######## block 1 ########
Fig. 1: block 1, placed standard cells
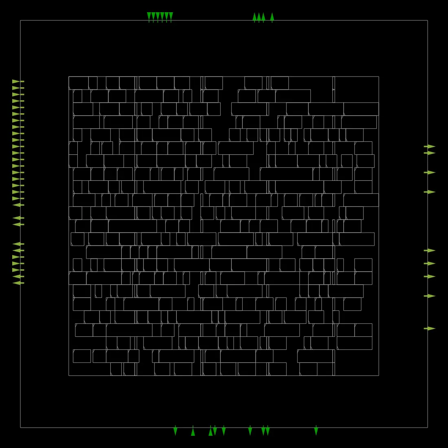

--- src/rtl/pipeline_pkg.sv ---
// Shared definitions for the execute-stage sequencing controller.
//   FWD_* : operand-source encodings driven on fwd_a_o / fwd_b_o
//   ctrl_state_e : controller FSM states
package pipeline_pkg;

  localparam logic [1:0] FWD_RF    = 2'b00;  // operand from register file
  localparam logic [1:0] FWD_EXMEM = 2'b01;  // operand from EX/MEM pipeline register
  localparam logic [1:0] FWD_MEMWB = 2'b10;  // operand from MEM/WB pipeline register

  typedef enum logic {
    ST_RUN     = 1'b0,
    ST_MC_WAIT = 1'b1
  } ctrl_state_e;

endpackage

--- src/rtl/fwd_select.sv ---
// Combinational source-vs-destination compare for one ID operand.
//   rs, use_rs            : ID source register and "instruction reads it" flag
//   ex_rd, ex_regwrite    : destination of the instruction currently in EX
//   mem_rd, mem_regwrite  : destination of the instruction currently in MEM
//   ex_hit                : operand depends on the EX instruction
//   sel                   : forward select this operand needs once it reaches EX
module fwd_select
  import pipeline_pkg::*;
#(
  parameter int REG_AW = 5
) (
  input  logic [REG_AW-1:0] rs,
  input  logic              use_rs,
  input  logic [REG_AW-1:0] ex_rd,
  input  logic              ex_regwrite,
  input  logic [REG_AW-1:0] mem_rd,
  input  logic              mem_regwrite,
  output logic              ex_hit,
  output logic [1:0]        sel
);

  logic live_s;   // operand is read and is not x0 (x0 never forwards or stalls)
  logic mem_hit_s;

  // Match the operand against the EX and MEM destinations; EX/MEM is younger and wins.
  always_comb begin
    live_s    = use_rs && (rs != {REG_AW{1'b0}});
    ex_hit    = live_s && ex_regwrite && (rs == ex_rd);
    mem_hit_s = live_s && mem_regwrite && (rs == mem_rd);
    if (ex_hit) begin
      sel = FWD_EXMEM;
    end else if (mem_hit_s) begin
      sel = FWD_MEMWB;
    end else begin
      sel = FWD_RF;
    end
  end

endmodule

--- src/rtl/pipeline_hazard_ctrl.sv ---
// Stall / flush / forward sequencing around the execute stage.
//   Inputs : ID sources (id_rs*_i, id_use_rs*_i), EX dest info (ex_rd_i, ex_regwrite_i,
//            ex_memread_i, ex_mc_i), MEM dest info, EX redirect (ex_pc_select_i),
//            multi-cycle completion pulse (mc_done_i); clk_i, reset_i (sync, active-low).
//   Outputs: stall_if_o/stall_id_o/stall_ex_o, flush_id_o/flush_ex_o (same-cycle decode),
//            fwd_a_o/fwd_b_o (registered selects for EX), mc_start_o (start pulse),
//            stall_cycles_o (saturating stall counter), err_o (sticky watchdog expiry).
module pipeline_hazard_ctrl
  import pipeline_pkg::*;
#(
  parameter int REG_AW     = 5,
  parameter int CNT_W      = 16,
  parameter int MC_TIMEOUT = 64
) (
  input  logic              clk_i,
  input  logic              reset_i,
  input  logic [REG_AW-1:0] id_rs1_i,
  input  logic [REG_AW-1:0] id_rs2_i,
  input  logic              id_use_rs1_i,
  input  logic              id_use_rs2_i,
  input  logic [REG_AW-1:0] ex_rd_i,
  input  logic              ex_regwrite_i,
  input  logic              ex_memread_i,
  input  logic              ex_mc_i,
  input  logic [REG_AW-1:0] mem_rd_i,
  input  logic              mem_regwrite_i,
  input  logic              ex_pc_select_i,
  input  logic              mc_done_i,
  output logic              stall_if_o,
  output logic              stall_id_o,
  output logic              stall_ex_o,
  output logic              flush_id_o,
  output logic              flush_ex_o,
  output logic [1:0]        fwd_a_o,
  output logic [1:0]        fwd_b_o,
  output logic              mc_start_o,
  output logic [CNT_W-1:0]  stall_cycles_o,
  output logic              err_o
);

  localparam int WD_W = (MC_TIMEOUT > 1) ? $clog2(MC_TIMEOUT) : 1;

  ctrl_state_e      state_r, state_s;
  logic [WD_W-1:0]  wd_cnt_r;
  logic             wd_hit_s, wd_expire_s;
  logic             err_r;
  logic [CNT_W-1:0] stall_cnt_r;
  logic [1:0]       fwd_a_r, fwd_b_r;
  logic [1:0]       sel_a_s, sel_b_s;
  logic             ex_hit_a_s, ex_hit_b_s, load_use_s;
  logic             stall_if_s, stall_id_s, stall_ex_s, flush_id_s, flush_ex_s, mc_start_s;

  fwd_select #(.REG_AW(REG_AW)) u_fwd_a (
    .rs(id_rs1_i), .use_rs(id_use_rs1_i), .ex_rd(ex_rd_i), .ex_regwrite(ex_regwrite_i),
    .mem_rd(mem_rd_i), .mem_regwrite(mem_regwrite_i), .ex_hit(ex_hit_a_s), .sel(sel_a_s)
  );

  fwd_select #(.REG_AW(REG_AW)) u_fwd_b (
    .rs(id_rs2_i), .use_rs(id_use_rs2_i), .ex_rd(ex_rd_i), .ex_regwrite(ex_regwrite_i),
    .mem_rd(mem_rd_i), .mem_regwrite(mem_regwrite_i), .ex_hit(ex_hit_b_s), .sel(sel_b_s)
  );

  // Load-use: a load in EX whose result an ID operand needs cannot be forwarded in time.
  assign load_use_s = ex_memread_i && (ex_hit_a_s || ex_hit_b_s);

  // The watchdog fires on the MC_TIMEOUT-th MC_WAIT cycle; a zero timeout disables it.
  assign wd_hit_s = (MC_TIMEOUT != 0) && (wd_cnt_r == WD_W'(MC_TIMEOUT - 1));

  // Next-state and stall/flush/start decode; everything is held at 0 while reset is asserted.
  always_comb begin
    state_s     = state_r;
    stall_if_s  = 1'b0;
    stall_id_s  = 1'b0;
    stall_ex_s  = 1'b0;
    flush_id_s  = 1'b0;
    flush_ex_s  = 1'b0;
    mc_start_s  = 1'b0;
    wd_expire_s = 1'b0;
    if (!reset_i) begin
      state_s = ST_RUN;
    end else begin
      case (state_r)
        ST_RUN: begin
          if (ex_pc_select_i) begin
            flush_id_s = 1'b1;
            flush_ex_s = 1'b1;
          end else if (ex_mc_i) begin
            mc_start_s = 1'b1;
            state_s    = ST_MC_WAIT;
          end else if (load_use_s) begin
            stall_if_s = 1'b1;
            stall_id_s = 1'b1;
            flush_ex_s = 1'b1;
          end else begin
            state_s = ST_RUN;
          end
        end
        ST_MC_WAIT: begin
          if (mc_done_i) begin
            state_s = ST_RUN;
          end else if (wd_hit_s) begin
            stall_if_s  = 1'b1;
            stall_id_s  = 1'b1;
            stall_ex_s  = 1'b1;
            wd_expire_s = 1'b1;
            state_s     = ST_RUN;
          end else begin
            stall_if_s = 1'b1;
            stall_id_s = 1'b1;
            stall_ex_s = 1'b1;
          end
        end
        default: begin
          state_s = ST_RUN;
        end
      endcase
    end
  end

  // State, watchdog, sticky error, stall counter and forward-select registers.
  always_ff @(posedge clk_i) begin
    if (!reset_i) begin
      state_r     <= ST_RUN;
      wd_cnt_r    <= {WD_W{1'b0}};
      err_r       <= 1'b0;
      stall_cnt_r <= {CNT_W{1'b0}};
      fwd_a_r     <= FWD_RF;
      fwd_b_r     <= FWD_RF;
    end else begin
      state_r <= state_s;
      if ((state_r == ST_MC_WAIT) && (state_s == ST_MC_WAIT)) begin
        wd_cnt_r <= wd_cnt_r + {{(WD_W-1){1'b0}}, 1'b1};
      end else begin
        wd_cnt_r <= {WD_W{1'b0}};
      end
      if (wd_expire_s) begin
        err_r <= 1'b1;
      end
      if (stall_if_s && (stall_cnt_r != {CNT_W{1'b1}})) begin
        stall_cnt_r <= stall_cnt_r + {{(CNT_W-1){1'b0}}, 1'b1};
      end
      // A bubble entering EX forwards nothing; selects only move when ID advances into EX.
      if (flush_ex_s) begin
        fwd_a_r <= FWD_RF;
        fwd_b_r <= FWD_RF;
      end else if (!stall_ex_s && !stall_id_s) begin
        fwd_a_r <= sel_a_s;
        fwd_b_r <= sel_b_s;
      end
    end
  end

  assign stall_if_o     = stall_if_s;
  assign stall_id_o     = stall_id_s;
  assign stall_ex_o     = stall_ex_s;
  assign flush_id_o     = flush_id_s;
  assign flush_ex_o     = flush_ex_s;
  assign mc_start_o     = mc_start_s;
  assign fwd_a_o        = fwd_a_r;
  assign fwd_b_o        = fwd_b_r;
  assign stall_cycles_o = stall_cnt_r;
  assign err_o          = err_r;

endmodule
--- config.mk ---
export PLATFORM = sky130hd
export DESIGN_NAME = pipeline_hazard_ctrl
export DESIGN_NICKNAME = d
export VERILOG_FILES = /design/src/rtl/pipeline_pkg.sv /design/src/rtl/fwd_select.sv /design/src/rtl/pipeline_hazard_ctrl.sv
export SDC_FILE = /design/constraint.sdc
export NUM_CORES = 1
export LEC_CHECK = 0
export CAP_MARGIN = 20
export CORE_MARGIN = 10
export CORE_UTILIZATION = 42
export DETAILED_ROUTE_END_ITERATION = 8
export PLACE_DENSITY_LB_ADDON = 0.08
export SYNTH_ARGS = -nofsm -noshare
export SYNTH_HDL_FRONTEND = slang
export SYNTH_SLANG_ARGS = --single-unit
--- constraint.sdc ---
create_clock -name clk_i -period 2.4 [get_ports clk_i]
set_clock_uncertainty 0.15 [all_clocks]
set_input_delay 0.6 -clock clk_i [delete_from_list [all_inputs] [get_ports clk_i]]
set_output_delay 0.6 -clock clk_i [all_outputs]
set_load 0.02 [all_outputs]
######## block 2 ########
===== config.mk =====
export PLATFORM = sky130hd
export DESIGN_NAME = layer2_argmax
export DESIGN_NICKNAME = d
export VERILOG_FILES = /design/src/rtl/nn_pkg.sv /design/src/rtl/layer2_argmax.sv
export SDC_FILE = /design/constraint.sdc
export NUM_CORES = 1
export LEC_CHECK = 0
export ABC_AREA = 0
export ABC_CLOCK_PERIOD_IN_PS = 4950
export CORE_AREA = 2 2 114 116
export CTS_CLUSTER_SIZE = 24
export DETAILED_ROUTE_END_ITERATION = 10
export DIE_AREA = 0 0 116 118
export GPL_ROUTABILITY_DRIVEN = 0
export GPL_TIMING_DRIVEN = 0
export MAX_ROUTING_LAYER = met4
export PLACE_DENSITY = 0.8
export SETUP_SLACK_MARGIN = 0.2
export SYNTH_ARGS = -nofsm -noshare
export SYNTH_HDL_FRONTEND = slang
export SYNTH_SLANG_ARGS = --single-unit

===== constraint.sdc =====
create_clock -name clk -period 4.95 [get_ports clk]
set_input_delay 1.485 -clock clk [delete_from_list [all_inputs] [get_ports clk]]
set_output_delay 1.485 -clock clk [all_outputs]
set_load 0.02 [all_outputs]

===== src/rtl/nn_pkg.sv =====
// ============================================================================
// Module  : nn_pkg
// Brief   : Shared constants and the argmax FSM state type for the NN layers.
// Rev     : 1.0  initial release
// ============================================================================
`default_nettype none

package nn_pkg;

    localparam int NN_WIDTH      = 16;
    localparam int NN_L2_OUTPUTS = 5;

    typedef enum logic [1:0] {
        IDLE = 2'd0,
        SCAN = 2'd1,
        DONE = 2'd2
    } argmax_state_t;

endpackage : nn_pkg

`default_nettype wire


===== src/rtl/layer2_argmax.sv =====
// ============================================================================
// Module  : layer2_argmax
// Brief   : Sequential signed argmax over the layer2 logit vector; optional
//           out_score port enabled by ARGMAX_SCORE_OUT_EN.
// Rev     : 1.0  initial release
// ============================================================================
`default_nettype none

module layer2_argmax
    import nn_pkg::*;
#(
    parameter int    OUTPUT_SIZE = NN_L2_OUTPUTS,
    parameter int    WIDTH       = NN_WIDTH,
    localparam int   IDX_W       = (OUTPUT_SIZE > 1) ? $clog2(OUTPUT_SIZE) : 1
) (
    input  logic                         clk,
    input  logic                         rst,
    input  logic                         in_valid,
    output logic                         in_ready,
    input  logic [OUTPUT_SIZE*WIDTH-1:0] in_logits,
    output logic                         out_valid,
    input  logic                         out_ready,
`ifdef ARGMAX_SCORE_OUT_EN
    output logic [WIDTH-1:0]             out_score,
`endif
    output logic [IDX_W-1:0]             out_class
);

    localparam logic [IDX_W-1:0] c_first_idx = IDX_W'((OUTPUT_SIZE > 1) ? 1 : 0);
    localparam logic [IDX_W-1:0] c_last_idx  = IDX_W'(OUTPUT_SIZE - 1);

    argmax_state_t                r_state;
    argmax_state_t                w_state_next;
    logic [OUTPUT_SIZE*WIDTH-1:0] r_buf;
    logic signed [WIDTH-1:0]      r_best_val;
    logic [IDX_W-1:0]             r_best_idx;
    logic [IDX_W-1:0]             r_idx;
    logic                         r_out_valid;
    logic [IDX_W-1:0]             r_out_class;

    logic                         w_accept;
    logic                         w_last;
    logic                         w_better;
    logic signed [WIDTH-1:0]      w_cand;
    logic signed [WIDTH-1:0]      w_new_val;
    logic [IDX_W-1:0]             w_new_idx;

    assign w_accept  = in_valid && in_ready;
    assign w_last    = (r_idx == c_last_idx);
    assign w_cand    = r_buf[int'(r_idx)*WIDTH +: WIDTH];
    // Strict greater-than keeps the lowest index on ties.
    assign w_better  = (w_cand > r_best_val);
    assign w_new_val = w_better ? w_cand : r_best_val;
    assign w_new_idx = w_better ? r_idx  : r_best_idx;

    always_ff @(posedge clk) begin
        if (rst) begin
            r_state <= IDLE;
        end else begin
            r_state <= w_state_next;
        end
    end

    always_comb begin
        w_state_next = r_state;
        in_ready     = 1'b0;
        case (r_state)
            IDLE: begin
                in_ready = !rst;
                if (w_accept) begin
                    w_state_next = (OUTPUT_SIZE == 1) ? DONE : SCAN;
                end
            end
            SCAN: begin
                if (w_last) begin
                    w_state_next = DONE;
                end
            end
            DONE: begin
                if (r_out_valid && out_ready) begin
                    w_state_next = IDLE;
                end
            end
            default: w_state_next = IDLE;
        endcase
    end

    always_ff @(posedge clk) begin
        if (rst) begin
            r_buf       <= '0;
            r_best_val  <= '0;
            r_best_idx  <= '0;
            r_idx       <= '0;
            r_out_valid <= 1'b0;
            r_out_class <= '0;
        end else begin
            case (r_state)
                IDLE: begin
                    if (w_accept) begin
                        r_buf      <= in_logits;
                        r_best_val <= in_logits[WIDTH-1:0];
                        r_best_idx <= '0;
                        r_idx      <= c_first_idx;
                    end
                end
                SCAN: begin
                    r_best_val <= w_new_val;
                    r_best_idx <= w_new_idx;
                    if (w_last) begin
                        r_out_valid <= 1'b1;
                        r_out_class <= w_new_idx;
                    end else begin
                        r_idx <= r_idx + 1'b1;
                    end
                end
                DONE: begin
                    // Single-logit builds enter DONE straight from IDLE and publish here.
                    if (!r_out_valid) begin
                        r_out_valid <= 1'b1;
                        r_out_class <= r_best_idx;
                    end else if (out_ready) begin
                        r_out_valid <= 1'b0;
                    end
                end
                default: ;
            endcase
        end
    end

`ifdef ARGMAX_SCORE_OUT_EN
    logic [WIDTH-1:0] r_out_score;

    always_ff @(posedge clk) begin
        if (rst) begin
            r_out_score <= '0;
        end else if (r_state == SCAN && w_last) begin
            r_out_score <= w_new_val;
        end else if (r_state == DONE && !r_out_valid) begin
            r_out_score <= r_best_val;
        end
    end

    assign out_score = r_out_score;
`endif

    assign out_valid = r_out_valid;
    assign out_class = r_out_class;

endmodule : layer2_argmax

`default_nettype wire


######## block 3 ########
`src/rtl/jtag_types_pkg.sv`:
```
// Shared JTAG back-end types: state encoding for the AHB FIFO read streamer.
package jtag_types_pkg;

    typedef enum logic [0:0] {
        IDLE  = 1'b0,
        SHIFT = 1'b1
    } ahb_rd_state_t;

endpackage

```
`src/rtl/frame_shifter.sv`:
```
// Frame shift register with parallel load, LSB-first shift, hold and a bit
// counter that flags the last bit of the frame.
module frame_shifter #(
    parameter int FRAME_W = 9
) (
    input  logic               TCK,
    input  logic               tlr_reset,
    input  logic               load,
    input  logic [FRAME_W-1:0] load_value,
    input  logic               shift_en,
    output logic               lsb,
    output logic               boundary
);
    localparam int BC_W = (FRAME_W > 1) ? $clog2(FRAME_W) : 1;
    localparam logic [BC_W-1:0] LAST_BIT = BC_W'(FRAME_W - 1);

    logic [FRAME_W-1:0] sr;
    logic [BC_W-1:0]    bit_cnt;

    // Load takes priority over shift; with neither, the frame holds (Pause-DR).
    always_ff @(posedge TCK) begin
        if (tlr_reset) begin
            sr      <= '0;
            bit_cnt <= '0;
        end else if (load) begin
            sr      <= load_value;
            bit_cnt <= '0;
        end else if (shift_en) begin
            sr      <= sr >> 1;
            bit_cnt <= bit_cnt + BC_W'(1);
        end
    end

    assign lsb      = sr[0];
    assign boundary = (bit_cnt == LAST_BIT);

endmodule

```
`src/rtl/ahb_fifo_read_streamer.sv`:
```
// JTAG DR back end that streams framed FIFO words ({data, valid}, LSB first)
// onto TDO during one DR scan, with a per-scan burst cap and a peek mode.
module ahb_fifo_read_streamer
    import jtag_types_pkg::*;
#(
    parameter  int DATA_WIDTH = 8,
    parameter  int MAX_BURST  = 4,
    localparam int FRAME_W    = DATA_WIDTH + 1,
    localparam int CNT_W      = $clog2(MAX_BURST + 1)
) (
    input  logic                  TCK,
    input  logic                  tlr_reset,
    input  logic                  ahb_fifo_read_select,
    input  logic                  dr_capture,
    input  logic                  dr_shift,
    input  logic                  dr_update,
    input  logic                  peek,
    input  logic                  empty,
    input  logic [DATA_WIDTH-1:0] rdata,
    output logic                  TDO,
    output logic                  rinc,
    output logic [CNT_W-1:0]      words_read
);
    localparam logic [CNT_W-1:0] BURST_CAP = CNT_W'(MAX_BURST);

    ahb_rd_state_t      state;
    logic               capture_load;
    logic               boundary_load;
    logic               load;
    logic               burst_open;
    logic               can_read;
    logic               shift_en;
    logic               boundary;
    logic               sr_lsb;
    logic [FRAME_W-1:0] load_value;

    assign capture_load  = ahb_fifo_read_select & dr_capture;
    assign boundary_load = (state == SHIFT) & ahb_fifo_read_select & dr_shift & boundary;
    assign load          = capture_load | boundary_load;

    // A capture starts a fresh burst, so the count left over from the last scan is ignored.
    assign burst_open = capture_load | (words_read < BURST_CAP);
    assign can_read   = ~empty & burst_open;
    assign load_value = can_read ? {rdata, 1'b1} : '0;

    assign rinc     = load & can_read & ~peek & ~tlr_reset;
    assign shift_en = (state == SHIFT) & ahb_fifo_read_select & dr_shift
                      & ~boundary & ~capture_load;
    assign TDO      = (state == SHIFT) & ahb_fifo_read_select & sr_lsb;

    frame_shifter #(
        .FRAME_W(FRAME_W)
    ) u_frame_shifter (
        .TCK       (TCK),
        .tlr_reset (tlr_reset),
        .load      (load),
        .load_value(load_value),
        .shift_en  (shift_en),
        .lsb       (sr_lsb),
        .boundary  (boundary)
    );

    // Capture beats update when both arrive together.
    always_ff @(posedge TCK) begin
        if (tlr_reset) begin
            state <= IDLE;
        end else if (capture_load) begin
            state <= SHIFT;
        end else if ((state == SHIFT) && (dr_update || !ahb_fifo_read_select)) begin
            state <= IDLE;
        end
    end

    // Every valid load counts, popped or peeked, so the cap holds in both modes.
    always_ff @(posedge TCK) begin
        if (tlr_reset) begin
            words_read <= '0;
        end else if (capture_load) begin
            words_read <= can_read ? CNT_W'(1) : '0;
        end else if (boundary_load && can_read) begin
            words_read <= words_read + CNT_W'(1);
        end
    end

endmodule

```
`config.mk`:
```
export PLATFORM = sky130hd
export DESIGN_NAME = ahb_fifo_read_streamer
export DESIGN_NICKNAME = d
export VERILOG_FILES = /design/src/rtl/jtag_types_pkg.sv /design/src/rtl/frame_shifter.sv /design/src/rtl/ahb_fifo_read_streamer.sv
export SDC_FILE = /design/constraint.sdc
export NUM_CORES = 1
export LEC_CHECK = 0
export ABC_AREA = 1
export CORE_MARGIN = 5
export CORE_UTILIZATION = 45
export DETAILED_ROUTE_END_ITERATION = 12
export PLACE_DENSITY = 0.72
export SYNTH_ARGS = -nofsm -noshare
export SYNTH_HDL_FRONTEND = slang
export SYNTH_SLANG_ARGS = --single-unit
```
`constraint.sdc`:
```
create_clock -name TCK -period 1.69 [get_ports TCK]
set_input_delay 0.2535 -clock TCK [delete_from_list [all_inputs] [get_ports TCK]]
set_output_delay 0.2535 -clock TCK [all_outputs]
set_load 0.02 [all_outputs]
```

==> screenshots <==
Close-up of the layout.
image #1
Bar = 10 µm. Region (46, 23) to (71, 48) µm. Cells in gray, sequential cells in the stronger gray; small squares are vias.
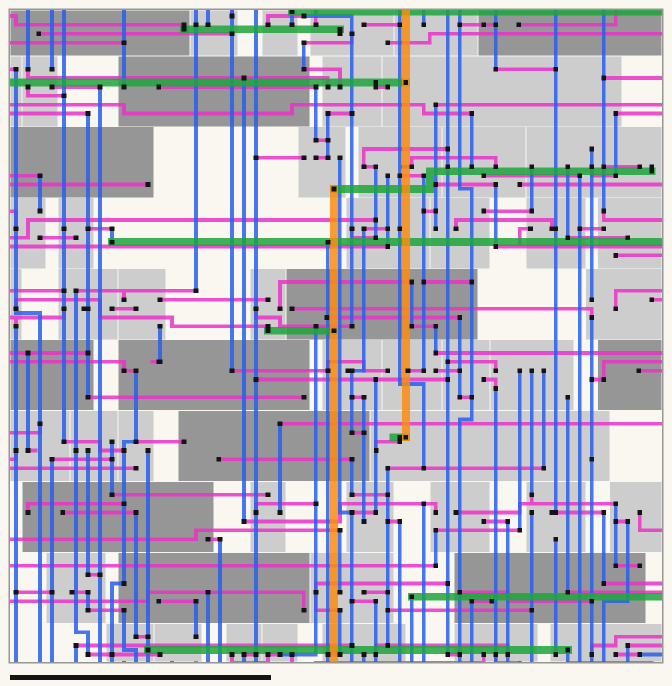
image #2
Bar = 10 µm. Region (30, 13) to (55, 38) µm. Cells in gray, sequential cells in the stronger gray; small squares are vias.
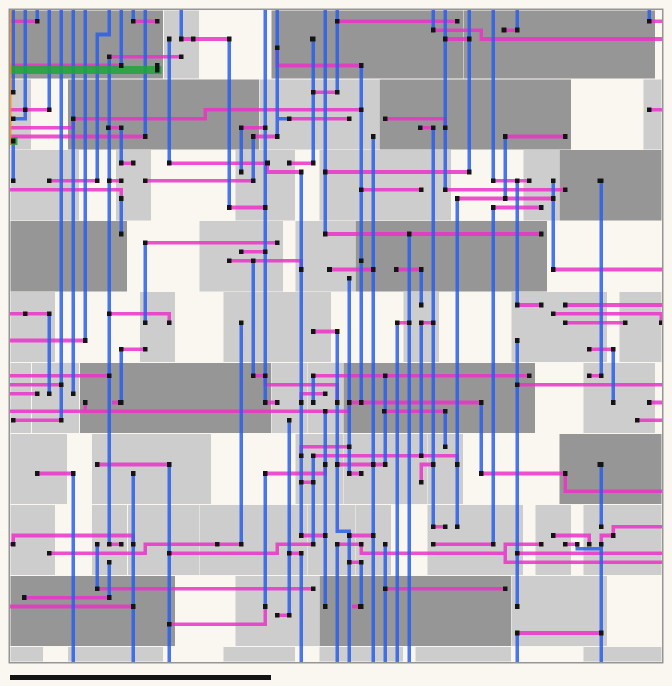
image #3
Bar = 10 µm. Region (16, 5) to (41, 30) µm. Cells in gray, sequential cells in the stronger gray; small squares are vias.
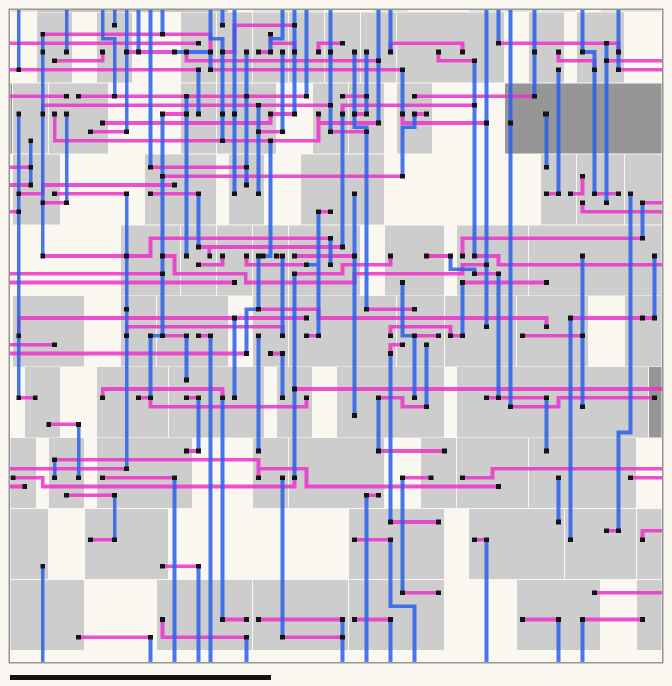
Of these, largest die: image #1
block 1 -> image #2
block 2 -> image #1
block 3 -> image #3

Fig. 2: block 3, routed metal per tile
12 x 12 tiles, from black (low) to pale yellow (high), scaled to the fullest tile. Values are wire area over tile area, all layers added.
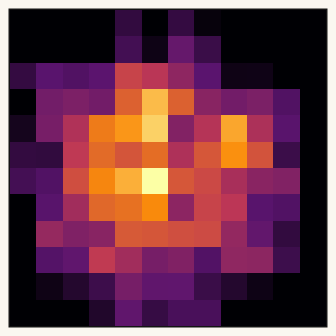
mean over tiles = 0.11
emptiest ninth of the die = north-east
nearly empty tiles = 28%
fullest tile = 0.41
tiles over half the peak = 21%
densest ninth of the die = center

==> out/qor.txt, block 3 <==
overall routing resource usage: 15.69%
Simple-Gate Fraction of Synth Area: 48.17%
status: finished, final reports clean
largest buffer count on any clock path: 2
yosys synthesis chip area: 0.001023 mm²
placed insts: 213
Multi-In Gates: 105
Top cell area share: 33.25%
RSZ-0062 raised after global routing: yes
Setup WS post-layout: 0.03008 ns
Non-Filler Instances: 220
CTS resizes: 13
CTS Buf Count: 3
Root Buffer: clkbuf_4
R2R depth: 11
vias in the first global route: 987
Critical Path Start Type: flip-flop
crit path DRT: 1.44 ns
syn nets: 166
post-synth cell types: 23
tap cell count: 28
Fmax: 602.4 MHz
TNS Setup: 0 ns
I/O pin cnt: 21
share of power burned in combinational logic: 18.7%
Arr. time, crit path: 1.41 ns
GRT met3 Usage: 4.009%
kind of critical path: flip-flop to output port
Max IR drop VDD: 498.5 µV
std cell rows: 17
clk pwr: 212 µW
Top cell excl fill/tap: nand2_1
initial antenna violation count: 0
Inverters: 24
Worst Hold Class: flip-flop to flip-flop
Synth area leaders: dfxtp_1 33%, nand2_1 14%, inv_1 7.7%
worst r2r src: u_frame_shifter.bit_cnt[0]$_SDFFE_PP0P_
met2 Usage GRT: 26.94%
Reg clk slew, reported paths: 0.10 ns
Hold Buf Count CTS: 0
most frequent logic cells in the routed design: 38 x nand2_1, 22 x buf_4, 20 x nor2_1, 19 x inv_1, 17 x clkdlybuf4s50_1
Fig. 3: block 1, clock distribution
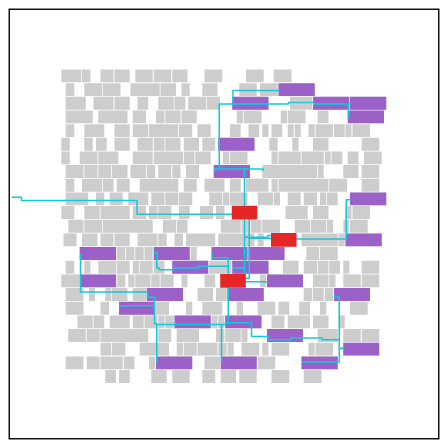
red -> cells driving clock nets  # count 3
cyan -> clock wires  # length 350 µm
purple -> flip-flops  # count 28
routed clock nets = 4

## Picture notes: Fig. 1
fillers: 327
final core utilization: 71.75%
std cell rows: 23

==> out/qor.txt, block 1 <==
Non-Filler Instances: 356
Biggest Area Class: combinational gates
I/O pin cnt: 57
Hold EP: wd_cnt_r[0]$_SDFF_PN0_
CTS H-Tree Depth: 1
failing checks: negative setup slack
status: finished, violations left
M1 GR Usage: 15.41%
GRT met3 Usage: 5.163%
Vias per Instance: 5.230
Arr. time, crit path: 1.88 ns
Setup WS post-layout: -0.2267 ns
share of power burned in combinational logic: 20.8%
DRT iter0 DRCs: 113
top-count cell post-synth: nand2_1
clk pwr: 375 µW
multi-input combinational area share: 45.25%
Most common reg cell: dfxtp_1
Setup-failing EPs final: 10
Area after DPL: 0.002651 mm²
initial antenna violation count: 0
Sw Ratio: 23.85%
tool warnings: 29
yosys stat cell total: 209
CTS Buf Count: 3
Worst-Margin Slew: 0.4238 ns
Crit path largest cell delay: 0.51 ns
Fig. 4: block 2, clock distribution
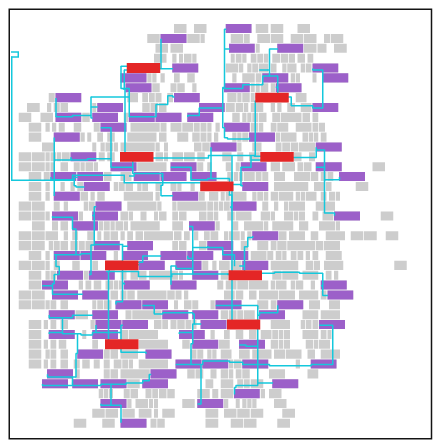
purple -> flip-flops  # count 108
red -> cells driving clock nets  # count 9
cyan -> clock wires  # length 1,210 µm
routed clock nets = 10

==> out/qor.txt, block 2 <==
status: finished, final reports clean
Net Sw Power: 686.6 µW
tap cell count: 172
TritonCTS clock tree: built
die width: 116 µm
Fmax: 232.0 MHz
Avg Inst Size Synth: 8.783 µm²
clk_buf instances: 10
yosys aoi share: 20.95%
crit share post-route: 87.06%
CTS H-Tree Depth: 3
share of power burned in combinational logic: 25.1%
Setup-failing EPs final: 0
yosys stat cell total: 621
clock share of power: 31.1%
WL met3: 1.028 mm
maximum fanout along the worst path: 10
DRC errors left: 0
Top Consumer: registers
Hold Vio Cnt, Final: 0
Multi-In Gates: 447
Crit path max-delay family: buffers and inverters
Critical Path Start: r_idx[1]$_SDFFE_PP0P_
Area after DPL: 0.006540 mm²
layout cells sized above 1: 9.544%
Hold Crit Start: r_best_val[4]$_SDFFE_PP0P_
number of nets in the layout: 821

######## block 4 ########
`src/rtl/iob_wb2iob_master.sv`:
```
// Wishbone classic slave to IOb native master bridge for the MAC DMA port.
// Each single-word Wishbone cycle is registered and replayed as one IOb
// transaction. The result returns as a one-cycle ack, or as a one-cycle err
// if memory stays silent for 2^TIMEOUT_W-1 cycles.
module iob_wb2iob_master #(
  parameter int unsigned ADDR_W    = 32,
  parameter int unsigned DATA_W    = 32,
  parameter int unsigned TIMEOUT_W = 8
) (
  input  logic                  clk,
  input  logic                  rst,
  input  logic [ADDR_W-1:0]     wb_adr_i,
  input  logic [DATA_W/8-1:0]   wb_sel_i,
  input  logic                  wb_we_i,
  input  logic [DATA_W-1:0]     wb_dat_i,
  input  logic                  wb_cyc_i,
  input  logic                  wb_stb_i,
  output logic [DATA_W-1:0]     wb_dat_o,
  output logic                  wb_ack_o,
  output logic                  wb_err_o,
  output logic                  valid,
  output logic [ADDR_W-1:0]     address,
  output logic [DATA_W-1:0]     wdata,
  output logic [DATA_W/8-1:0]   wstrb,
  input  logic [DATA_W-1:0]     rdata,
  input  logic                  ready
);

  localparam int unsigned STRB_W = DATA_W / 8;
  // Counter value in the last REQ cycle before the timeout fires.
  localparam logic [TIMEOUT_W-1:0] CNT_LAST = TIMEOUT_W'((2 ** TIMEOUT_W) - 2);

  typedef enum logic [1:0] {
    IDLE = 2'd0,
    REQ  = 2'd1,
    RESP = 2'd2
  } state_e;

  state_e                state_q, state_d;
  logic                  valid_q, valid_d;
  logic [ADDR_W-1:0]     addr_q, addr_d;
  logic [DATA_W-1:0]     wdata_q, wdata_d;
  logic [STRB_W-1:0]     wstrb_q, wstrb_d;
  logic [DATA_W-1:0]     rdat_q, rdat_d;
  logic                  ack_q, ack_d;
  logic                  err_q, err_d;
  logic [TIMEOUT_W-1:0]  cnt_q, cnt_d;
  logic                  abort_q, abort_d;

  // Next-state and registered-output logic.
  always_comb begin
    state_d = state_q;
    valid_d = valid_q;
    addr_d  = addr_q;
    wdata_d = wdata_q;
    wstrb_d = wstrb_q;
    rdat_d  = rdat_q;
    ack_d   = 1'b0;
    err_d   = 1'b0;
    cnt_d   = cnt_q;
    abort_d = abort_q;

    unique case (state_q)
      IDLE: begin
        if (wb_cyc_i && wb_stb_i) begin
          addr_d  = wb_adr_i;
          wdata_d = wb_dat_i;
          wstrb_d = wb_we_i ? wb_sel_i : '0;
          cnt_d   = '0;
          abort_d = 1'b0;
          if (wb_we_i && (wb_sel_i == '0)) begin
            // Write with no lanes selected: nothing to send to memory.
            state_d = RESP;
            ack_d   = 1'b1;
          end else begin
            valid_d = 1'b1;
            state_d = REQ;
          end
        end
      end

      REQ: begin
        cnt_d = cnt_q + TIMEOUT_W'(1);
        if (ready) begin
          valid_d = 1'b0;
          abort_d = 1'b0;
          if (wstrb_q == '0) rdat_d = rdata;
          // A master that left the cycle gets no response.
          if (abort_q || !wb_cyc_i) begin
            state_d = IDLE;
          end else begin
            state_d = RESP;
            ack_d   = 1'b1;
          end
        end else begin
          if (!wb_cyc_i) abort_d = 1'b1;
          if (cnt_q == CNT_LAST) begin
            valid_d = 1'b0;
            abort_d = 1'b0;
            state_d = RESP;
            err_d   = 1'b1;
          end
        end
      end

      RESP: begin
        // Strobe is deliberately ignored here; the finished cycle may still hold it.
        state_d = IDLE;
      end

      default: state_d = IDLE;
    endcase
  end

  // State and output registers with asynchronous active-low reset.
  always_ff @(posedge clk or negedge rst) begin
    if (!rst) begin
      state_q <= IDLE;
      valid_q <= 1'b0;
      addr_q  <= '0;
      wdata_q <= '0;
      wstrb_q <= '0;
      rdat_q  <= '0;
      ack_q   <= 1'b0;
      err_q   <= 1'b0;
      cnt_q   <= '0;
      abort_q <= 1'b0;
    end else begin
      state_q <= state_d;
      valid_q <= valid_d;
      addr_q  <= addr_d;
      wdata_q <= wdata_d;
      wstrb_q <= wstrb_d;
      rdat_q  <= rdat_d;
      ack_q   <= ack_d;
      err_q   <= err_d;
      cnt_q   <= cnt_d;
      abort_q <= abort_d;
    end
  end

  assign valid    = valid_q;
  assign address  = addr_q;
  assign wdata    = wdata_q;
  assign wstrb    = wstrb_q;
  assign wb_dat_o = rdat_q;
  assign wb_ack_o = ack_q;
  assign wb_err_o = err_q;

endmodule

```
`config.mk`:
```
export PLATFORM = sky130hd
export DESIGN_NAME = iob_wb2iob_master
export DESIGN_NICKNAME = d
export VERILOG_FILES = /design/src/rtl/iob_wb2iob_master.sv
export SDC_FILE = /design/constraint.sdc
export NUM_CORES = 1
export LEC_CHECK = 0
export ABC_AREA = 1
export CORE_MARGIN = 8
export CORE_UTILIZATION = 27
export DETAILED_ROUTE_END_ITERATION = 8
export GPL_TIMING_DRIVEN = 0
export PLACE_DENSITY = 0.63
export SETUP_SLACK_MARGIN = 0.4
export SLEW_MARGIN = 20
export SYNTH_ARGS = -nofsm -noshare
export SYNTH_HDL_FRONTEND = slang
export SYNTH_SLANG_ARGS = --single-unit
```
`constraint.sdc`:
```
create_clock -name clk -period 1.5 [get_ports clk]
set_input_delay 0.3 -clock clk [delete_from_list [all_inputs] [get_ports clk]]
set_output_delay 0.3 -clock clk [all_outputs]
set_load 0.02 [all_outputs]
```
######## block 5 ########
===== config.mk =====
export PLATFORM = sky130hd
export DESIGN_NAME = mem_access
export DESIGN_NICKNAME = d
export VERILOG_FILES = /design/src/rtl/mem_access_pkg.sv /design/src/rtl/mem_access_load_align.sv /design/src/rtl/mem_access.sv
export SDC_FILE = /design/constraint.sdc
export NUM_CORES = 1
export LEC_CHECK = 0
export CORE_ASPECT_RATIO = 1.25
export CORE_MARGIN = 3
export CORE_UTILIZATION = 43
export DETAILED_ROUTE_END_ITERATION = 8
export MAX_ROUTING_LAYER = met4
export PLACE_DENSITY = 0.79
export SYNTH_ARGS = -nofsm -noshare
export SYNTH_HDL_FRONTEND = slang
export SYNTH_SLANG_ARGS = --single-unit
export TNS_END_PERCENT = 50

===== constraint.sdc =====
create_clock -name clk -period 2.4 [get_ports clk]
set_input_delay 0.48 -clock clk [delete_from_list [all_inputs] [get_ports clk]]
set_output_delay 0.48 -clock clk [all_outputs]
set_load 0.005 [all_outputs]

===== src/rtl/mem_access_pkg.sv =====
// Shared types, constants and helpers for the mem_access pipeline stage.
// Opcode, access-size and exception codes match those used by execute and writeback.
package mem_access_pkg;

  localparam int unsigned DataWidth    = 32;
  localparam int unsigned AddrWidth    = 32;
  localparam int unsigned RegAddrWidth = 5;
  localparam int unsigned ExWidth      = 4;

  localparam logic [4:0] OpLoad  = 5'b00000;
  localparam logic [4:0] OpStore = 5'b01000;

  localparam logic [2:0] F3Byte  = 3'd0;
  localparam logic [2:0] F3Half  = 3'd1;
  localparam logic [2:0] F3Word  = 3'd2;
  localparam logic [2:0] F3ByteU = 3'd4;
  localparam logic [2:0] F3HalfU = 3'd5;

  localparam logic [ExWidth-1:0] ExLoadMisalign  = 4'd4;
  localparam logic [ExWidth-1:0] ExLoadFault     = 4'd5;
  localparam logic [ExWidth-1:0] ExStoreMisalign = 4'd6;
  localparam logic [ExWidth-1:0] ExStoreFault    = 4'd7;

  typedef enum logic [0:0] {StIdle, StBusy} state_e;

  typedef enum logic [1:0] {SzByte, SzHalf, SzWord} size_e;

  // Registered record handed to writeback.
  typedef struct packed {
    logic [4:0]              opcode;
    logic                    nop;
    logic [DataWidth-1:0]    result;
    logic [RegAddrWidth-1:0] rd;
    logic                    exc_valid;
    logic [ExWidth-1:0]      exc;
    logic                    halt;
  } wb_t;

  // Memory access latched at acceptance and held for the whole BUSY phase.
  typedef struct packed {
    logic                    we;
    logic [AddrWidth-1:0]    addr;
    logic [1:0]              off;
    logic [2:0]              funct3;
    logic [3:0]              be;
    logic [DataWidth-1:0]    wdata;
    logic [4:0]              opcode;
    logic [RegAddrWidth-1:0] rd;
  } acc_t;

  function automatic size_e decode_size(logic [2:0] funct3);
    case (funct3[1:0])
      2'b00:   return SzByte;
      2'b01:   return SzHalf;
      default: return SzWord;
    endcase
  endfunction

  function automatic logic is_misaligned(size_e size, logic [1:0] off);
    case (size)
      SzHalf:  return off[0];
      SzWord:  return |off;
      default: return 1'b0;
    endcase
  endfunction

  function automatic logic [1:0] force_align(size_e size, logic [1:0] off);
    case (size)
      SzHalf:  return {off[1], 1'b0};
      SzWord:  return 2'b00;
      default: return off;
    endcase
  endfunction

  function automatic logic [3:0] byte_enable(size_e size, logic [1:0] off);
    case (size)
      SzByte:  return 4'b0001 << off;
      SzHalf:  return 4'b0011 << off;
      default: return 4'b1111;
    endcase
  endfunction

  function automatic logic [DataWidth-1:0] replicate(size_e size, logic [DataWidth-1:0] d);
    case (size)
      SzByte:  return {4{d[7:0]}};
      SzHalf:  return {2{d[15:0]}};
      default: return d;
    endcase
  endfunction

endpackage


===== src/rtl/mem_access_load_align.sv =====
// Load data alignment: selects the addressed lane of a memory word and
// sign- or zero-extends it according to the load size code.
module mem_access_load_align
  import mem_access_pkg::*;
(
  input  logic [DataWidth-1:0] rdata,
  input  logic [1:0]           offset,
  input  logic [2:0]           funct3,
  output logic [DataWidth-1:0] data
);

  logic [7:0]  lane_byte;
  logic [15:0] lane_half;

  assign lane_byte = rdata[{offset, 3'b000} +: 8];
  assign lane_half = offset[1] ? rdata[31:16] : rdata[15:0];

  always_comb begin
    data = rdata;
    case (funct3)
      F3Byte:  data = {{24{lane_byte[7]}}, lane_byte};
      F3Half:  data = {{16{lane_half[15]}}, lane_half};
      F3ByteU: data = {24'b0, lane_byte};
      F3HalfU: data = {16'b0, lane_half};
      default: data = rdata;
    endcase
  end

endmodule


===== src/rtl/mem_access.sv =====
// Memory-access pipeline stage: LOAD/STORE over a req/ack data port, pass-through otherwise.
// Build option MEM_MISALIGN_TRAP_EN: trap misaligned accesses instead of forcing alignment.
module mem_access
  import mem_access_pkg::*;
#(
  parameter int unsigned BUS_TIMEOUT = 255
) (
  input  logic                    clk,
  input  logic                    reset,
  input  logic                    in_valid,
  input  logic [4:0]              in_opcode,
  input  logic [2:0]              in_funct3,
  input  logic                    in_nop,
  input  logic [DataWidth-1:0]    in_result,
  input  logic [DataWidth-1:0]    in_store_data,
  input  logic [RegAddrWidth-1:0] in_rd_addr,
  input  logic                    in_exception_valid,
  input  logic [ExWidth-1:0]      in_exception,
  input  logic                    in_halt,
  output logic                    stall_out,
  output logic [4:0]              opcode,
  output logic                    nop_instr,
  output logic [DataWidth-1:0]    result,
  output logic [RegAddrWidth-1:0] rd_addr,
  output logic                    exception_valid,
  output logic [ExWidth-1:0]      exception,
  output logic                    halt_out,
  output logic                    pipeline_valid,
  output logic                    dmem_req,
  output logic                    dmem_we,
  output logic [AddrWidth-1:0]    dmem_addr,
  output logic [3:0]              dmem_be,
  output logic [DataWidth-1:0]    dmem_wdata,
  input  logic [DataWidth-1:0]    dmem_rdata,
  input  logic                    dmem_ack
);

  localparam logic [7:0] TimeoutLast = 8'(BUS_TIMEOUT - 1);

  state_e               state_q, state_d;
  logic [7:0]           cnt_q, cnt_d;
  acc_t                 acc_q, acc_d;
  wb_t                  wb_q, wb_d;
  logic                 pv_q, pv_d;

  logic                 is_load, is_store, is_mem, pass_through;
  size_e                size;
  logic                 misaligned;
  logic [1:0]           eff_off;
  logic [DataWidth-1:0] load_data;

  assign is_load      = (in_opcode == OpLoad);
  assign is_store     = (in_opcode == OpStore);
  assign is_mem       = is_load | is_store;
  assign pass_through = !is_mem || in_nop || in_exception_valid || in_halt;
  assign size         = decode_size(in_funct3);

`ifdef MEM_MISALIGN_TRAP_EN
  assign misaligned = is_misaligned(size, in_result[1:0]);
  assign eff_off    = in_result[1:0];
`else
  // Without the trap, low address bits below the access size are simply ignored.
  assign misaligned = 1'b0;
  assign eff_off    = force_align(size, in_result[1:0]);
`endif

  mem_access_load_align u_load_align (
    .rdata  (dmem_rdata),
    .offset (acc_q.off),
    .funct3 (acc_q.funct3),
    .data   (load_data)
  );

  always_comb begin
    state_d = state_q;
    cnt_d   = cnt_q;
    acc_d   = acc_q;
    wb_d    = wb_q;
    pv_d    = 1'b0;

    unique case (state_q)
      StIdle: begin
        if (in_valid) begin
          if (pass_through || misaligned) begin
            wb_d.opcode    = in_opcode;
            wb_d.nop       = in_nop;
            wb_d.result    = in_result;
            wb_d.rd        = in_rd_addr;
            wb_d.exc_valid = in_exception_valid;
            wb_d.exc       = in_exception;
            wb_d.halt      = in_halt;
            pv_d           = 1'b1;
            if (!pass_through) begin
              wb_d.exc_valid = 1'b1;
              wb_d.exc       = is_load ? ExLoadMisalign : ExStoreMisalign;
            end
          end else begin
            acc_d.we     = is_store;
            acc_d.addr   = in_result;
            acc_d.off    = eff_off;
            acc_d.funct3 = in_funct3;
            acc_d.be     = byte_enable(size, eff_off);
            acc_d.wdata  = replicate(size, in_store_data);
            acc_d.opcode = in_opcode;
            acc_d.rd     = in_rd_addr;
            cnt_d        = '0;
            state_d      = StBusy;
          end
        end
      end
      StBusy: begin
        if (dmem_ack || (cnt_q == TimeoutLast)) begin
          wb_d.opcode    = acc_q.opcode;
          wb_d.nop       = 1'b0;
          wb_d.rd        = acc_q.rd;
          wb_d.halt      = 1'b0;
          wb_d.result    = acc_q.addr;
          wb_d.exc_valid = 1'b0;
          wb_d.exc       = '0;
          pv_d           = 1'b1;
          cnt_d          = '0;
          state_d        = StIdle;
          // An ack in the timeout cycle still completes the access normally.
          if (dmem_ack) begin
            if (!acc_q.we) begin
              wb_d.result = load_data;
            end
          end else begin
            wb_d.exc_valid = 1'b1;
            wb_d.exc       = acc_q.we ? ExStoreFault : ExLoadFault;
          end
        end else begin
          cnt_d = cnt_q + 8'd1;
        end
      end
      default: state_d = StIdle;
    endcase
  end

  always_ff @(posedge clk) begin
    if (!reset) begin
      state_q <= StIdle;
      cnt_q   <= '0;
      acc_q   <= '0;
      wb_q    <= '0;
      pv_q    <= 1'b0;
    end else begin
      state_q <= state_d;
      cnt_q   <= cnt_d;
      acc_q   <= acc_d;
      wb_q    <= wb_d;
      pv_q    <= pv_d;
    end
  end

  assign stall_out       = (state_q == StBusy);
  assign dmem_req        = (state_q == StBusy);
  assign dmem_we         = acc_q.we;
  assign dmem_addr       = {acc_q.addr[AddrWidth-1:2], 2'b00};
  assign dmem_be         = acc_q.be;
  assign dmem_wdata      = acc_q.wdata;

  assign opcode          = wb_q.opcode;
  assign nop_instr       = wb_q.nop;
  assign result          = wb_q.result;
  assign rd_addr         = wb_q.rd;
  assign exception_valid = wb_q.exc_valid;
  assign exception       = wb_q.exc;
  assign halt_out        = wb_q.halt;
  assign pipeline_valid  = pv_q;

endmodule



==> screenshots <==
Close-up of the layout.
picture 1
Bar = 10 µm. Region (51, 35) to (76, 60) µm. Cells in gray, sequential cells in the stronger gray; small squares are vias.
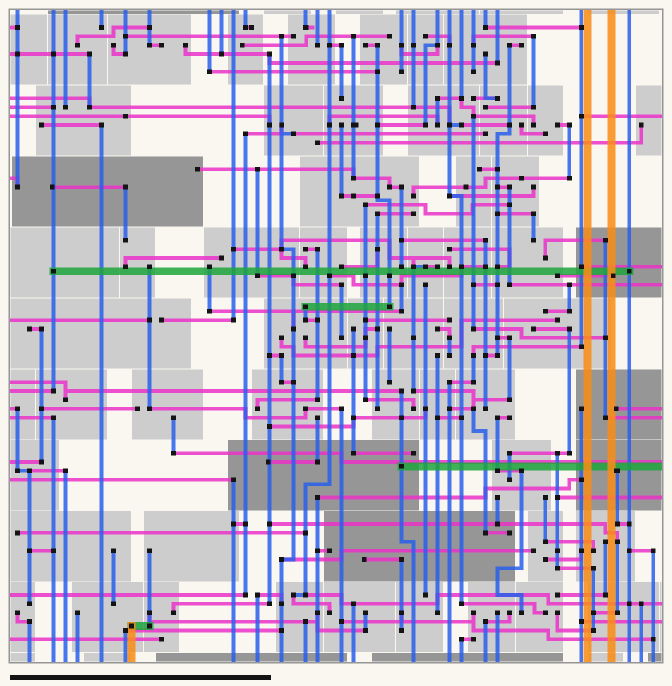
picture 2
Bar = 10 µm. Region (61, 31) to (86, 56) µm. Cells in gray, sequential cells in the stronger gray; small squares are vias.
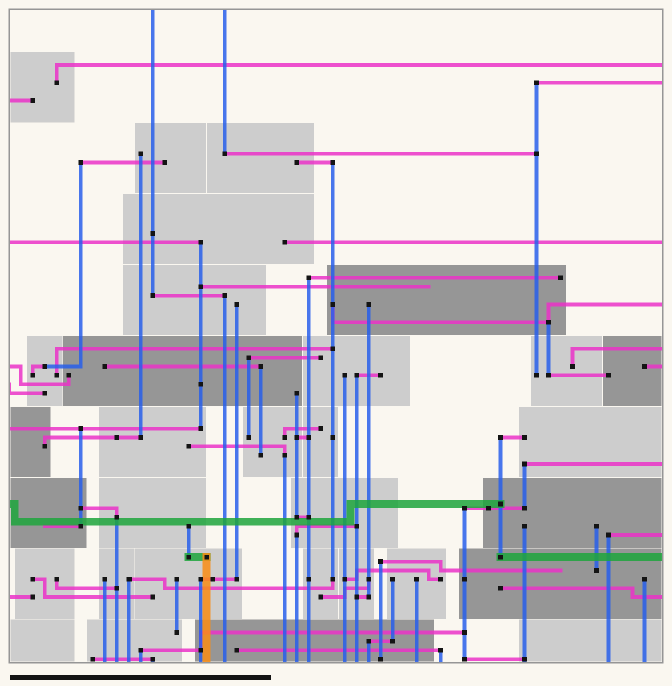
For block 4, see picture 2.
For block 5, see picture 1.

Fig. 5: block 5, routed metal per tile
25 x 32 tiles, from black (low) to pale yellow (high), scaled to the fullest tile. Values are wire area over tile area, all layers added.
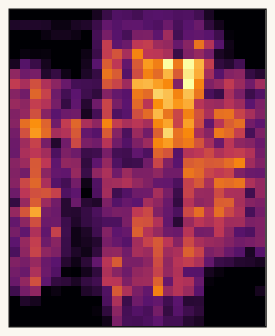
tiles over half the peak = 20%
mean over tiles = 0.21
fullest tile = 0.68
nearly empty tiles = 14%

==> out/qor.txt, block 5 <==
Setup Buffers After CTS: 0
Setup WS post-layout: 0.1526 ns
clock skew: 0.008521 ns
HPWL after detailed placement: 18.66 mm
Inverters: 12
P_leak: 0.003622 µW
Pre-antenna DRT Iters: 5
clk pwr: 2570 µW
sequential power: 2470 µW
first-pass GRT wire length: 39.44 mm
Most common reg cell: dfxtp_1
overall routing resource usage: 25.65%
crit path DRT: 1.92 ns
vias in the first global route: 7,344
non-clk buf share: 26.20%
largest buffer count on any clock path: 2
worst hold margin: 0.4407 ns
Critical Path Start: dmem_req$_SDFF_PN0_
crit path to: stall_out
Max IR drop VDD: 466.0 µV
status: finished, final reports clean
CTS Buf Count: 17
crit path time final: 2.247 ns
Fig. 6: block 4, routed metal per tile
29 x 29 tiles, from black (low) to pale yellow (high), scaled to the fullest tile. Values are wire area over tile area, all layers added.
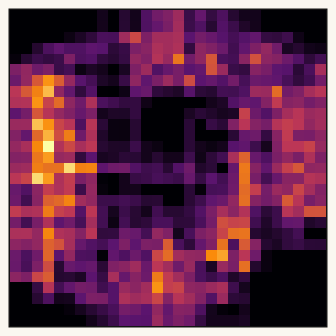
emptiest ninth of the die = center
densest ninth of the die = west
nearly empty tiles = 17%
tiles over half the peak = 11%
fullest tile = 0.51
mean over tiles = 0.13

==> out/qor.txt, block 4 <==
Biggest Area Class: buffers
Hold Vio Cnt, Final: 55
share of power burned in combinational logic: 40.1%
pin count of the biggest net entering global routing: 60
multi-input combinational area share: 21.71%
status: finished, violations left
worst hold margin: -0.1417 ns
via count: 4,525
Synth area leaders: dfrtp_1 62%, nand2_1 23%, o21ai_0 3.9%
Arr. time, crit path: 1.68 ns
number of nets in the layout: 920
met2 Usage GRT: 22.53%
maximum fanout along the worst path: 7
clock skew: 0.008966 ns
failing checks: negative hold slack
Setup Buffers After CTS: 21
I/O pin cnt: 209
std cell rows: 47
top cells by count: 281 x nand2_1, 114 x dfrtp_1, 36 x o21ai_0

######## block 6 ########
Fig. 7: block 6, close-up of the layout
Bar = 10 µm. Region (35, 2) to (60, 27) µm. Cells in gray, sequential cells in the stronger gray; small squares are vias.
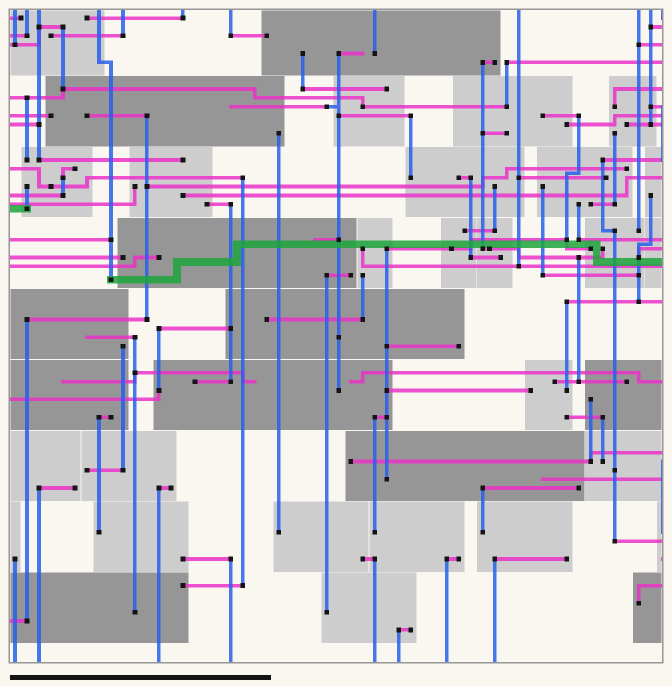

<file path="src/rtl/vga_pkg.sv">
// Shared VGA timing constants (640x480@60) and small helpers.
package vga_pkg;

  localparam int COORD_W   = 10;
  localparam int MAX_TOTAL = 1 << COORD_W;

  localparam int VGA_H_VISIBLE = 640;
  localparam int VGA_H_FRONT   = 16;
  localparam int VGA_H_SYNC    = 96;
  localparam int VGA_H_BACK    = 48;

  localparam int VGA_V_VISIBLE = 480;
  localparam int VGA_V_FRONT   = 10;
  localparam int VGA_V_SYNC    = 2;
  localparam int VGA_V_BACK    = 33;

  // Map "sync window active" to the pin level for the chosen polarity.
  function automatic logic sync_level(input logic active, input logic active_low);
    return active ^ active_low;
  endfunction

endpackage

</file>
<file path="src/rtl/vga_axis.sv">
// One raster axis: wrapping position counter plus visible and sync-window decode.
module vga_axis
  import vga_pkg::*;
#(
  parameter int TOTAL      = 800,
  parameter int VISIBLE    = 640,
  parameter int SYNC_START = 656,
  parameter int SYNC_END   = 752
) (
  input  logic               clk,
  input  logic               rst,
  input  logic               en,
  output logic [COORD_W-1:0] cnt,
  output logic               wrap,
  output logic               at_zero,
  output logic               visible,
  output logic               sync_act
);

  // One extra bit so a window ending at exactly MAX_TOTAL still fits.
  localparam logic [COORD_W:0] LAST_L = (COORD_W+1)'(TOTAL - 1);
  localparam logic [COORD_W:0] VIS_L  = (COORD_W+1)'(VISIBLE);
  localparam logic [COORD_W:0] SS_L   = (COORD_W+1)'(SYNC_START);
  localparam logic [COORD_W:0] SE_L   = (COORD_W+1)'(SYNC_END);

  logic [COORD_W:0] cnt_ext;

  assign cnt_ext  = {1'b0, cnt};
  assign wrap     = en && (cnt_ext == LAST_L);
  assign at_zero  = (cnt == '0);
  assign visible  = (cnt_ext < VIS_L);
  assign sync_act = (cnt_ext >= SS_L) && (cnt_ext < SE_L);

  // Advance when enabled, returning to 0 after the last position.
  // NOTE: sequential state uses non-blocking assignments so every flop samples pre-edge values.
  always_ff @(posedge clk or posedge rst) begin
    if (rst) begin
      cnt <= '0;
    end else if (en) begin
      cnt <= wrap ? '0 : cnt + 1'b1;
    end
  end

endmodule

</file>
<file path="src/rtl/vga_timing.sv">
// 640x480@60 raster timing: two chained axes and a registered output stage.
module vga_timing
  import vga_pkg::*;
#(
  parameter int H_VISIBLE       = VGA_H_VISIBLE,
  parameter int H_FRONT         = VGA_H_FRONT,
  parameter int H_SYNC          = VGA_H_SYNC,
  parameter int H_BACK          = VGA_H_BACK,
  parameter int V_VISIBLE       = VGA_V_VISIBLE,
  parameter int V_FRONT         = VGA_V_FRONT,
  parameter int V_SYNC          = VGA_V_SYNC,
  parameter int V_BACK          = VGA_V_BACK,
  parameter bit SYNC_ACTIVE_LOW = 1'b1
) (
  input  logic               clk,
  input  logic               rst,
  output logic               hs,
  output logic               vs,
  output logic               video_on,
  output logic [COORD_W-1:0] x,
  output logic [COORD_W-1:0] y,
  output logic               line_start,
  output logic               frame_start
);

  localparam int H_TOTAL = H_VISIBLE + H_FRONT + H_SYNC + H_BACK;
  localparam int V_TOTAL = V_VISIBLE + V_FRONT + V_SYNC + V_BACK;

  if (H_TOTAL > MAX_TOTAL || V_TOTAL > MAX_TOTAL) begin : g_total_check
    $fatal(1, "vga_timing: H_TOTAL/V_TOTAL exceed coordinate range");
  end

  logic [COORD_W-1:0] h_cnt, v_cnt;
  logic h_wrap, h_zero, h_vis, h_sync;
  logic v_zero, v_vis, v_sync;
  // The vertical wrap has no consumer: frame_start is decoded from the counters.
  logic v_wrap_unused;

  vga_axis #(
    .TOTAL      (H_TOTAL),
    .VISIBLE    (H_VISIBLE),
    .SYNC_START (H_VISIBLE + H_FRONT),
    .SYNC_END   (H_VISIBLE + H_FRONT + H_SYNC)
  ) u_h_axis (
    .clk      (clk),
    .rst      (rst),
    .en       (1'b1),
    .cnt      (h_cnt),
    .wrap     (h_wrap),
    .at_zero  (h_zero),
    .visible  (h_vis),
    .sync_act (h_sync)
  );

  vga_axis #(
    .TOTAL      (V_TOTAL),
    .VISIBLE    (V_VISIBLE),
    .SYNC_START (V_VISIBLE + V_FRONT),
    .SYNC_END   (V_VISIBLE + V_FRONT + V_SYNC)
  ) u_v_axis (
    .clk      (clk),
    .rst      (rst),
    .en       (h_wrap),
    .cnt      (v_cnt),
    .wrap     (v_wrap_unused),
    .at_zero  (v_zero),
    .visible  (v_vis),
    .sync_act (v_sync)
  );

  // Register the decode of the current (h,v) so every output lags the counters by one cycle.
  // NOTE: async reset forces syncs inactive immediately, so no partial pulse survives a reset.
  always_ff @(posedge clk or posedge rst) begin
    if (rst) begin
      hs          <= sync_level(1'b0, SYNC_ACTIVE_LOW);
      vs          <= sync_level(1'b0, SYNC_ACTIVE_LOW);
      video_on    <= 1'b0;
      x           <= '0;
      y           <= '0;
      line_start  <= 1'b0;
      frame_start <= 1'b0;
    end else begin
      hs          <= sync_level(h_sync, SYNC_ACTIVE_LOW);
      vs          <= sync_level(v_sync, SYNC_ACTIVE_LOW);
      video_on    <= h_vis && v_vis;
      x           <= h_cnt;
      y           <= v_cnt;
      line_start  <= h_zero;
      frame_start <= h_zero && v_zero;
    end
  end

endmodule

</file>
<file path="config.mk">
export PLATFORM = sky130hd
export DESIGN_NAME = vga_timing
export DESIGN_NICKNAME = d
export VERILOG_FILES = /design/src/rtl/vga_pkg.sv /design/src/rtl/vga_axis.sv /design/src/rtl/vga_timing.sv
export SDC_FILE = /design/constraint.sdc
export NUM_CORES = 1
export LEC_CHECK = 0
export CAP_MARGIN = 30
export CORE_ASPECT_RATIO = 0.5
export CORE_UTILIZATION = 40
export CTS_CLUSTER_DIAMETER = 50
export CTS_CLUSTER_SIZE = 20
export DETAILED_ROUTE_END_ITERATION = 10
export PLACE_DENSITY = 0.71
export SLEW_MARGIN = 20
export SYNTH_ARGS = -nofsm -noshare
export SYNTH_HDL_FRONTEND = slang
export SYNTH_SLANG_ARGS = --single-unit
</file>
<file path="constraint.sdc">
create_clock -name clk -period 2.25 [get_ports clk]
set_clock_uncertainty 0.05 [all_clocks]
set_input_delay 0.225 -clock clk [delete_from_list [all_inputs] [get_ports clk]]
set_output_delay 0.225 -clock clk [all_outputs]
set_load 0.005 [all_outputs]
</file>
######## block 7 ########
`config.mk`:
```
export PLATFORM = sky130hd
export DESIGN_NAME = period_meter
export DESIGN_NICKNAME = d
export VERILOG_FILES = /design/src/rtl/period_meter.sv
export SDC_FILE = /design/constraint.sdc
export NUM_CORES = 1
export LEC_CHECK = 0
export ABC_AREA = 1
export CAP_MARGIN = 20
export CORE_AREA = 3 3 88 90
export CTS_BUF_LIST = sky130_fd_sc_hd__clkbuf_8
export DETAILED_ROUTE_END_ITERATION = 10
export DIE_AREA = 0 0 91 93
export PLACE_DENSITY = 0.85
export SLEW_MARGIN = 0
export SYNTH_ARGS = -nofsm -noshare
export SYNTH_HDL_FRONTEND = slang
export SYNTH_SLANG_ARGS = --single-unit
export TNS_END_PERCENT = 100
```
`constraint.sdc`:
```
create_clock -name clk_in -period 1.71 [get_ports clk_in]
set_clock_uncertainty 0.15 [all_clocks]
set_input_delay 0.342 -clock clk_in [delete_from_list [all_inputs] [get_ports clk_in]]
set_output_delay 0.342 -clock clk_in [all_outputs]
set_load 0.05 [all_outputs]
```
`src/rtl/period_meter.sv`:
```
// period_meter: synchronizes an asynchronous slow signal into clk_in and reports its
// period and high time per rising edge over valid/ready. PERIOD_METER_MINMAX_EN adds period_min/period_max.
module period_meter #(
    parameter int CNT_W       = 16,
    parameter int SYNC_STAGES = 2
) (
    input  logic             clk_in,
    input  logic             rst_n,
    input  logic             sig_in,
    input  logic             enable,
    output logic [CNT_W-1:0] period,
    output logic [CNT_W-1:0] high_time,
    output logic             ovf,
    output logic             res_valid,
    input  logic             res_ready,
    output logic             dropped
`ifdef PERIOD_METER_MINMAX_EN
    ,
    output logic [CNT_W-1:0] period_min,
    output logic [CNT_W-1:0] period_max
`endif
);

    localparam logic [CNT_W-1:0] CNT_MAX  = {CNT_W{1'b1}};
    localparam logic [CNT_W-1:0] CNT_ONE  = {{(CNT_W-1){1'b0}}, 1'b1};
    localparam logic [CNT_W-1:0] CNT_ZERO = {CNT_W{1'b0}};

    typedef enum logic [1:0] {
        ST_IDLE = 2'd0,
        ST_ARM  = 2'd1,
        ST_MEAS = 2'd2
    } state_t;

    state_t                 state_r;
    state_t                 state_nxt_s;
    logic [SYNC_STAGES-1:0] sync_r;
    logic                   hist_r;
    logic [CNT_W-1:0]       pcnt_r;
    logic [CNT_W-1:0]       hcnt_r;
    logic                   ovf_int_r;
    logic [CNT_W-1:0]       period_r;
    logic [CNT_W-1:0]       high_time_r;
    logic                   ovf_r;
    logic                   res_valid_r;
    logic                   dropped_r;

    logic synced_s;
    logic edge_s;
    logic meas_edge_s;
    logic capture_s;
    logic drop_s;
    logic arm_entry_s;

    assign synced_s    = sync_r[SYNC_STAGES-1];
    assign edge_s      = synced_s & ~hist_r;
    assign meas_edge_s = (state_r == ST_MEAS) & edge_s;
    assign capture_s   = meas_edge_s & (~res_valid_r | res_ready);
    assign drop_s      = meas_edge_s & res_valid_r & ~res_ready;
    assign arm_entry_s = (state_r == ST_IDLE) & enable;

    // Synchronizer chain plus history flop for rising-edge detection.
    always_ff @(posedge clk_in or negedge rst_n) begin
        if (!rst_n) begin
            sync_r <= {SYNC_STAGES{1'b0}};
            hist_r <= 1'b0;
        end else begin
            sync_r <= {sync_r[SYNC_STAGES-2:0], sig_in};
            hist_r <= synced_s;
        end
    end

    // FSM state register.
    always_ff @(posedge clk_in or negedge rst_n) begin
        if (!rst_n) begin
            state_r <= ST_IDLE;
        end else begin
            state_r <= state_nxt_s;
        end
    end

    // Next-state logic; enable low always wins.
    always_comb begin
        state_nxt_s = state_r;
        if (!enable) begin
            state_nxt_s = ST_IDLE;
        end else begin
            case (state_r)
                ST_IDLE: state_nxt_s = ST_ARM;
                ST_ARM: begin
                    if (edge_s) begin
                        state_nxt_s = ST_MEAS;
                    end else begin
                        state_nxt_s = ST_ARM;
                    end
                end
                ST_MEAS: state_nxt_s = ST_MEAS;
                default: state_nxt_s = ST_IDLE;
            endcase
        end
    end

    // Period/high counters: restart on every edge once armed, saturate instead of wrapping.
    // ovf_int flags an increment attempted at saturation, so a period of exactly CNT_MAX is not an overflow.
    always_ff @(posedge clk_in or negedge rst_n) begin
        if (!rst_n) begin
            pcnt_r    <= CNT_ZERO;
            hcnt_r    <= CNT_ZERO;
            ovf_int_r <= 1'b0;
        end else if (state_r == ST_IDLE) begin
            pcnt_r    <= CNT_ZERO;
            hcnt_r    <= CNT_ZERO;
            ovf_int_r <= 1'b0;
        end else if (edge_s) begin
            pcnt_r    <= CNT_ONE;
            hcnt_r    <= CNT_ONE;
            ovf_int_r <= 1'b0;
        end else if (state_r == ST_MEAS) begin
            if (pcnt_r != CNT_MAX) begin
                pcnt_r <= pcnt_r + CNT_ONE;
            end else begin
                ovf_int_r <= 1'b1;
            end
            if (synced_s && (hcnt_r != CNT_MAX)) begin
                hcnt_r <= hcnt_r + CNT_ONE;
            end
        end
    end

    // Result capture and valid/ready handshake; a new capture beats a same-cycle transfer.
    always_ff @(posedge clk_in or negedge rst_n) begin
        if (!rst_n) begin
            period_r    <= CNT_ZERO;
            high_time_r <= CNT_ZERO;
            ovf_r       <= 1'b0;
            res_valid_r <= 1'b0;
            dropped_r   <= 1'b0;
        end else begin
            if (capture_s) begin
                period_r    <= pcnt_r;
                high_time_r <= hcnt_r;
                ovf_r       <= ovf_int_r;
                res_valid_r <= 1'b1;
            end else if (res_valid_r && res_ready) begin
                res_valid_r <= 1'b0;
            end
            if (drop_s) begin
                dropped_r <= 1'b1;
            end
        end
    end

    assign period    = period_r;
    assign high_time = high_time_r;
    assign ovf       = ovf_r;
    assign res_valid = res_valid_r;
    assign dropped   = dropped_r;

`ifdef PERIOD_METER_MINMAX_EN
    logic [CNT_W-1:0] period_min_r;
    logic [CNT_W-1:0] period_max_r;

    // Running extremes over every capture, dropped ones included; cleared on entry to ARM.
    always_ff @(posedge clk_in or negedge rst_n) begin
        if (!rst_n) begin
            period_min_r <= CNT_MAX;
            period_max_r <= CNT_ZERO;
        end else if (arm_entry_s) begin
            period_min_r <= CNT_MAX;
            period_max_r <= CNT_ZERO;
        end else if (meas_edge_s) begin
            if (pcnt_r < period_min_r) begin
                period_min_r <= pcnt_r;
            end
            if (pcnt_r > period_max_r) begin
                period_max_r <= pcnt_r;
            end
        end
    end

    assign period_min = period_min_r;
    assign period_max = period_max_r;
`else
    logic unused_s;
    assign unused_s = arm_entry_s;
`endif

endmodule
```
Fig. 8: block 7, routed metal per tile
18 x 19 tiles, from black (low) to pale yellow (high), scaled to the fullest tile. Values are wire area over tile area, all layers added.
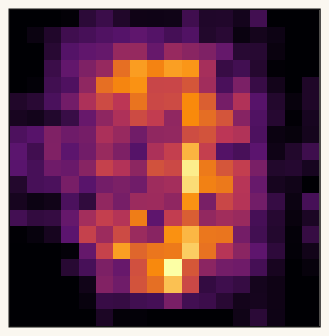
densest ninth of the die = center
mean over tiles = 0.18
tiles over half the peak = 19%
nearly empty tiles = 18%

==> out/qor.txt, block 7 <==
Synth mux share: 0%
post-synthesis cell count: 468
std cell rows: 31
max-slew violation count: 0
Setup-failing EPs final: 2
Top cell excl fill/tap: nand2_1
Flops: 73
Critical Path Start Type: flip-flop
Setup WS post-layout: -0.01659 ns
status: finished, violations left
area delta synth->final: 39.34%
Worst-Margin Slew: 0.4423 ns
initial antenna violation count: 0
Comb area: 0.001734 mm²
Non-Filler Instances: 642
n_diodes: 0
R2R depth: 9
TritonCTS clock tree: built
Reg2Reg Capture Point: hcnt_r[15]$_DFFE_PN0P_
yosys xor share: 1.878%
failing checks: negative setup slack
Reg clk slew, reported paths: 0.08 ns
most frequent logic cells in the routed design: 134 x nand2_1, 73 x dfrtp_1, 61 x inv_1, 39 x buf_12, 35 x o21ai_1
CTS Sinks: 73
worst hold margin: 0.2084 ns
WL met2: 4.530 mm
Fig. 9: block 6, routed metal per tile
19 x 10 tiles, from black (low) to pale yellow (high), scaled to the fullest tile. Values are wire area over tile area, all layers added.
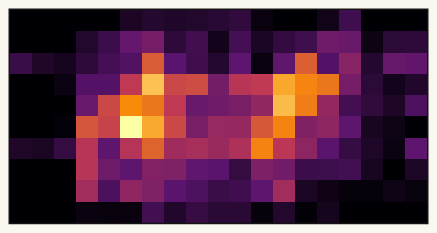
emptiest ninth of the die = south-east
fullest tile = 0.45
densest ninth of the die = center
nearly empty tiles = 22%
mean over tiles = 0.10

Fig. 10: block 6, placed standard cells
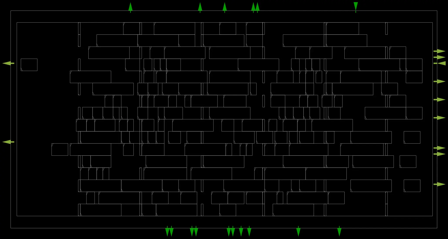
Flops: 45
Seq area share: 51.93%
std cell rows: 16
Non-Filler Instances: 227
core area: 0.004064 mm²

## Picture notes: Fig. 7
blue -> met2
magenta -> met1
green -> met3
most frequent = dfrtp_1 (7), clkdlybuf4s50_1 (7)
sequential cells in the window = 7
cells with their middle in the window = 28
netlist names of flops here include = `u_h_axis.cnt` (2)

==> out/qor.txt, block 6 <==
status: finished, final reports clean
post-synthesis cell count: 140
Avg Inst Size Synth: 12.57 µm²
tap cell count: 54
TNS Setup: 0 ns
Critical Path Start: u_h_axis.cnt[5]$_DFF_PP0_
Yosys top cell by area: dfrtp_1
Buf/Inv on CP: 0
Pwr Density: 599.1 mW/mm²
DRT iter0 DRCs: 38
first-pass GRT wire length: 5.223 mm
layout cells sized above 1: 11.56%
yosys aoi share: 4.196%
Worst Hold Class: input port to asynchronous set/reset pin
Yosys reg bits: 45
Reg2Reg Setup Slack: 0.25 ns
kind of critical path: flip-flop to flip-flop
chip area: 0.004683 mm²
CTS H-Tree Depth: 2
Top Consumer: registers
Reg clk slew, reported paths: 0.08 ns
worst hold margin: 0.05402 ns
R2R depth: 4
port bufs: 26
vias in the first global route: 1,140
HPWL after detailed placement: 1.998 mm
clk pwr: 473 µW
Simple-Gate Fraction of Synth Area: 20.77%
Max IR drop VDD: 242.8 µV
Pre-antenna DRT Iters: 4
clk latency of the worst-skew pair: 0.30 ns
initial core utilization: 43.29%

==> gallery <==
Selected gate families.
Bar = 20 µm.
Plate I
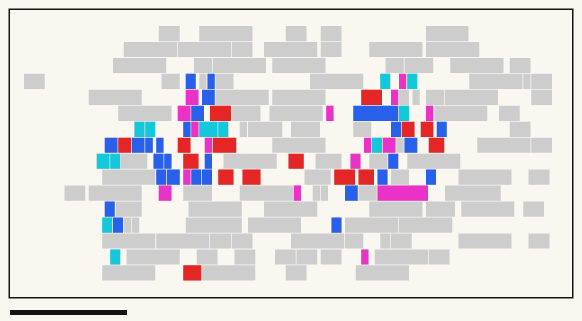
Plate II
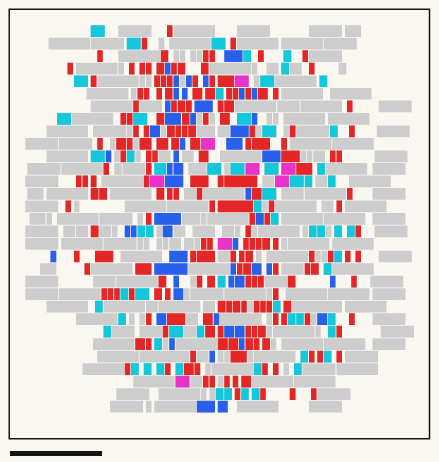
Plate II: block 7
Plate I: block 6

Key to Plate II:
cyan -> inverting AOI/OAI gates  # cells 62
blue -> NOR gates  # cells 52
magenta -> XOR/XNOR gates  # cells 8
red -> NAND gates  # cells 193


######## block 8 ########
Fig. 11: block 8, clock distribution
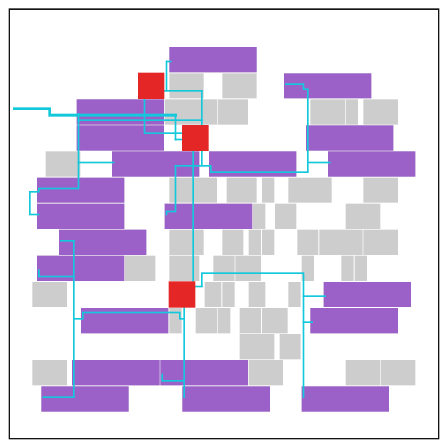

===== config.mk =====
export PLATFORM = sky130hd
export DESIGN_NAME = key_bit_entry
export DESIGN_NICKNAME = d
export VERILOG_FILES = /design/src/rtl/key_bit_entry.sv
export SDC_FILE = /design/constraint.sdc
export NUM_CORES = 1
export LEC_CHECK = 0
export CORE_MARGIN = 2
export CORE_UTILIZATION = 47
export CTS_CLUSTER_DIAMETER = 40
export DETAILED_ROUTE_END_ITERATION = 16
export HOLD_SLACK_MARGIN = 0.15
export PLACE_DENSITY = 0.73
export SLEW_MARGIN = 15
export SYNTH_ARGS = -nofsm -noshare
export SYNTH_HDL_FRONTEND = slang
export SYNTH_SLANG_ARGS = --single-unit

===== constraint.sdc =====
create_clock -name clk -period 3.6 [get_ports clk]
set_clock_uncertainty 0.05 [all_clocks]
set_input_delay 0.72 -clock clk [delete_from_list [all_inputs] [get_ports clk]]
set_output_delay 0.72 -clock clk [all_outputs]
set_load 0.01 [all_outputs]

===== src/rtl/key_bit_entry.sv =====
// Push-button front end: synchronise, (optionally) debounce and edge-detect start/key1/key2,
// then frame exactly WIDTH MSB-first serial bits. Define KEY_DEBOUNCE_EN to include the debounce filter.
module key_bit_entry #(
    parameter int WIDTH      = 4,
    parameter int DEB_CYCLES = 50000
) (
    input  logic                     clk,
    input  logic                     rst_n,
    input  logic                     start,
    input  logic                     key1,
    input  logic                     key2,
    output logic                     bit_out,
    output logic                     bit_valid,
    output logic [$clog2(WIDTH)-1:0] bit_index,
    output logic                     frame_active,
    output logic                     frame_done,
    output logic                     key_conflict
);
    localparam int IW = $clog2(WIDTH);
    localparam int CW = $clog2(WIDTH + 1);

    if (WIDTH < 2 || WIDTH > 16 || DEB_CYCLES < 1) begin : g_bad_param
        $error("key_bit_entry: WIDTH must be 2..16 and DEB_CYCLES >= 1");
    end

    logic [2:0] raw;
    logic [2:0] press;
    logic       s_p, k1_p, k2_p;

    assign raw = {key2, key1, start};

    for (genvar gi = 0; gi < 3; gi++) begin : g_btn
        logic s1_reg, s2_reg, lvl, lvl_d_reg;

        always_ff @(posedge clk or negedge rst_n) begin
            if (!rst_n) begin
                s1_reg <= 1'b0;
                s2_reg <= 1'b0;
            end else begin
                s1_reg <= raw[gi];
                s2_reg <= s1_reg;
            end
        end

`ifdef KEY_DEBOUNCE_EN
        localparam int DW = (DEB_CYCLES > 1) ? $clog2(DEB_CYCLES) : 1;
        logic          deb_reg;
        logic [DW-1:0] dcnt_reg;

        // Accept a new level only once it has differed from the current one for DEB_CYCLES cycles.
        always_ff @(posedge clk or negedge rst_n) begin
            if (!rst_n) begin
                deb_reg  <= 1'b0;
                dcnt_reg <= '0;
            end else if (s2_reg == deb_reg) begin
                dcnt_reg <= '0;
            end else if (dcnt_reg == DW'(DEB_CYCLES - 1)) begin
                deb_reg  <= s2_reg;
                dcnt_reg <= '0;
            end else begin
                dcnt_reg <= dcnt_reg + 1'b1;
            end
        end
        assign lvl = deb_reg;
`else
        assign lvl = s2_reg;
`endif

        always_ff @(posedge clk or negedge rst_n) begin
            if (!rst_n) lvl_d_reg <= 1'b0;
            else        lvl_d_reg <= lvl;
        end
        assign press[gi] = lvl & ~lvl_d_reg;
    end

    assign s_p  = press[0];
    assign k1_p = press[1];
    assign k2_p = press[2];

    typedef enum logic [1:0] {IDLE, COLLECT, DONE} state_t;

    state_t          state_reg, state_next;
    logic [CW-1:0]   cnt_reg, cnt_next;
    logic            bit_out_reg, bit_out_next;
    logic            bit_valid_reg, bit_valid_next;
    logic [IW-1:0]   bit_index_reg, bit_index_next;
    logic            frame_active_reg, frame_active_next;
    logic            frame_done_reg, frame_done_next;
    logic            key_conflict_reg, key_conflict_next;
    logic            key_ok;

    // Key pulses right after a strobe are dropped so strobes never run back to back.
    assign key_ok = !(bit_valid_reg || key_conflict_reg);

    always_comb begin
        state_next        = state_reg;
        cnt_next          = cnt_reg;
        bit_out_next      = bit_out_reg;
        bit_index_next    = bit_index_reg;
        bit_valid_next    = 1'b0;
        frame_active_next = frame_active_reg;
        frame_done_next   = 1'b0;
        key_conflict_next = 1'b0;
        case (state_reg)
            IDLE: begin
                if (s_p) begin
                    state_next        = COLLECT;
                    cnt_next          = '0;
                    frame_active_next = 1'b1;
                end
            end
            COLLECT: begin
                if (s_p) begin
                    cnt_next = '0;
                end else if (key_ok && k1_p && k2_p) begin
                    key_conflict_next = 1'b1;
                end else if (key_ok && (k1_p ^ k2_p)) begin
                    bit_out_next   = k1_p;
                    bit_valid_next = 1'b1;
                    bit_index_next = IW'(WIDTH - 1 - int'(cnt_reg));
                    cnt_next       = cnt_reg + 1'b1;
                    if (cnt_reg == CW'(WIDTH - 1)) begin
                        state_next        = DONE;
                        frame_active_next = 1'b0;
                    end
                end
            end
            DONE: begin
                frame_done_next = 1'b1;
                state_next      = IDLE;
            end
            default: state_next = IDLE;
        endcase
    end

    always_ff @(posedge clk or negedge rst_n) begin
        if (!rst_n) begin
            state_reg        <= IDLE;
            cnt_reg          <= '0;
            bit_out_reg      <= 1'b0;
            bit_valid_reg    <= 1'b0;
            bit_index_reg    <= '0;
            frame_active_reg <= 1'b0;
            frame_done_reg   <= 1'b0;
            key_conflict_reg <= 1'b0;
        end else begin
            state_reg        <= state_next;
            cnt_reg          <= cnt_next;
            bit_out_reg      <= bit_out_next;
            bit_valid_reg    <= bit_valid_next;
            bit_index_reg    <= bit_index_next;
            frame_active_reg <= frame_active_next;
            frame_done_reg   <= frame_done_next;
            key_conflict_reg <= key_conflict_next;
        end
    end

    assign bit_out      = bit_out_reg;
    assign bit_valid    = bit_valid_reg;
    assign bit_index    = bit_index_reg;
    assign frame_active = frame_active_reg;
    assign frame_done   = frame_done_reg;
    assign key_conflict = key_conflict_reg;
endmodule


######## block 9 ########
[src/rtl/friscv_icache_blkfill.sv]
// Icache line filler: fetch AR -> INCR burst, beats assembled into a line, written 1 cycle after RLAST; AR is pass-through, stalls when MAX_OSTD fills pend.
// FENCE.i drains then erases every line. Define ICACHE_FILL_CHECK_EN to drop lines with bad RRESP/RLAST placement and pulse fill_err.
module friscv_icache_blkfill #(
  parameter int AXI_ADDR_W    = 32,
  parameter int AXI_ID_W      = 8,
  parameter int AXI_DATA_W    = 32,
  parameter int AXI_ID_MASK   = 'h10,
  parameter int CACHE_BLOCK_W = 128,
  parameter int CACHE_DEPTH   = 512,
  parameter int MAX_OSTD      = 4
)(
  input  logic                     aclk,
  input  logic                     aresetn,
  input  logic                     srst,
  input  logic                     flush_req,
  output logic                     flush_ack,
  output logic                     flush,
  input  logic                     ctrl_arvalid,
  output logic                     ctrl_arready,
  input  logic [AXI_ADDR_W-1:0]    ctrl_araddr,
  input  logic [2:0]               ctrl_arprot,
  input  logic [AXI_ID_W-1:0]      ctrl_arid,
  output logic                     mem_arvalid,
  input  logic                     mem_arready,
  output logic [AXI_ADDR_W-1:0]    mem_araddr,
  output logic [7:0]               mem_arlen,
  output logic [2:0]               mem_arsize,
  output logic [1:0]               mem_arburst,
  output logic [1:0]               mem_arlock,
  output logic [3:0]               mem_arcache,
  output logic [2:0]               mem_arprot,
  output logic [3:0]               mem_arqos,
  output logic [3:0]               mem_arregion,
  output logic [AXI_ID_W-1:0]      mem_arid,
  input  logic                     mem_rvalid,
  output logic                     mem_rready,
  input  logic [AXI_ID_W-1:0]      mem_rid,
  input  logic [1:0]               mem_rresp,
  input  logic [AXI_DATA_W-1:0]    mem_rdata,
  input  logic                     mem_rlast,
  output logic                     cache_wen,
  output logic [AXI_ADDR_W-1:0]    cache_waddr,
  output logic [CACHE_BLOCK_W-1:0] cache_wdata,
  output logic                     fill_err
);

  localparam int BEATS = CACHE_BLOCK_W / AXI_DATA_W;
  localparam int BC_W  = (BEATS > 1) ? $clog2(BEATS) : 1;
  localparam int PTR_W = $clog2(MAX_OSTD);
  localparam int CNT_W = PTR_W + 1;
  localparam int OFF_W = $clog2(CACHE_BLOCK_W / 8);
  localparam int ER_W  = (CACHE_DEPTH > 1) ? $clog2(CACHE_DEPTH) : 1;
  localparam logic [AXI_ADDR_W-1:0] ALIGN_MASK = {AXI_ADDR_W{1'b1}} << OFF_W;

  typedef enum logic [1:0] {IDLE, DRAIN, ERASE, ACK} state_t;

  state_t                   state_q, state_d;
  logic [PTR_W-1:0]         wptr_q, wptr_d, rptr_q, rptr_d;
  logic [CNT_W-1:0]         cnt_q, cnt_d;
  logic [BC_W-1:0]          beat_cnt_q, beat_cnt_d;
  logic [ER_W-1:0]          erase_cnt_q, erase_cnt_d;
  logic [CACHE_BLOCK_W-1:0] line_q, line_d, wdata_q, wdata_d;
  logic [AXI_ADDR_W-1:0]    waddr_q, waddr_d;
  logic                     wen_q, wen_d, err_q, err_d, fill_err_q, fill_err_d;
  logic [AXI_ADDR_W-1:0]    addr_fifo_q [MAX_OSTD];

  logic full, empty, idle, erasing, push, beat, pop, last_beat, beat_err;

  assign mem_arlen    = 8'(BEATS - 1);
  assign mem_arsize   = 3'($clog2(AXI_DATA_W / 8));
  assign mem_arburst  = 2'b01;
  assign mem_arlock   = '0;
  assign mem_arcache  = '0;
  assign mem_arqos    = '0;
  assign mem_arregion = '0;
  assign mem_arprot   = ctrl_arprot;
  assign mem_arid     = ctrl_arid | AXI_ID_W'(AXI_ID_MASK);
  assign mem_araddr   = ctrl_araddr & ALIGN_MASK;

  assign full      = (cnt_q == CNT_W'(MAX_OSTD));
  assign empty     = (cnt_q == '0);
  assign idle      = (state_q == IDLE);
  assign erasing   = (state_q == ERASE);
  assign last_beat = (beat_cnt_q == BC_W'(BEATS - 1));

  assign mem_arvalid  = ctrl_arvalid & !full & idle;
  assign ctrl_arready = mem_arready & !full & idle;
  assign mem_rready   = !empty;
  assign push = mem_arvalid & mem_arready;
  assign beat = mem_rvalid & mem_rready;
  assign pop  = beat & mem_rlast;

  assign flush       = erasing;
  assign flush_ack   = (state_q == ACK) & flush_req;
  assign cache_wen   = erasing | wen_q;
  assign cache_waddr = erasing ? (AXI_ADDR_W'(erase_cnt_q) << OFF_W) : waddr_q;
  assign cache_wdata = erasing ? '0 : wdata_q;

`ifdef ICACHE_FILL_CHECK_EN
  // RLAST must coincide exactly with the final beat slot
  assign beat_err = (mem_rresp != 2'b00) | (mem_rlast ^ last_beat);
  assign fill_err = fill_err_q;
  logic unused_sig;
  assign unused_sig = ^mem_rid;
`else
  assign beat_err = 1'b0;
  assign fill_err = 1'b0;
  logic unused_sig;
  assign unused_sig = ^{mem_rid, mem_rresp, fill_err_q};
`endif

  always_comb begin
    state_d     = state_q;
    wptr_d      = wptr_q;
    rptr_d      = rptr_q;
    cnt_d       = cnt_q + CNT_W'(push) - CNT_W'(pop);
    beat_cnt_d  = beat_cnt_q;
    erase_cnt_d = erase_cnt_q;
    line_d      = line_q;
    wdata_d     = wdata_q;
    waddr_d     = waddr_q;
    wen_d       = 1'b0;
    err_d       = err_q;
    fill_err_d  = 1'b0;

    if (push) wptr_d = wptr_q + 1'b1;
    if (pop)  rptr_d = rptr_q + 1'b1;

    if (beat) begin
      line_d[beat_cnt_q*AXI_DATA_W +: AXI_DATA_W] = mem_rdata;
      if (mem_rlast) begin
        beat_cnt_d = '0;
        err_d      = 1'b0;
        wen_d      = !(err_q | beat_err);
        fill_err_d = err_q | beat_err;
        wdata_d    = line_d;
        waddr_d    = addr_fifo_q[rptr_q];
      end else begin
        err_d = err_q | beat_err;
        // overlong bursts keep landing in the last slot until RLAST
        if (!last_beat) beat_cnt_d = beat_cnt_q + 1'b1;
      end
    end

    case (state_q)
      IDLE:  if (flush_req) state_d = DRAIN;
      DRAIN: if (empty && beat_cnt_q == '0) state_d = ERASE;
      ERASE: begin
        erase_cnt_d = erase_cnt_q + 1'b1;
        if (erase_cnt_q == ER_W'(CACHE_DEPTH - 1)) begin
          erase_cnt_d = '0;
          state_d     = ACK;
        end
      end
      ACK:     if (!flush_req) state_d = IDLE;
      default: state_d = IDLE;
    endcase

    if (srst) begin
      state_d     = IDLE;
      wptr_d      = '0;
      rptr_d      = '0;
      cnt_d       = '0;
      beat_cnt_d  = '0;
      erase_cnt_d = '0;
      line_d      = '0;
      wdata_d     = '0;
      waddr_d     = '0;
      wen_d       = 1'b0;
      err_d       = 1'b0;
      fill_err_d  = 1'b0;
    end
  end

  always_ff @(posedge aclk or negedge aresetn) begin
    if (!aresetn) begin
      state_q     <= IDLE;
      wptr_q      <= '0;
      rptr_q      <= '0;
      cnt_q       <= '0;
      beat_cnt_q  <= '0;
      erase_cnt_q <= '0;
      line_q      <= '0;
      wdata_q     <= '0;
      waddr_q     <= '0;
      wen_q       <= 1'b0;
      err_q       <= 1'b0;
      fill_err_q  <= 1'b0;
    end else begin
      state_q     <= state_d;
      wptr_q      <= wptr_d;
      rptr_q      <= rptr_d;
      cnt_q       <= cnt_d;
      beat_cnt_q  <= beat_cnt_d;
      erase_cnt_q <= erase_cnt_d;
      line_q      <= line_d;
      wdata_q     <= wdata_d;
      waddr_q     <= waddr_d;
      wen_q       <= wen_d;
      err_q       <= err_d;
      fill_err_q  <= fill_err_d;
    end
  end

  always_ff @(posedge aclk) begin
    if (push) addr_fifo_q[wptr_q] <= mem_araddr;
  end

endmodule

[config.mk]
export PLATFORM = sky130hd
export DESIGN_NAME = friscv_icache_blkfill
export DESIGN_NICKNAME = d
export VERILOG_FILES = /design/src/rtl/friscv_icache_blkfill.sv
export SDC_FILE = /design/constraint.sdc
export NUM_CORES = 1
export LEC_CHECK = 0
export CAP_MARGIN = 15
export CORE_UTILIZATION = 45
export CTS_CLUSTER_SIZE = 12
export DETAILED_ROUTE_END_ITERATION = 10
export DONT_BUFFER_PORTS = 1
export GPL_TIMING_DRIVEN = 0
export PLACE_DENSITY_LB_ADDON = 0.12
export SLEW_MARGIN = 15
export SYNTH_ARGS = -nofsm -noshare
export SYNTH_HDL_FRONTEND = slang
export SYNTH_SLANG_ARGS = --single-unit
[constraint.sdc]
create_clock -name aclk -period 2.4 [get_ports aclk]
set_input_delay 0.48 -clock aclk [delete_from_list [all_inputs] [get_ports aclk]]
set_output_delay 0.48 -clock aclk [all_outputs]
set_load 0.01 [all_outputs]
######## block 10 ########
$ cat src/rtl/mux_arb_param_pkg.sv
// Shared types for the arbitrated N-to-1 registered mux: payload types carried by
// the channels, the arbitration mode selector and the round-robin pointer step.
package mux_arb_param_pkg;

    typedef enum logic [2:0] {
        OP_NOP, OP_LD, OP_ST, OP_ADD, OP_SUB, OP_AND, OP_OR, OP_JMP
    } op_codes_e_t;

    typedef struct packed {
        logic [7:0] addr;
        logic       we;
        logic [3:0] be;
    } mem_ctl_st_t;

    typedef enum logic {ARB_FIXED, ARB_RR} arb_mode_e_t;

    typedef enum logic {EMPTY, FULL} out_state_e;

    function automatic int unsigned next_rr_ptr(input int unsigned w, input int unsigned n);
        return (w + 1 >= n) ? 32'd0 : w + 1;
    endfunction

endpackage

$ cat src/rtl/mux_arb_param_if.sv
// Channel-side and consumer-side handshake bundle of the arbitrated mux.
// The mux sits on the slave modport; producers/consumer drive the master modport.
interface mux_arb_param_if
    import mux_arb_param_pkg::*;
#(
    parameter type T   = op_codes_e_t,
    parameter int  SEL = 2
);
    localparam int N = 2**SEL;

    T [N-1:0]       in_data;
    logic [N-1:0]   in_valid;
    logic [N-1:0]   in_ready;
    logic           force_en;
    logic [SEL-1:0] force_sel;
    T               out_data;
    logic [SEL-1:0] out_sel;
    logic           out_valid;
    logic           out_ready;
    logic [15:0]    grant_cnt;

    modport slave (
        input  in_data, in_valid, force_en, force_sel, out_ready,
        output in_ready, out_data, out_sel, out_valid, grant_cnt
    );

    modport master (
        output in_data, in_valid, force_en, force_sel, out_ready,
        input  in_ready, out_data, out_sel, out_valid, grant_cnt
    );
endinterface

$ cat src/rtl/mux_arb_param_pick.sv
// Combinational winner search over a request vector: scans N slots starting at
// ptr (round-robin) or at slot 0 (fixed priority) and returns the first request.
module rr_pick_param
    import mux_arb_param_pkg::*;
#(
    parameter int          SEL  = 2,
    parameter arb_mode_e_t MODE = ARB_RR
) (
    input  logic [2**SEL-1:0] req,
    input  logic [SEL-1:0]    ptr,
    output logic [SEL-1:0]    gnt_idx,
    output logic              gnt_any
);
    localparam int N = 2**SEL;

    logic [SEL-1:0] cand;

    // Candidate index wraps naturally in SEL bits because N is a power of two.
    always_comb begin
        gnt_idx = '0;
        gnt_any = 1'b0;
        cand    = '0;
        for (int k = 0; k < N; k++) begin
            cand = (MODE == ARB_RR) ? ptr + SEL'(k) : SEL'(k);
            if (!gnt_any && req[cand]) begin
                gnt_idx = cand;
                gnt_any = 1'b1;
            end
        end
    end
endmodule

$ cat src/rtl/mux_arb_param.sv
// N-to-1 registered mux: arbitrates valid channels into a one-entry output register
// with valid/ready on both sides, optional forced channel, and an accept counter.
module mux_arb_param
    import mux_arb_param_pkg::*;
#(
    parameter type         T    = op_codes_e_t,
    parameter int          SEL  = 2,
    parameter arb_mode_e_t MODE = ARB_RR
) (
    input logic            clk,
    input logic            rst_n,
    mux_arb_param_if.slave bus
);
    localparam int unsigned N = 2**SEL;

    out_state_e     state, state_nxt;
    logic [N-1:0]   eligible, req;
    logic [SEL-1:0] rr_ptr, gnt_idx;
    logic           gnt_any, load;

    rr_pick_param #(.SEL(SEL), .MODE(MODE)) u_pick (
        .req     (req),
        .ptr     (rr_ptr),
        .gnt_idx (gnt_idx),
        .gnt_any (gnt_any)
    );

    // A full register only accepts when the consumer drains it in the same cycle.
    always_comb begin
        eligible     = bus.force_en ? (N'(1) << bus.force_sel) : '1;
        req          = bus.in_valid & eligible;
        load         = rst_n && ((state == EMPTY) || bus.out_ready) && gnt_any;
        bus.in_ready = load ? (N'(1) << gnt_idx) : '0;
        state_nxt    = state;
        case (state)
            EMPTY: if (load) state_nxt = FULL;
            FULL:  if (bus.out_ready && !gnt_any) state_nxt = EMPTY;
            default: state_nxt = EMPTY;
        endcase
    end

    always_ff @(posedge clk) begin
        if (!rst_n) state <= EMPTY;
        else        state <= state_nxt;
    end

    // Payload and index are held after a drain; only a load rewrites them.
    always_ff @(posedge clk) begin
        if (!rst_n) begin
            bus.out_data  <= T'('0);
            bus.out_sel   <= '0;
            bus.grant_cnt <= '0;
            rr_ptr        <= '0;
        end else if (load) begin
            bus.out_data  <= bus.in_data[gnt_idx];
            bus.out_sel   <= gnt_idx;
            bus.grant_cnt <= bus.grant_cnt + 16'd1;
            if (MODE == ARB_RR) rr_ptr <= SEL'(next_rr_ptr(32'(gnt_idx), N));
        end
    end

    assign bus.out_valid = (state == FULL);
endmodule

$ cat src/flat_wrapper.sv
// flat-port wrapper written by rule: the top's interface ports become plain ports
module mux_arb_param_flat import mux_arb_param_pkg::*;
#(
    parameter type         T    = op_codes_e_t,
    parameter int          SEL  = 2,
    parameter arb_mode_e_t MODE = ARB_RR
)
  (clk, rst_n, bus_in_data, bus_in_valid, bus_force_en, bus_force_sel, bus_out_ready, bus_in_ready, bus_out_data, bus_out_sel, bus_out_valid, bus_grant_cnt);
  mux_arb_param_if #(.T(T), .SEL(SEL)) bus_i ();
  input logic clk;
  input logic rst_n;
  input wire logic [$bits(bus_i.in_data)-1:0] bus_in_data;
  input wire logic [$bits(bus_i.in_valid)-1:0] bus_in_valid;
  input wire logic [$bits(bus_i.force_en)-1:0] bus_force_en;
  input wire logic [$bits(bus_i.force_sel)-1:0] bus_force_sel;
  input wire logic [$bits(bus_i.out_ready)-1:0] bus_out_ready;
  output wire logic [$bits(bus_i.in_ready)-1:0] bus_in_ready;
  output wire logic [$bits(bus_i.out_data)-1:0] bus_out_data;
  output wire logic [$bits(bus_i.out_sel)-1:0] bus_out_sel;
  output wire logic [$bits(bus_i.out_valid)-1:0] bus_out_valid;
  output wire logic [$bits(bus_i.grant_cnt)-1:0] bus_grant_cnt;
  assign bus_i.in_data = bus_in_data;
  assign bus_i.in_valid = bus_in_valid;
  assign bus_i.force_en = bus_force_en;
  assign bus_i.force_sel = bus_force_sel;
  assign bus_i.out_ready = bus_out_ready;
  assign bus_in_ready = bus_i.in_ready;
  assign bus_out_data = bus_i.out_data;
  assign bus_out_sel = bus_i.out_sel;
  assign bus_out_valid = bus_i.out_valid;
  assign bus_grant_cnt = bus_i.grant_cnt;
  mux_arb_param #(.T(T), .SEL(SEL), .MODE(MODE)) u_core (.clk(clk), .rst_n(rst_n), .bus(bus_i));
endmodule
$ cat config.mk
export PLATFORM = sky130hd
export DESIGN_NAME = mux_arb_param_flat
export DESIGN_NICKNAME = d
export VERILOG_FILES = /design/src/rtl/mux_arb_param_pkg.sv /design/src/rtl/mux_arb_param_if.sv /design/src/rtl/mux_arb_param_pick.sv /design/src/rtl/mux_arb_param.sv /design/src/flat_wrapper.sv
export SDC_FILE = /design/constraint.sdc
export NUM_CORES = 1
export LEC_CHECK = 0
export ABC_AREA = 1
export CORE_UTILIZATION = 37
export CTS_CLUSTER_SIZE = 24
export DETAILED_ROUTE_END_ITERATION = 8
export PLACE_DENSITY = 0.7
export REMOVE_ABC_BUFFERS = 1
export SLEW_MARGIN = 20
export SYNTH_ARGS = -nofsm -noshare
export SYNTH_HDL_FRONTEND = slang
export SYNTH_SLANG_ARGS = --single-unit
$ cat constraint.sdc
create_clock -name clk -period 1.8 [get_ports clk]
set_clock_uncertainty 0.05 [all_clocks]
set_input_delay 0.18 -clock clk [delete_from_list [all_inputs] [get_ports clk]]
set_output_delay 0.18 -clock clk [all_outputs]
set_load 0.01 [all_outputs]
######## block 11 ########
==> src/rtl/pipe_stage_skid_reg.sv <==
// Generic pipeline stage register with a 2-entry skid buffer, registered o_ready
// and a synchronous flush that turns the head entry into a bubble.
module pipe_stage_skid_reg #(
  parameter int               CTRL_W        = 16,
  parameter int               DATA_W        = 128,
  parameter logic [CTRL_W-1:0] KILL_MASK    = {CTRL_W{1'b1}},
  parameter bit               FLUSH_KEEP_IN = 1'b0
) (
  input  logic              clk,
  input  logic              reset,
  input  logic              i_flush,
  input  logic              i_valid,
  output logic              o_ready,
  input  logic [CTRL_W-1:0] i_ctrl,
  input  logic [DATA_W-1:0] i_data,
  output logic              o_valid,
  input  logic              i_ready,
  output logic [CTRL_W-1:0] o_ctrl,
  output logic [DATA_W-1:0] o_data,
  output logic [1:0]        o_occupancy
);

  localparam logic [1:0] EMPTY = 2'd0;
  localparam logic [1:0] HALF  = 2'd1;
  localparam logic [1:0] FULL  = 2'd2;

  logic [1:0]        state_reg, state_next;
  logic              ready_reg, ready_next;
  logic [CTRL_W-1:0] main_ctrl_reg, main_ctrl_next;
  logic [DATA_W-1:0] main_data_reg, main_data_next;
  logic [CTRL_W-1:0] skid_ctrl_reg, skid_ctrl_next;
  logic [DATA_W-1:0] skid_data_reg, skid_data_next;
  logic [CTRL_W-1:0] ctrl_killed;
  logic              in_fire, out_fire;

  // Bits selected by KILL_MASK are cleared on flush; the rest hold.
  genvar gi;
  generate
    for (gi = 0; gi < CTRL_W; gi++) begin : g_kill
      assign ctrl_killed[gi] = KILL_MASK[gi] ? 1'b0 : main_ctrl_reg[gi];
    end
  endgenerate

  assign in_fire  = i_valid & ready_reg;
  assign out_fire = (state_reg != EMPTY) & i_ready;

  always_comb begin
    state_next     = state_reg;
    main_ctrl_next = main_ctrl_reg;
    main_data_next = main_data_reg;
    skid_ctrl_next = skid_ctrl_reg;
    skid_data_next = skid_data_reg;
    if (i_flush) begin
      if (FLUSH_KEEP_IN && in_fire) begin
        main_ctrl_next = i_ctrl;
        main_data_next = i_data;
        state_next     = HALF;
      end else begin
        main_ctrl_next = ctrl_killed;
        state_next     = EMPTY;
      end
    end else begin
      case (state_reg)
        EMPTY: begin
          if (in_fire) begin
            main_ctrl_next = i_ctrl;
            main_data_next = i_data;
            state_next     = HALF;
          end
        end
        HALF: begin
          if (in_fire && out_fire) begin
            main_ctrl_next = i_ctrl;
            main_data_next = i_data;
          end else if (in_fire) begin
            skid_ctrl_next = i_ctrl;
            skid_data_next = i_data;
            state_next     = FULL;
          end else if (out_fire) begin
            state_next = EMPTY;
          end
        end
        FULL: begin
          // o_ready is low here, so only a drain can happen.
          if (out_fire) begin
            main_ctrl_next = skid_ctrl_reg;
            main_data_next = skid_data_reg;
            state_next     = HALF;
          end
        end
        default: state_next = EMPTY;
      endcase
    end
    ready_next = (state_next != FULL);
  end

  always_ff @(posedge clk) begin
    if (!reset) begin
      state_reg     <= EMPTY;
      ready_reg     <= 1'b1;
      main_ctrl_reg <= '0;
      main_data_reg <= '0;
      skid_ctrl_reg <= '0;
      skid_data_reg <= '0;
    end else begin
      state_reg     <= state_next;
      ready_reg     <= ready_next;
      main_ctrl_reg <= main_ctrl_next;
      main_data_reg <= main_data_next;
      skid_ctrl_reg <= skid_ctrl_next;
      skid_data_reg <= skid_data_next;
    end
  end

  assign o_ready     = ready_reg;
  assign o_valid     = (state_reg != EMPTY);
  assign o_ctrl      = main_ctrl_reg;
  assign o_data      = main_data_reg;
  assign o_occupancy = state_reg;

endmodule

==> config.mk <==
export PLATFORM = sky130hd
export DESIGN_NAME = pipe_stage_skid_reg
export DESIGN_NICKNAME = d
export VERILOG_FILES = /design/src/rtl/pipe_stage_skid_reg.sv
export SDC_FILE = /design/constraint.sdc
export NUM_CORES = 1
export LEC_CHECK = 0
export CAP_MARGIN = 20
export CORE_UTILIZATION = 53
export DETAILED_ROUTE_END_ITERATION = 7
export GPL_ROUTABILITY_DRIVEN = 1
export PLACE_DENSITY = 0.94
export SYNTH_ARGS = -nofsm -noshare
export SYNTH_HDL_FRONTEND = slang
export SYNTH_SLANG_ARGS = --single-unit
==> constraint.sdc <==
create_clock -name clk -period 4.15 [get_ports clk]
set_input_delay 0.83 -clock clk [delete_from_list [all_inputs] [get_ports clk]]
set_output_delay 0.83 -clock clk [all_outputs]
set_load 0.1 [all_outputs]
Fig. 12: block 8, placed standard cells
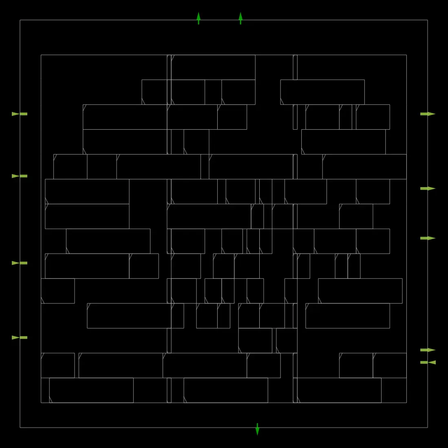
Non-Filler Instances: 86
core area: 0.001524 mm²
Flops: 21
std cell rows: 14

## Picture notes: Fig. 11
red -> cells driving clock nets  # count 3
purple -> flip-flops  # count 21
cyan -> clock wires  # length 215 µm
flops lie = spread over the die
routed clock nets = 4

==> out/qor.txt, block 8 <==
status: finished, final reports clean
crit share post-route: 55.41%
WL final: 988 µm
Vias per Instance: 4.907
yosys synthesis chip area: 775.7 µm²
crit path to: key_conflict
Setup-failing EPs final: 0
Internal: 412.7 µW
syn nets: 63
part of the power in registers: 53.5%
Critical Path Start: key_conflict$_DFF_PN0_
crit path time final: 1.995 ns
initial antenna violation count: 0
via count: 422
warnings from Yosys: 0
Register Area: 525.5 µm²
clk latency of the worst-skew pair: 0.29 ns
CTS Sinks: 21
Reg2Reg Capture Point: bit_out$_DFFE_PN0P_
Pwr Density: 621.5 mW/mm²
Yosys top cell by area: dfrtp_1
Setup Buffers After CTS: 0
RSZ-0062 raised after global routing: no
Seq area share: 57.07%
Top cell area share: 67.74%
Multi-In Gates: 30
R2R depth: 4
first-pass GRT wire length: 1.738 mm
met2 Usage GRT: 19.13%
Buf/Inv on CP: 1
Pre-antenna DRT Iters: 4
WL met3: 48 µm
Fig. 13: block 9, placed standard cells
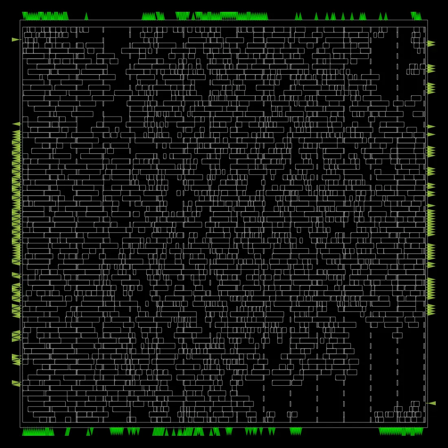
Seq area share: 45.99%
Non-Filler Instances: 2,421

==> out/qor.txt, block 9 <==
most frequent logic cells in the routed design: 301 x dfrtp_1, 147 x nor2b_1, 128 x o2bb2ai_1, 119 x nor2_1, 112 x edfxtp_1
clk latency of the worst-skew pair: 0.58 ns
Netlist Area Pre-Place: 0.01954 mm²
CTS Buf Count: 46
Area after DPL: 0.02048 mm²
Multi-In Gates: 1,049
RSZ-0062 raised after global routing: yes
Comb area: 0.008442 mm²
max-slew violation count: 0
clock skew: 0.01136 ns
Setup WS post-layout: -0.05606 ns
Setup-failing EPs final: 16
Vias per Instance: 5.816
HPWL after detailed placement: 40.25 mm
yosys synthesis chip area: 0.01954 mm²
Biggest Area Class: registers
port bufs: 0
Hold Buf Count CTS: 28
Avg Inst Size Synth: 11.66 µm²
failing checks: negative hold slack, negative setup slack
tap cell count: 577
worst path cell trace: ha_4 -> buf_12 -> clkbuf_16 -> clkbuf_16 -> or2_4
die width: 210.4 µm
Worst Hold Class: input port to asynchronous set/reset pin
biggest regs: line_q (128), wdata_q (128), addr_fifo_q (112)
Net Sw Power: 7590 µW
Reg2Reg Capture Point: wdata_q[95]$_DFFE_PN0P_
max layer used: met5
worst r2r src: beat_cnt_q[0]$_DFFE_PN0P_
Hold Vio Cnt, Final: 305
main logic family after synthesis: AND-OR/OR-AND gates
Register Area: 0.01100 mm²
yosys stat cell total: 1,676
Seq share, synth: 56.27%
CTS H-Tree Depth: 2
I/O pin cnt: 330
n_diodes: 0
worst hold margin: -0.3730 ns
status: finished, violations left
EDFF count, synth: 112
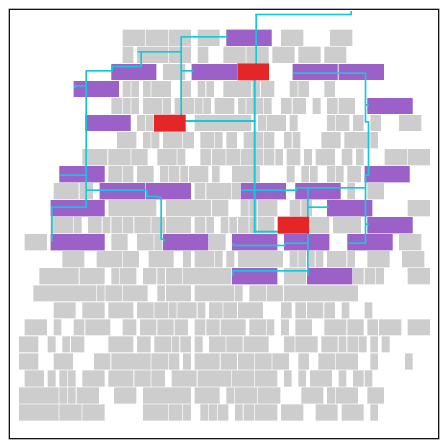
Fig. 14. Clock distribution (block 10).
cyan -> clock wires  # length 284 µm
red -> cells driving clock nets  # count 3
purple -> flip-flops  # count 24
routed clock nets = 4

==> out/qor.txt, block 10 <==
status: finished, violations left
failing checks: negative setup slack
worst r2r src: u_core.rr_ptr[0]$_SDFFE_PN0P_
crit path DRT: 1.57 ns
Reg clk slew, reported paths: 0.08 ns
Netlist Area Pre-Place: 0.001630 mm²
max reg flops: 16
Setup WS post-layout: -0.3379 ns
initial core utilization: 39.62%
maximum fanout along the worst path: 4
Inverters: 36
warnings from Yosys: 0
TNS Setup: -4.204 ns
Root Buffer: clkbuf_8
Setup-failing EPs final: 27
Yosys top cell by area: dfxtp_1
Pwr Density: 1446 mW/mm²
DRC errors left: 0
area delta synth->final: 75.21%
Crit path max-delay family: simple AND/OR/NAND/NOR gates
layout cells sized above 1: 33.14%
ClkCell Share: 1.927%
Area after DPL: 0.002286 mm²
clk latency of the worst-skew pair: 0.27 ns
first-pass GRT wire length: 8.017 mm
I/O pin cnt: 48
Most common reg cell: dfxtp_1
Fig. 15: block 11, routed metal per tile
31 x 31 tiles, from black (low) to pale yellow (high), scaled to the fullest tile. Values are wire area over tile area, all layers added.
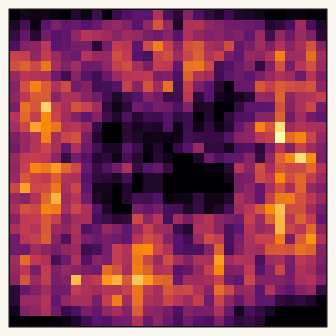
mean over tiles = 0.22
nearly empty tiles = 6.3%
tiles over half the peak = 23%
emptiest ninth of the die = center
fullest tile = 0.63

==> out/qor.txt, block 11 <==
WL final: 30.90 mm
gr ovfl total: 0
Biggest Area Class: registers
status: finished, violations left
main logic family after synthesis: AND-OR/OR-AND gates
failing checks: design-rule violations
Setup-failing EPs final: 0
DRC errors left: 22
Worst Hold Depth: 2
Multi-In Gates: 882
crit share post-route: 80.81%
Adder Share, Synth: 0%
die width: 152.7 µm
M1 WL: 12.25 mm
TritonCTS clock tree: built
Finished Cell Area: 0.01608 mm²
Crit path largest cell delay: 1.14 ns
vias in the first global route: 9,838
Simple-Gate Fraction of Synth Area: 14.15%

######## block 12 ########
Fig. 16: block 12, placed standard cells
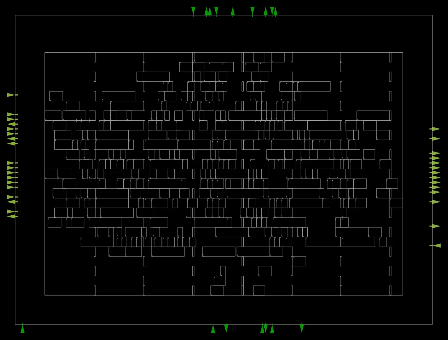
Fig. 17: block 12, clock distribution
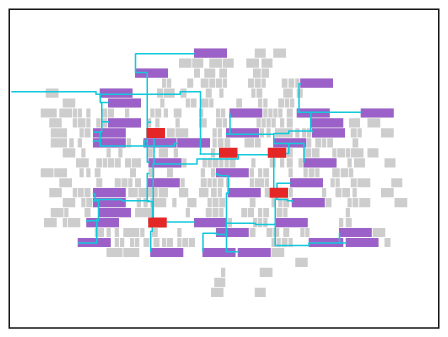
Fig. 18: block 12, selected gate families
Bar = 20 µm.
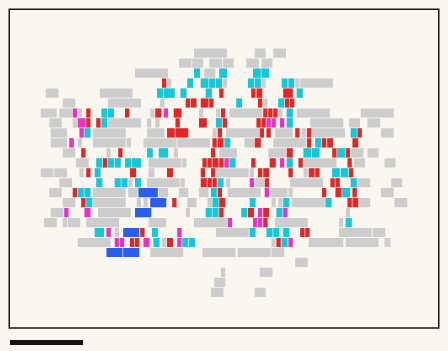
--- config.mk ---
export PLATFORM = sky130hd
export DESIGN_NAME = alu_sequencer_flat
export DESIGN_NICKNAME = d
export VERILOG_FILES = /design/src/rtl/alu_pkg.sv /design/src/rtl/alu_sequencer_if.sv /design/src/rtl/alu_sequencer.sv /design/src/flat_wrapper.sv
export SDC_FILE = /design/constraint.sdc
export NUM_CORES = 1
export LEC_CHECK = 0
export ABC_AREA = 1
export CORE_ASPECT_RATIO = 0.7
export CORE_MARGIN = 8
export CORE_UTILIZATION = 30
export DETAILED_ROUTE_END_ITERATION = 10
export PLACE_DENSITY = 0.62
export SYNTH_ARGS = -nofsm -noshare
export SYNTH_HDL_FRONTEND = slang
export SYNTH_SLANG_ARGS = --single-unit
--- constraint.sdc ---
create_clock -name clk -period 2.5 [get_ports clk]
set_input_delay 0.5 -clock clk [delete_from_list [all_inputs] [get_ports clk]]
set_output_delay 0.5 -clock clk [all_outputs]
set_load 0.01 [all_outputs]
--- src/rtl/alu_pkg.sv ---
// Shared definitions for the ALU and its command sequencer: opcodes,
// sequencer command codes, FSM state encoding and the default datapath width.
package alu_pkg;

    localparam int ALU_WIDTH = 6;

    // ALU operation codes
    localparam logic [3:0] OP_AND = 4'b0000;
    localparam logic [3:0] OP_OR  = 4'b0001;
    localparam logic [3:0] OP_ADD = 4'b0010;
    localparam logic [3:0] OP_SUB = 4'b0011;
    localparam logic [3:0] OP_SLL = 4'b0100;
    localparam logic [3:0] OP_SRL = 4'b0101;
    localparam logic [3:0] OP_SRA = 4'b0110;
    localparam logic [3:0] OP_SLT = 4'b0111;
    localparam logic [3:0] OP_XOR = 4'b1001;

    // Sequencer-only command codes (1011..1110 behave as READ)
    localparam logic [3:0] CMD_LOAD = 4'b1000;
    localparam logic [3:0] CMD_MUL  = 4'b1010;
    localparam logic [3:0] CMD_READ = 4'b1111;

    typedef enum logic [1:0] {
        ST_IDLE = 2'b00,
        ST_EXEC = 2'b01,
        ST_MUL  = 2'b10,
        ST_RESP = 2'b11
    } seq_state_e;

    // True for codes whose result comes straight from the ALU
    function automatic logic is_alu_op(input logic [3:0] op);
        logic hit;
        case (op)
            OP_AND, OP_OR, OP_ADD, OP_SUB,
            OP_SLL, OP_SRL, OP_SRA, OP_SLT, OP_XOR: hit = 1'b1;
            default:                                hit = 1'b0;
        endcase
        return hit;
    endfunction

endpackage

--- src/rtl/alu_sequencer_if.sv ---
// Command and response valid/ready streams of the ALU sequencer.
interface alu_sequencer_if #(parameter int WIDTH = 6);
    logic             cmd_valid;
    logic             cmd_ready;
    logic [3:0]       cmd_op;
    logic [WIDTH-1:0] cmd_operand;
    logic             rsp_valid;
    logic             rsp_ready;
    logic [WIDTH-1:0] rsp_data;
    logic             rsp_carry;
    logic             rsp_zero;

    modport master (
        output cmd_valid, cmd_op, cmd_operand, rsp_ready,
        input  cmd_ready, rsp_valid, rsp_data, rsp_carry, rsp_zero
    );

    modport slave (
        input  cmd_valid, cmd_op, cmd_operand, rsp_ready,
        output cmd_ready, rsp_valid, rsp_data, rsp_carry, rsp_zero
    );
endinterface

--- src/rtl/alu_sequencer.sv ---
// Accumulator-based initiator for the combinational ALU. Executes ALU ops,
// LOAD, READ and a shift-and-add MUL built from one ALU ADD per step, and
// returns each accumulator result over a valid/ready response stream.
module alu_sequencer
    import alu_pkg::*;
#(
    parameter int WIDTH = ALU_WIDTH
) (
    input  logic             clk,
    input  logic             rst_n,
    alu_sequencer_if.slave   bus,
    output logic [3:0]       alu_control,
    output logic [WIDTH-1:0] alu_a,
    output logic [WIDTH-1:0] alu_b,
    input  logic [WIDTH-1:0] alu_out,
    input  logic             alu_carry,
    input  logic             alu_zero
);

    localparam int CNT_W = $clog2(WIDTH) + 1;
    localparam logic [CNT_W-1:0] LAST_STEP = CNT_W'(WIDTH - 1);

    seq_state_e       state_r, state_next_s;
    logic [3:0]       op_r;
    logic [WIDTH-1:0] operand_r;     // operand B; shifted right as the MUL multiplier
    logic [WIDTH-1:0] acc_r;
    logic [WIDTH-1:0] mcand_r;
    logic [WIDTH-1:0] prod_r;
    logic             lost_r;
    logic             ovf_r;
    logic [CNT_W-1:0] step_r;
    logic [WIDTH-1:0] rsp_data_r;
    logic             rsp_carry_r;
    logic             rsp_zero_r;

    logic [WIDTH-1:0] mul_prod_s;
    logic             mul_ovf_s;
    logic [WIDTH-1:0] result_s;
    logic             carry_s;
    logic             last_step_s;
    logic             capture_s;

    // The ALU zero flag is redundant: zero is recomputed from the accumulator
    logic             unused_alu_zero_s;
    assign unused_alu_zero_s = alu_zero;

    assign last_step_s = (step_r == LAST_STEP);
    assign capture_s   = (state_r == ST_EXEC) || ((state_r == ST_MUL) && last_step_s);

    assign bus.rsp_data  = rsp_data_r;
    assign bus.rsp_carry = rsp_carry_r;
    assign bus.rsp_zero  = rsp_zero_r;

    // State register
    always_ff @(posedge clk or negedge rst_n) begin
        if (!rst_n) begin
            state_r <= ST_IDLE;
        end else begin
            state_r <= state_next_s;
        end
    end

    // Next-state logic
    always_comb begin
        state_next_s = state_r;
        case (state_r)
            ST_IDLE: begin
                if (bus.cmd_valid) begin
                    state_next_s = (bus.cmd_op == CMD_MUL) ? ST_MUL : ST_EXEC;
                end else begin
                    state_next_s = ST_IDLE;
                end
            end
            ST_EXEC: state_next_s = ST_RESP;
            ST_MUL: begin
                if (last_step_s) begin
                    state_next_s = ST_RESP;
                end else begin
                    state_next_s = ST_MUL;
                end
            end
            ST_RESP: begin
                if (bus.rsp_ready) begin
                    state_next_s = ST_IDLE;
                end else begin
                    state_next_s = ST_RESP;
                end
            end
            default: state_next_s = ST_IDLE;
        endcase
    end

    // Outputs decoded from registered state: handshakes and ALU drive
    always_comb begin
        bus.cmd_ready = 1'b0;
        bus.rsp_valid = 1'b0;
        alu_control   = 4'b0000;
        alu_a         = '0;
        alu_b         = '0;
        case (state_r)
            ST_IDLE: bus.cmd_ready = 1'b1;
            ST_EXEC: begin
                alu_control = op_r;
                alu_a       = acc_r;
                alu_b       = operand_r;
            end
            ST_MUL: begin
                alu_control = OP_ADD;
                alu_a       = prod_r;
                alu_b       = mcand_r;
            end
            ST_RESP: bus.rsp_valid = 1'b1;
            default: bus.cmd_ready = 1'b0;
        endcase
    end

    // Result selection: MUL step outcome or single-cycle command result
    always_comb begin
        mul_prod_s = prod_r;
        mul_ovf_s  = ovf_r;
        result_s   = acc_r;
        carry_s    = 1'b0;
        if (operand_r[0]) begin
            mul_prod_s = alu_out;
            mul_ovf_s  = ovf_r | alu_carry | lost_r;
        end else begin
            mul_prod_s = prod_r;
            mul_ovf_s  = ovf_r;
        end
        if (state_r == ST_MUL) begin
            result_s = mul_prod_s;
            carry_s  = mul_ovf_s;
        end else if (is_alu_op(op_r)) begin
            result_s = alu_out;
            carry_s  = alu_carry;
        end else if (op_r == CMD_LOAD) begin
            result_s = operand_r;
            carry_s  = 1'b0;
        end else begin
            result_s = acc_r;
            carry_s  = 1'b0;
        end
    end

    // Command latch, MUL iteration and accumulator/response capture
    always_ff @(posedge clk or negedge rst_n) begin
        if (!rst_n) begin
            op_r        <= 4'b0000;
            operand_r   <= '0;
            acc_r       <= '0;
            mcand_r     <= '0;
            prod_r      <= '0;
            lost_r      <= 1'b0;
            ovf_r       <= 1'b0;
            step_r      <= '0;
            rsp_data_r  <= '0;
            rsp_carry_r <= 1'b0;
            rsp_zero_r  <= 1'b1;
        end else begin
            if ((state_r == ST_IDLE) && bus.cmd_valid) begin
                op_r      <= bus.cmd_op;
                operand_r <= bus.cmd_operand;
                mcand_r   <= acc_r;
                prod_r    <= '0;
                lost_r    <= 1'b0;
                ovf_r     <= 1'b0;
                step_r    <= '0;
            end else if (state_r == ST_MUL) begin
                prod_r    <= mul_prod_s;
                ovf_r     <= mul_ovf_s;
                operand_r <= operand_r >> 1;
                mcand_r   <= mcand_r << 1;
                lost_r    <= lost_r | mcand_r[WIDTH-1];
                step_r    <= step_r + CNT_W'(1);
            end else begin
                step_r    <= step_r;
            end
            if (capture_s) begin
                acc_r       <= result_s;
                rsp_data_r  <= result_s;
                rsp_carry_r <= carry_s;
                rsp_zero_r  <= (result_s == '0);
            end else begin
                acc_r       <= acc_r;
            end
        end
    end

endmodule

--- src/flat_wrapper.sv ---
// flat-port wrapper written by rule: the top's interface ports become plain ports
module alu_sequencer_flat import alu_pkg::*;
#(
    parameter int WIDTH = ALU_WIDTH
)
  (clk, rst_n, alu_control, alu_a, alu_b, alu_out, alu_carry, alu_zero, bus_cmd_valid, bus_cmd_op, bus_cmd_operand, bus_rsp_ready, bus_cmd_ready, bus_rsp_valid, bus_rsp_data, bus_rsp_carry, bus_rsp_zero);
  alu_sequencer_if #(.WIDTH(WIDTH)) bus_i ();
  input  logic clk;
  input  logic rst_n;
  output logic [3:0] alu_control;
  output logic [WIDTH-1:0] alu_a;
  output logic [WIDTH-1:0] alu_b;
  input  logic [WIDTH-1:0] alu_out;
  input  logic alu_carry;
  input  logic alu_zero;
  input wire logic [$bits(bus_i.cmd_valid)-1:0] bus_cmd_valid;
  input wire logic [$bits(bus_i.cmd_op)-1:0] bus_cmd_op;
  input wire logic [$bits(bus_i.cmd_operand)-1:0] bus_cmd_operand;
  input wire logic [$bits(bus_i.rsp_ready)-1:0] bus_rsp_ready;
  output wire logic [$bits(bus_i.cmd_ready)-1:0] bus_cmd_ready;
  output wire logic [$bits(bus_i.rsp_valid)-1:0] bus_rsp_valid;
  output wire logic [$bits(bus_i.rsp_data)-1:0] bus_rsp_data;
  output wire logic [$bits(bus_i.rsp_carry)-1:0] bus_rsp_carry;
  output wire logic [$bits(bus_i.rsp_zero)-1:0] bus_rsp_zero;
  assign bus_i.cmd_valid = bus_cmd_valid;
  assign bus_i.cmd_op = bus_cmd_op;
  assign bus_i.cmd_operand = bus_cmd_operand;
  assign bus_i.rsp_ready = bus_rsp_ready;
  assign bus_cmd_ready = bus_i.cmd_ready;
  assign bus_rsp_valid = bus_i.rsp_valid;
  assign bus_rsp_data = bus_i.rsp_data;
  assign bus_rsp_carry = bus_i.rsp_carry;
  assign bus_rsp_zero = bus_i.rsp_zero;
  alu_sequencer #(.WIDTH(WIDTH)) u_core (.clk(clk), .rst_n(rst_n), .bus(bus_i), .alu_control(alu_control), .alu_a(alu_a), .alu_b(alu_b), .alu_out(alu_out), .alu_carry(alu_carry), .alu_zero(alu_zero));
endmodule
==> out/qor.txt <==
status: finished, final reports clean
Crit path max-delay family: buffers and inverters
Top cell excl fill/tap: nand2_1
Hold Vio Cnt, Final: 0
Reg2Reg Setup Slack: 0.55 ns
Avg Inst Size Synth: 7.365 µm²
Area after DPL: 0.002703 mm²
comb pwr: 1840 µW
non-clk buf share: 17.91%
yosys xor share: 0%
Vias per Instance: 4.880
initial antenna violation count: 0
TNS Setup: 0 ns
Seq area share: 34.16%
yosys aoi share: 18.45%
Simple-Gate Fraction of Synth Area: 23.67%
I/O pin cnt: 48
DRT iter0 DRCs: 120
die width: 116.9 µm
main logic family after synthesis: simple AND/OR/NAND/NOR gates
Worst Hold Class: input port to asynchronous set/reset pin
CP endpoint kind: output port
most frequent CP cell: inv_1
max_cap viols: 0
Routed Antenna Nets: 0
clk latency of the worst-skew pair: 0.29 ns
yosys synthesis chip area: 0.002136 mm²
Setup WS post-layout: 0.2022 ns
## Picture notes: Fig. 16
Non-Filler Instances: 434
std cell rows: 25
final core utilization: 40.88%
Flops: 38

## Picture notes: Fig. 17
cyan -> clock wires  # length 515 µm
purple -> flip-flops  # count 38
red -> cells driving clock nets  # count 5
routed clock nets = 6

## Picture notes: Fig. 18
cyan -> inverting AOI/OAI gates  # cells 74
blue -> adder and majority cells  # cells 6
magenta -> NOR gates  # cells 26
red -> NAND gates  # cells 95



==> screenshots <==
Close-up of the layout.
panel A
Bar = 10 µm. Region (10, 1) to (35, 26) µm. Cells in gray, sequential cells in the stronger gray; small squares are vias.
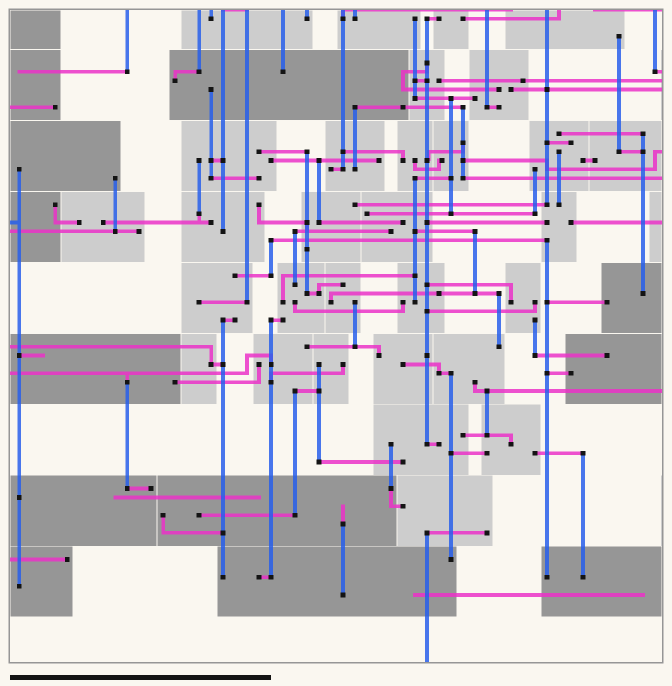
panel B
Bar = 10 µm. Region (46, 13) to (71, 38) µm. Cells in gray, sequential cells in the stronger gray; small squares are vias.
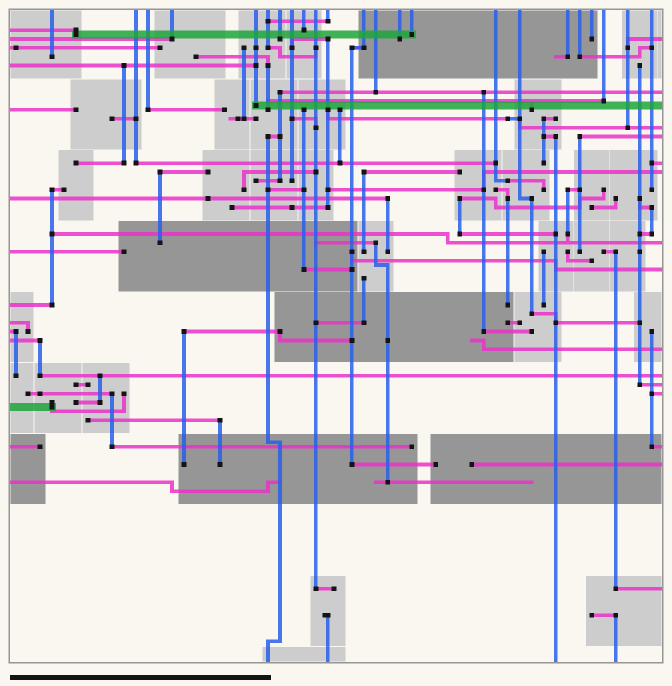
panel C
Bar = 10 µm. Region (93, 51) to (118, 76) µm. Cells in gray, sequential cells in the stronger gray; small squares are vias.
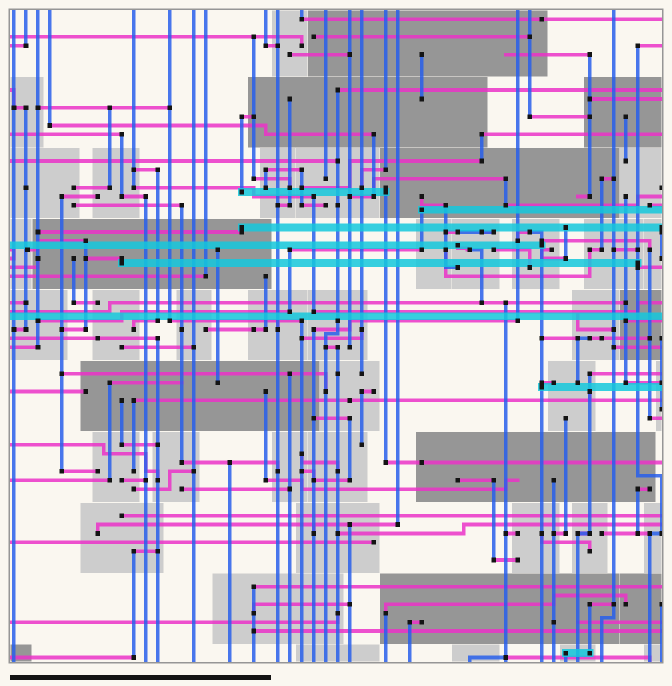
panel D
Bar = 10 µm. Region (33, 15) to (58, 40) µm. Cells in gray, sequential cells in the stronger gray; small squares are vias.
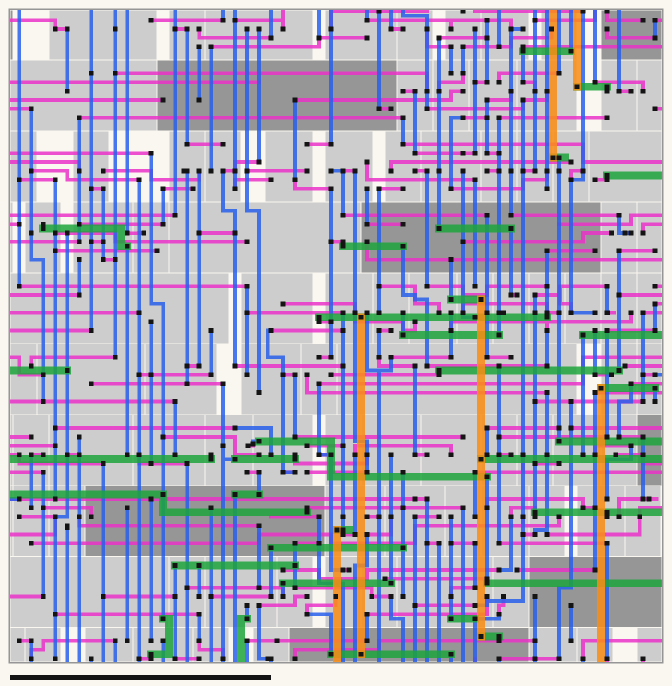
panel E
Bar = 10 µm. Region (64, 33) to (89, 58) µm. Cells in gray, sequential cells in the stronger gray; small squares are vias.
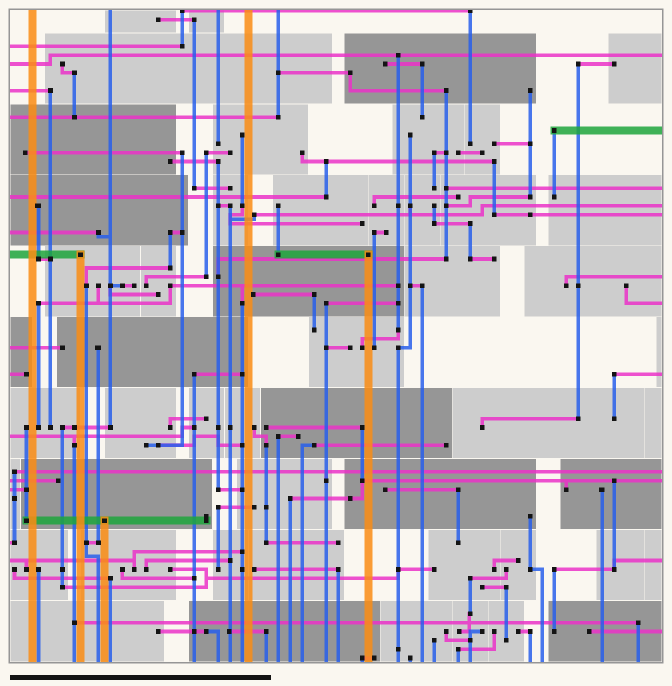
panel F
Bar = 10 µm. Region (22, 8) to (47, 33) µm. Cells in gray, sequential cells in the stronger gray; small squares are vias.
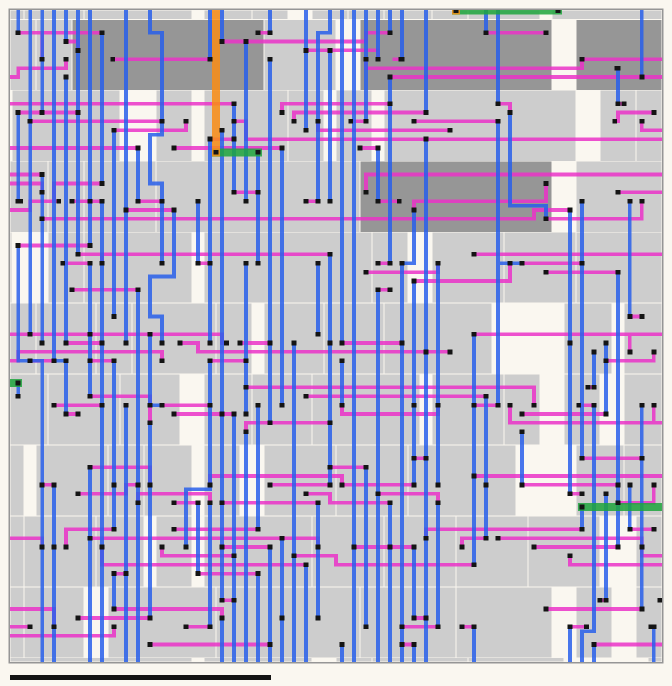
For block 11, see panel E.
For block 10, see panel F.
For block 9, see panel C.
For block 7, see panel D.
For block 8, see panel A.
For block 12, see panel B.
- largest die: panel C
- smallest die: panel A

Key to panel D:
orange -> met4
green -> met3
magenta -> met1
blue -> met2
netlist names of flops here include = `pcnt_r` (4)
sequential cells in the window = 4
cells with their middle in the window = 84
most frequent = nand2_1 (23), inv_1 (11), nand3_1 (9)


==> layout pictures side by side <==
Placed standard cells.
shot_01.png
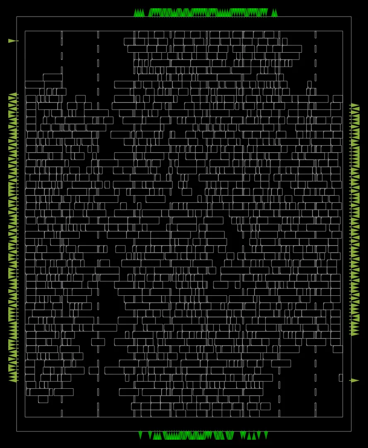
shot_02.png
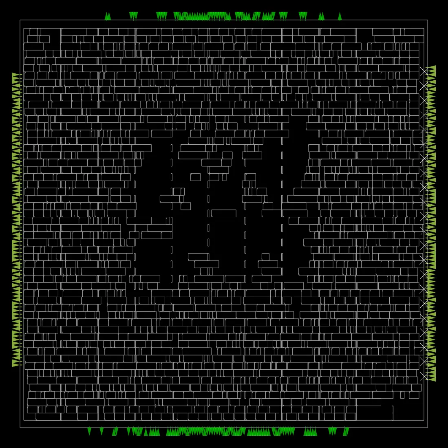
shot_03.png
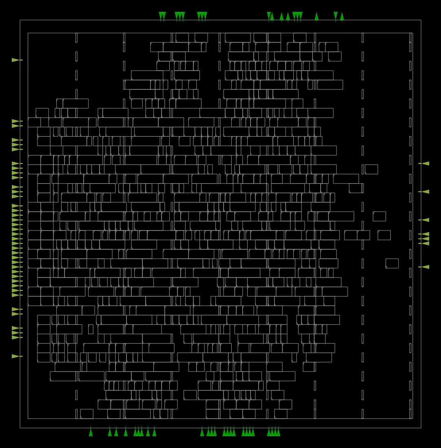
shot_04.png
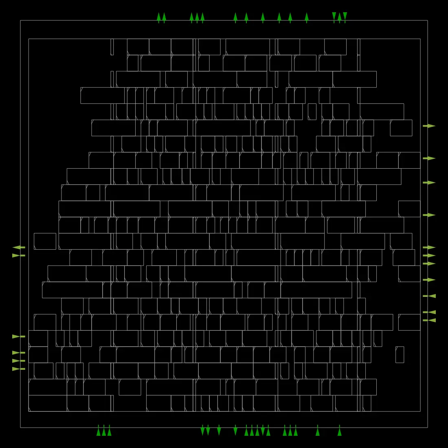
shot_05.png
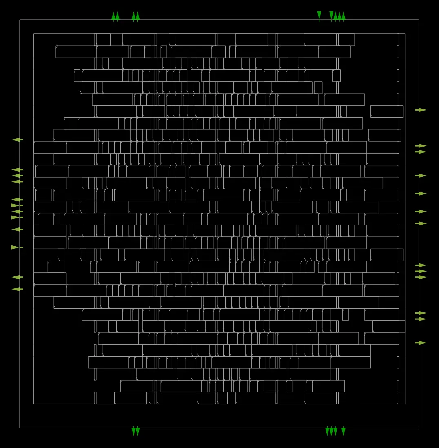
shot_06.png
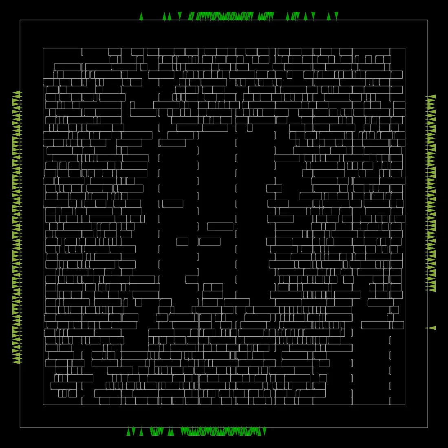
shot_01.png is block 5.
shot_04.png is block 10.
shot_06.png is block 4.
shot_05.png is block 7.
shot_03.png is block 2.
shot_02.png is block 11.
- fewest cells: shot_04.png
- most cells: shot_02.png

Power figures rest on the tool's default switching activity, not on a simulated workload.
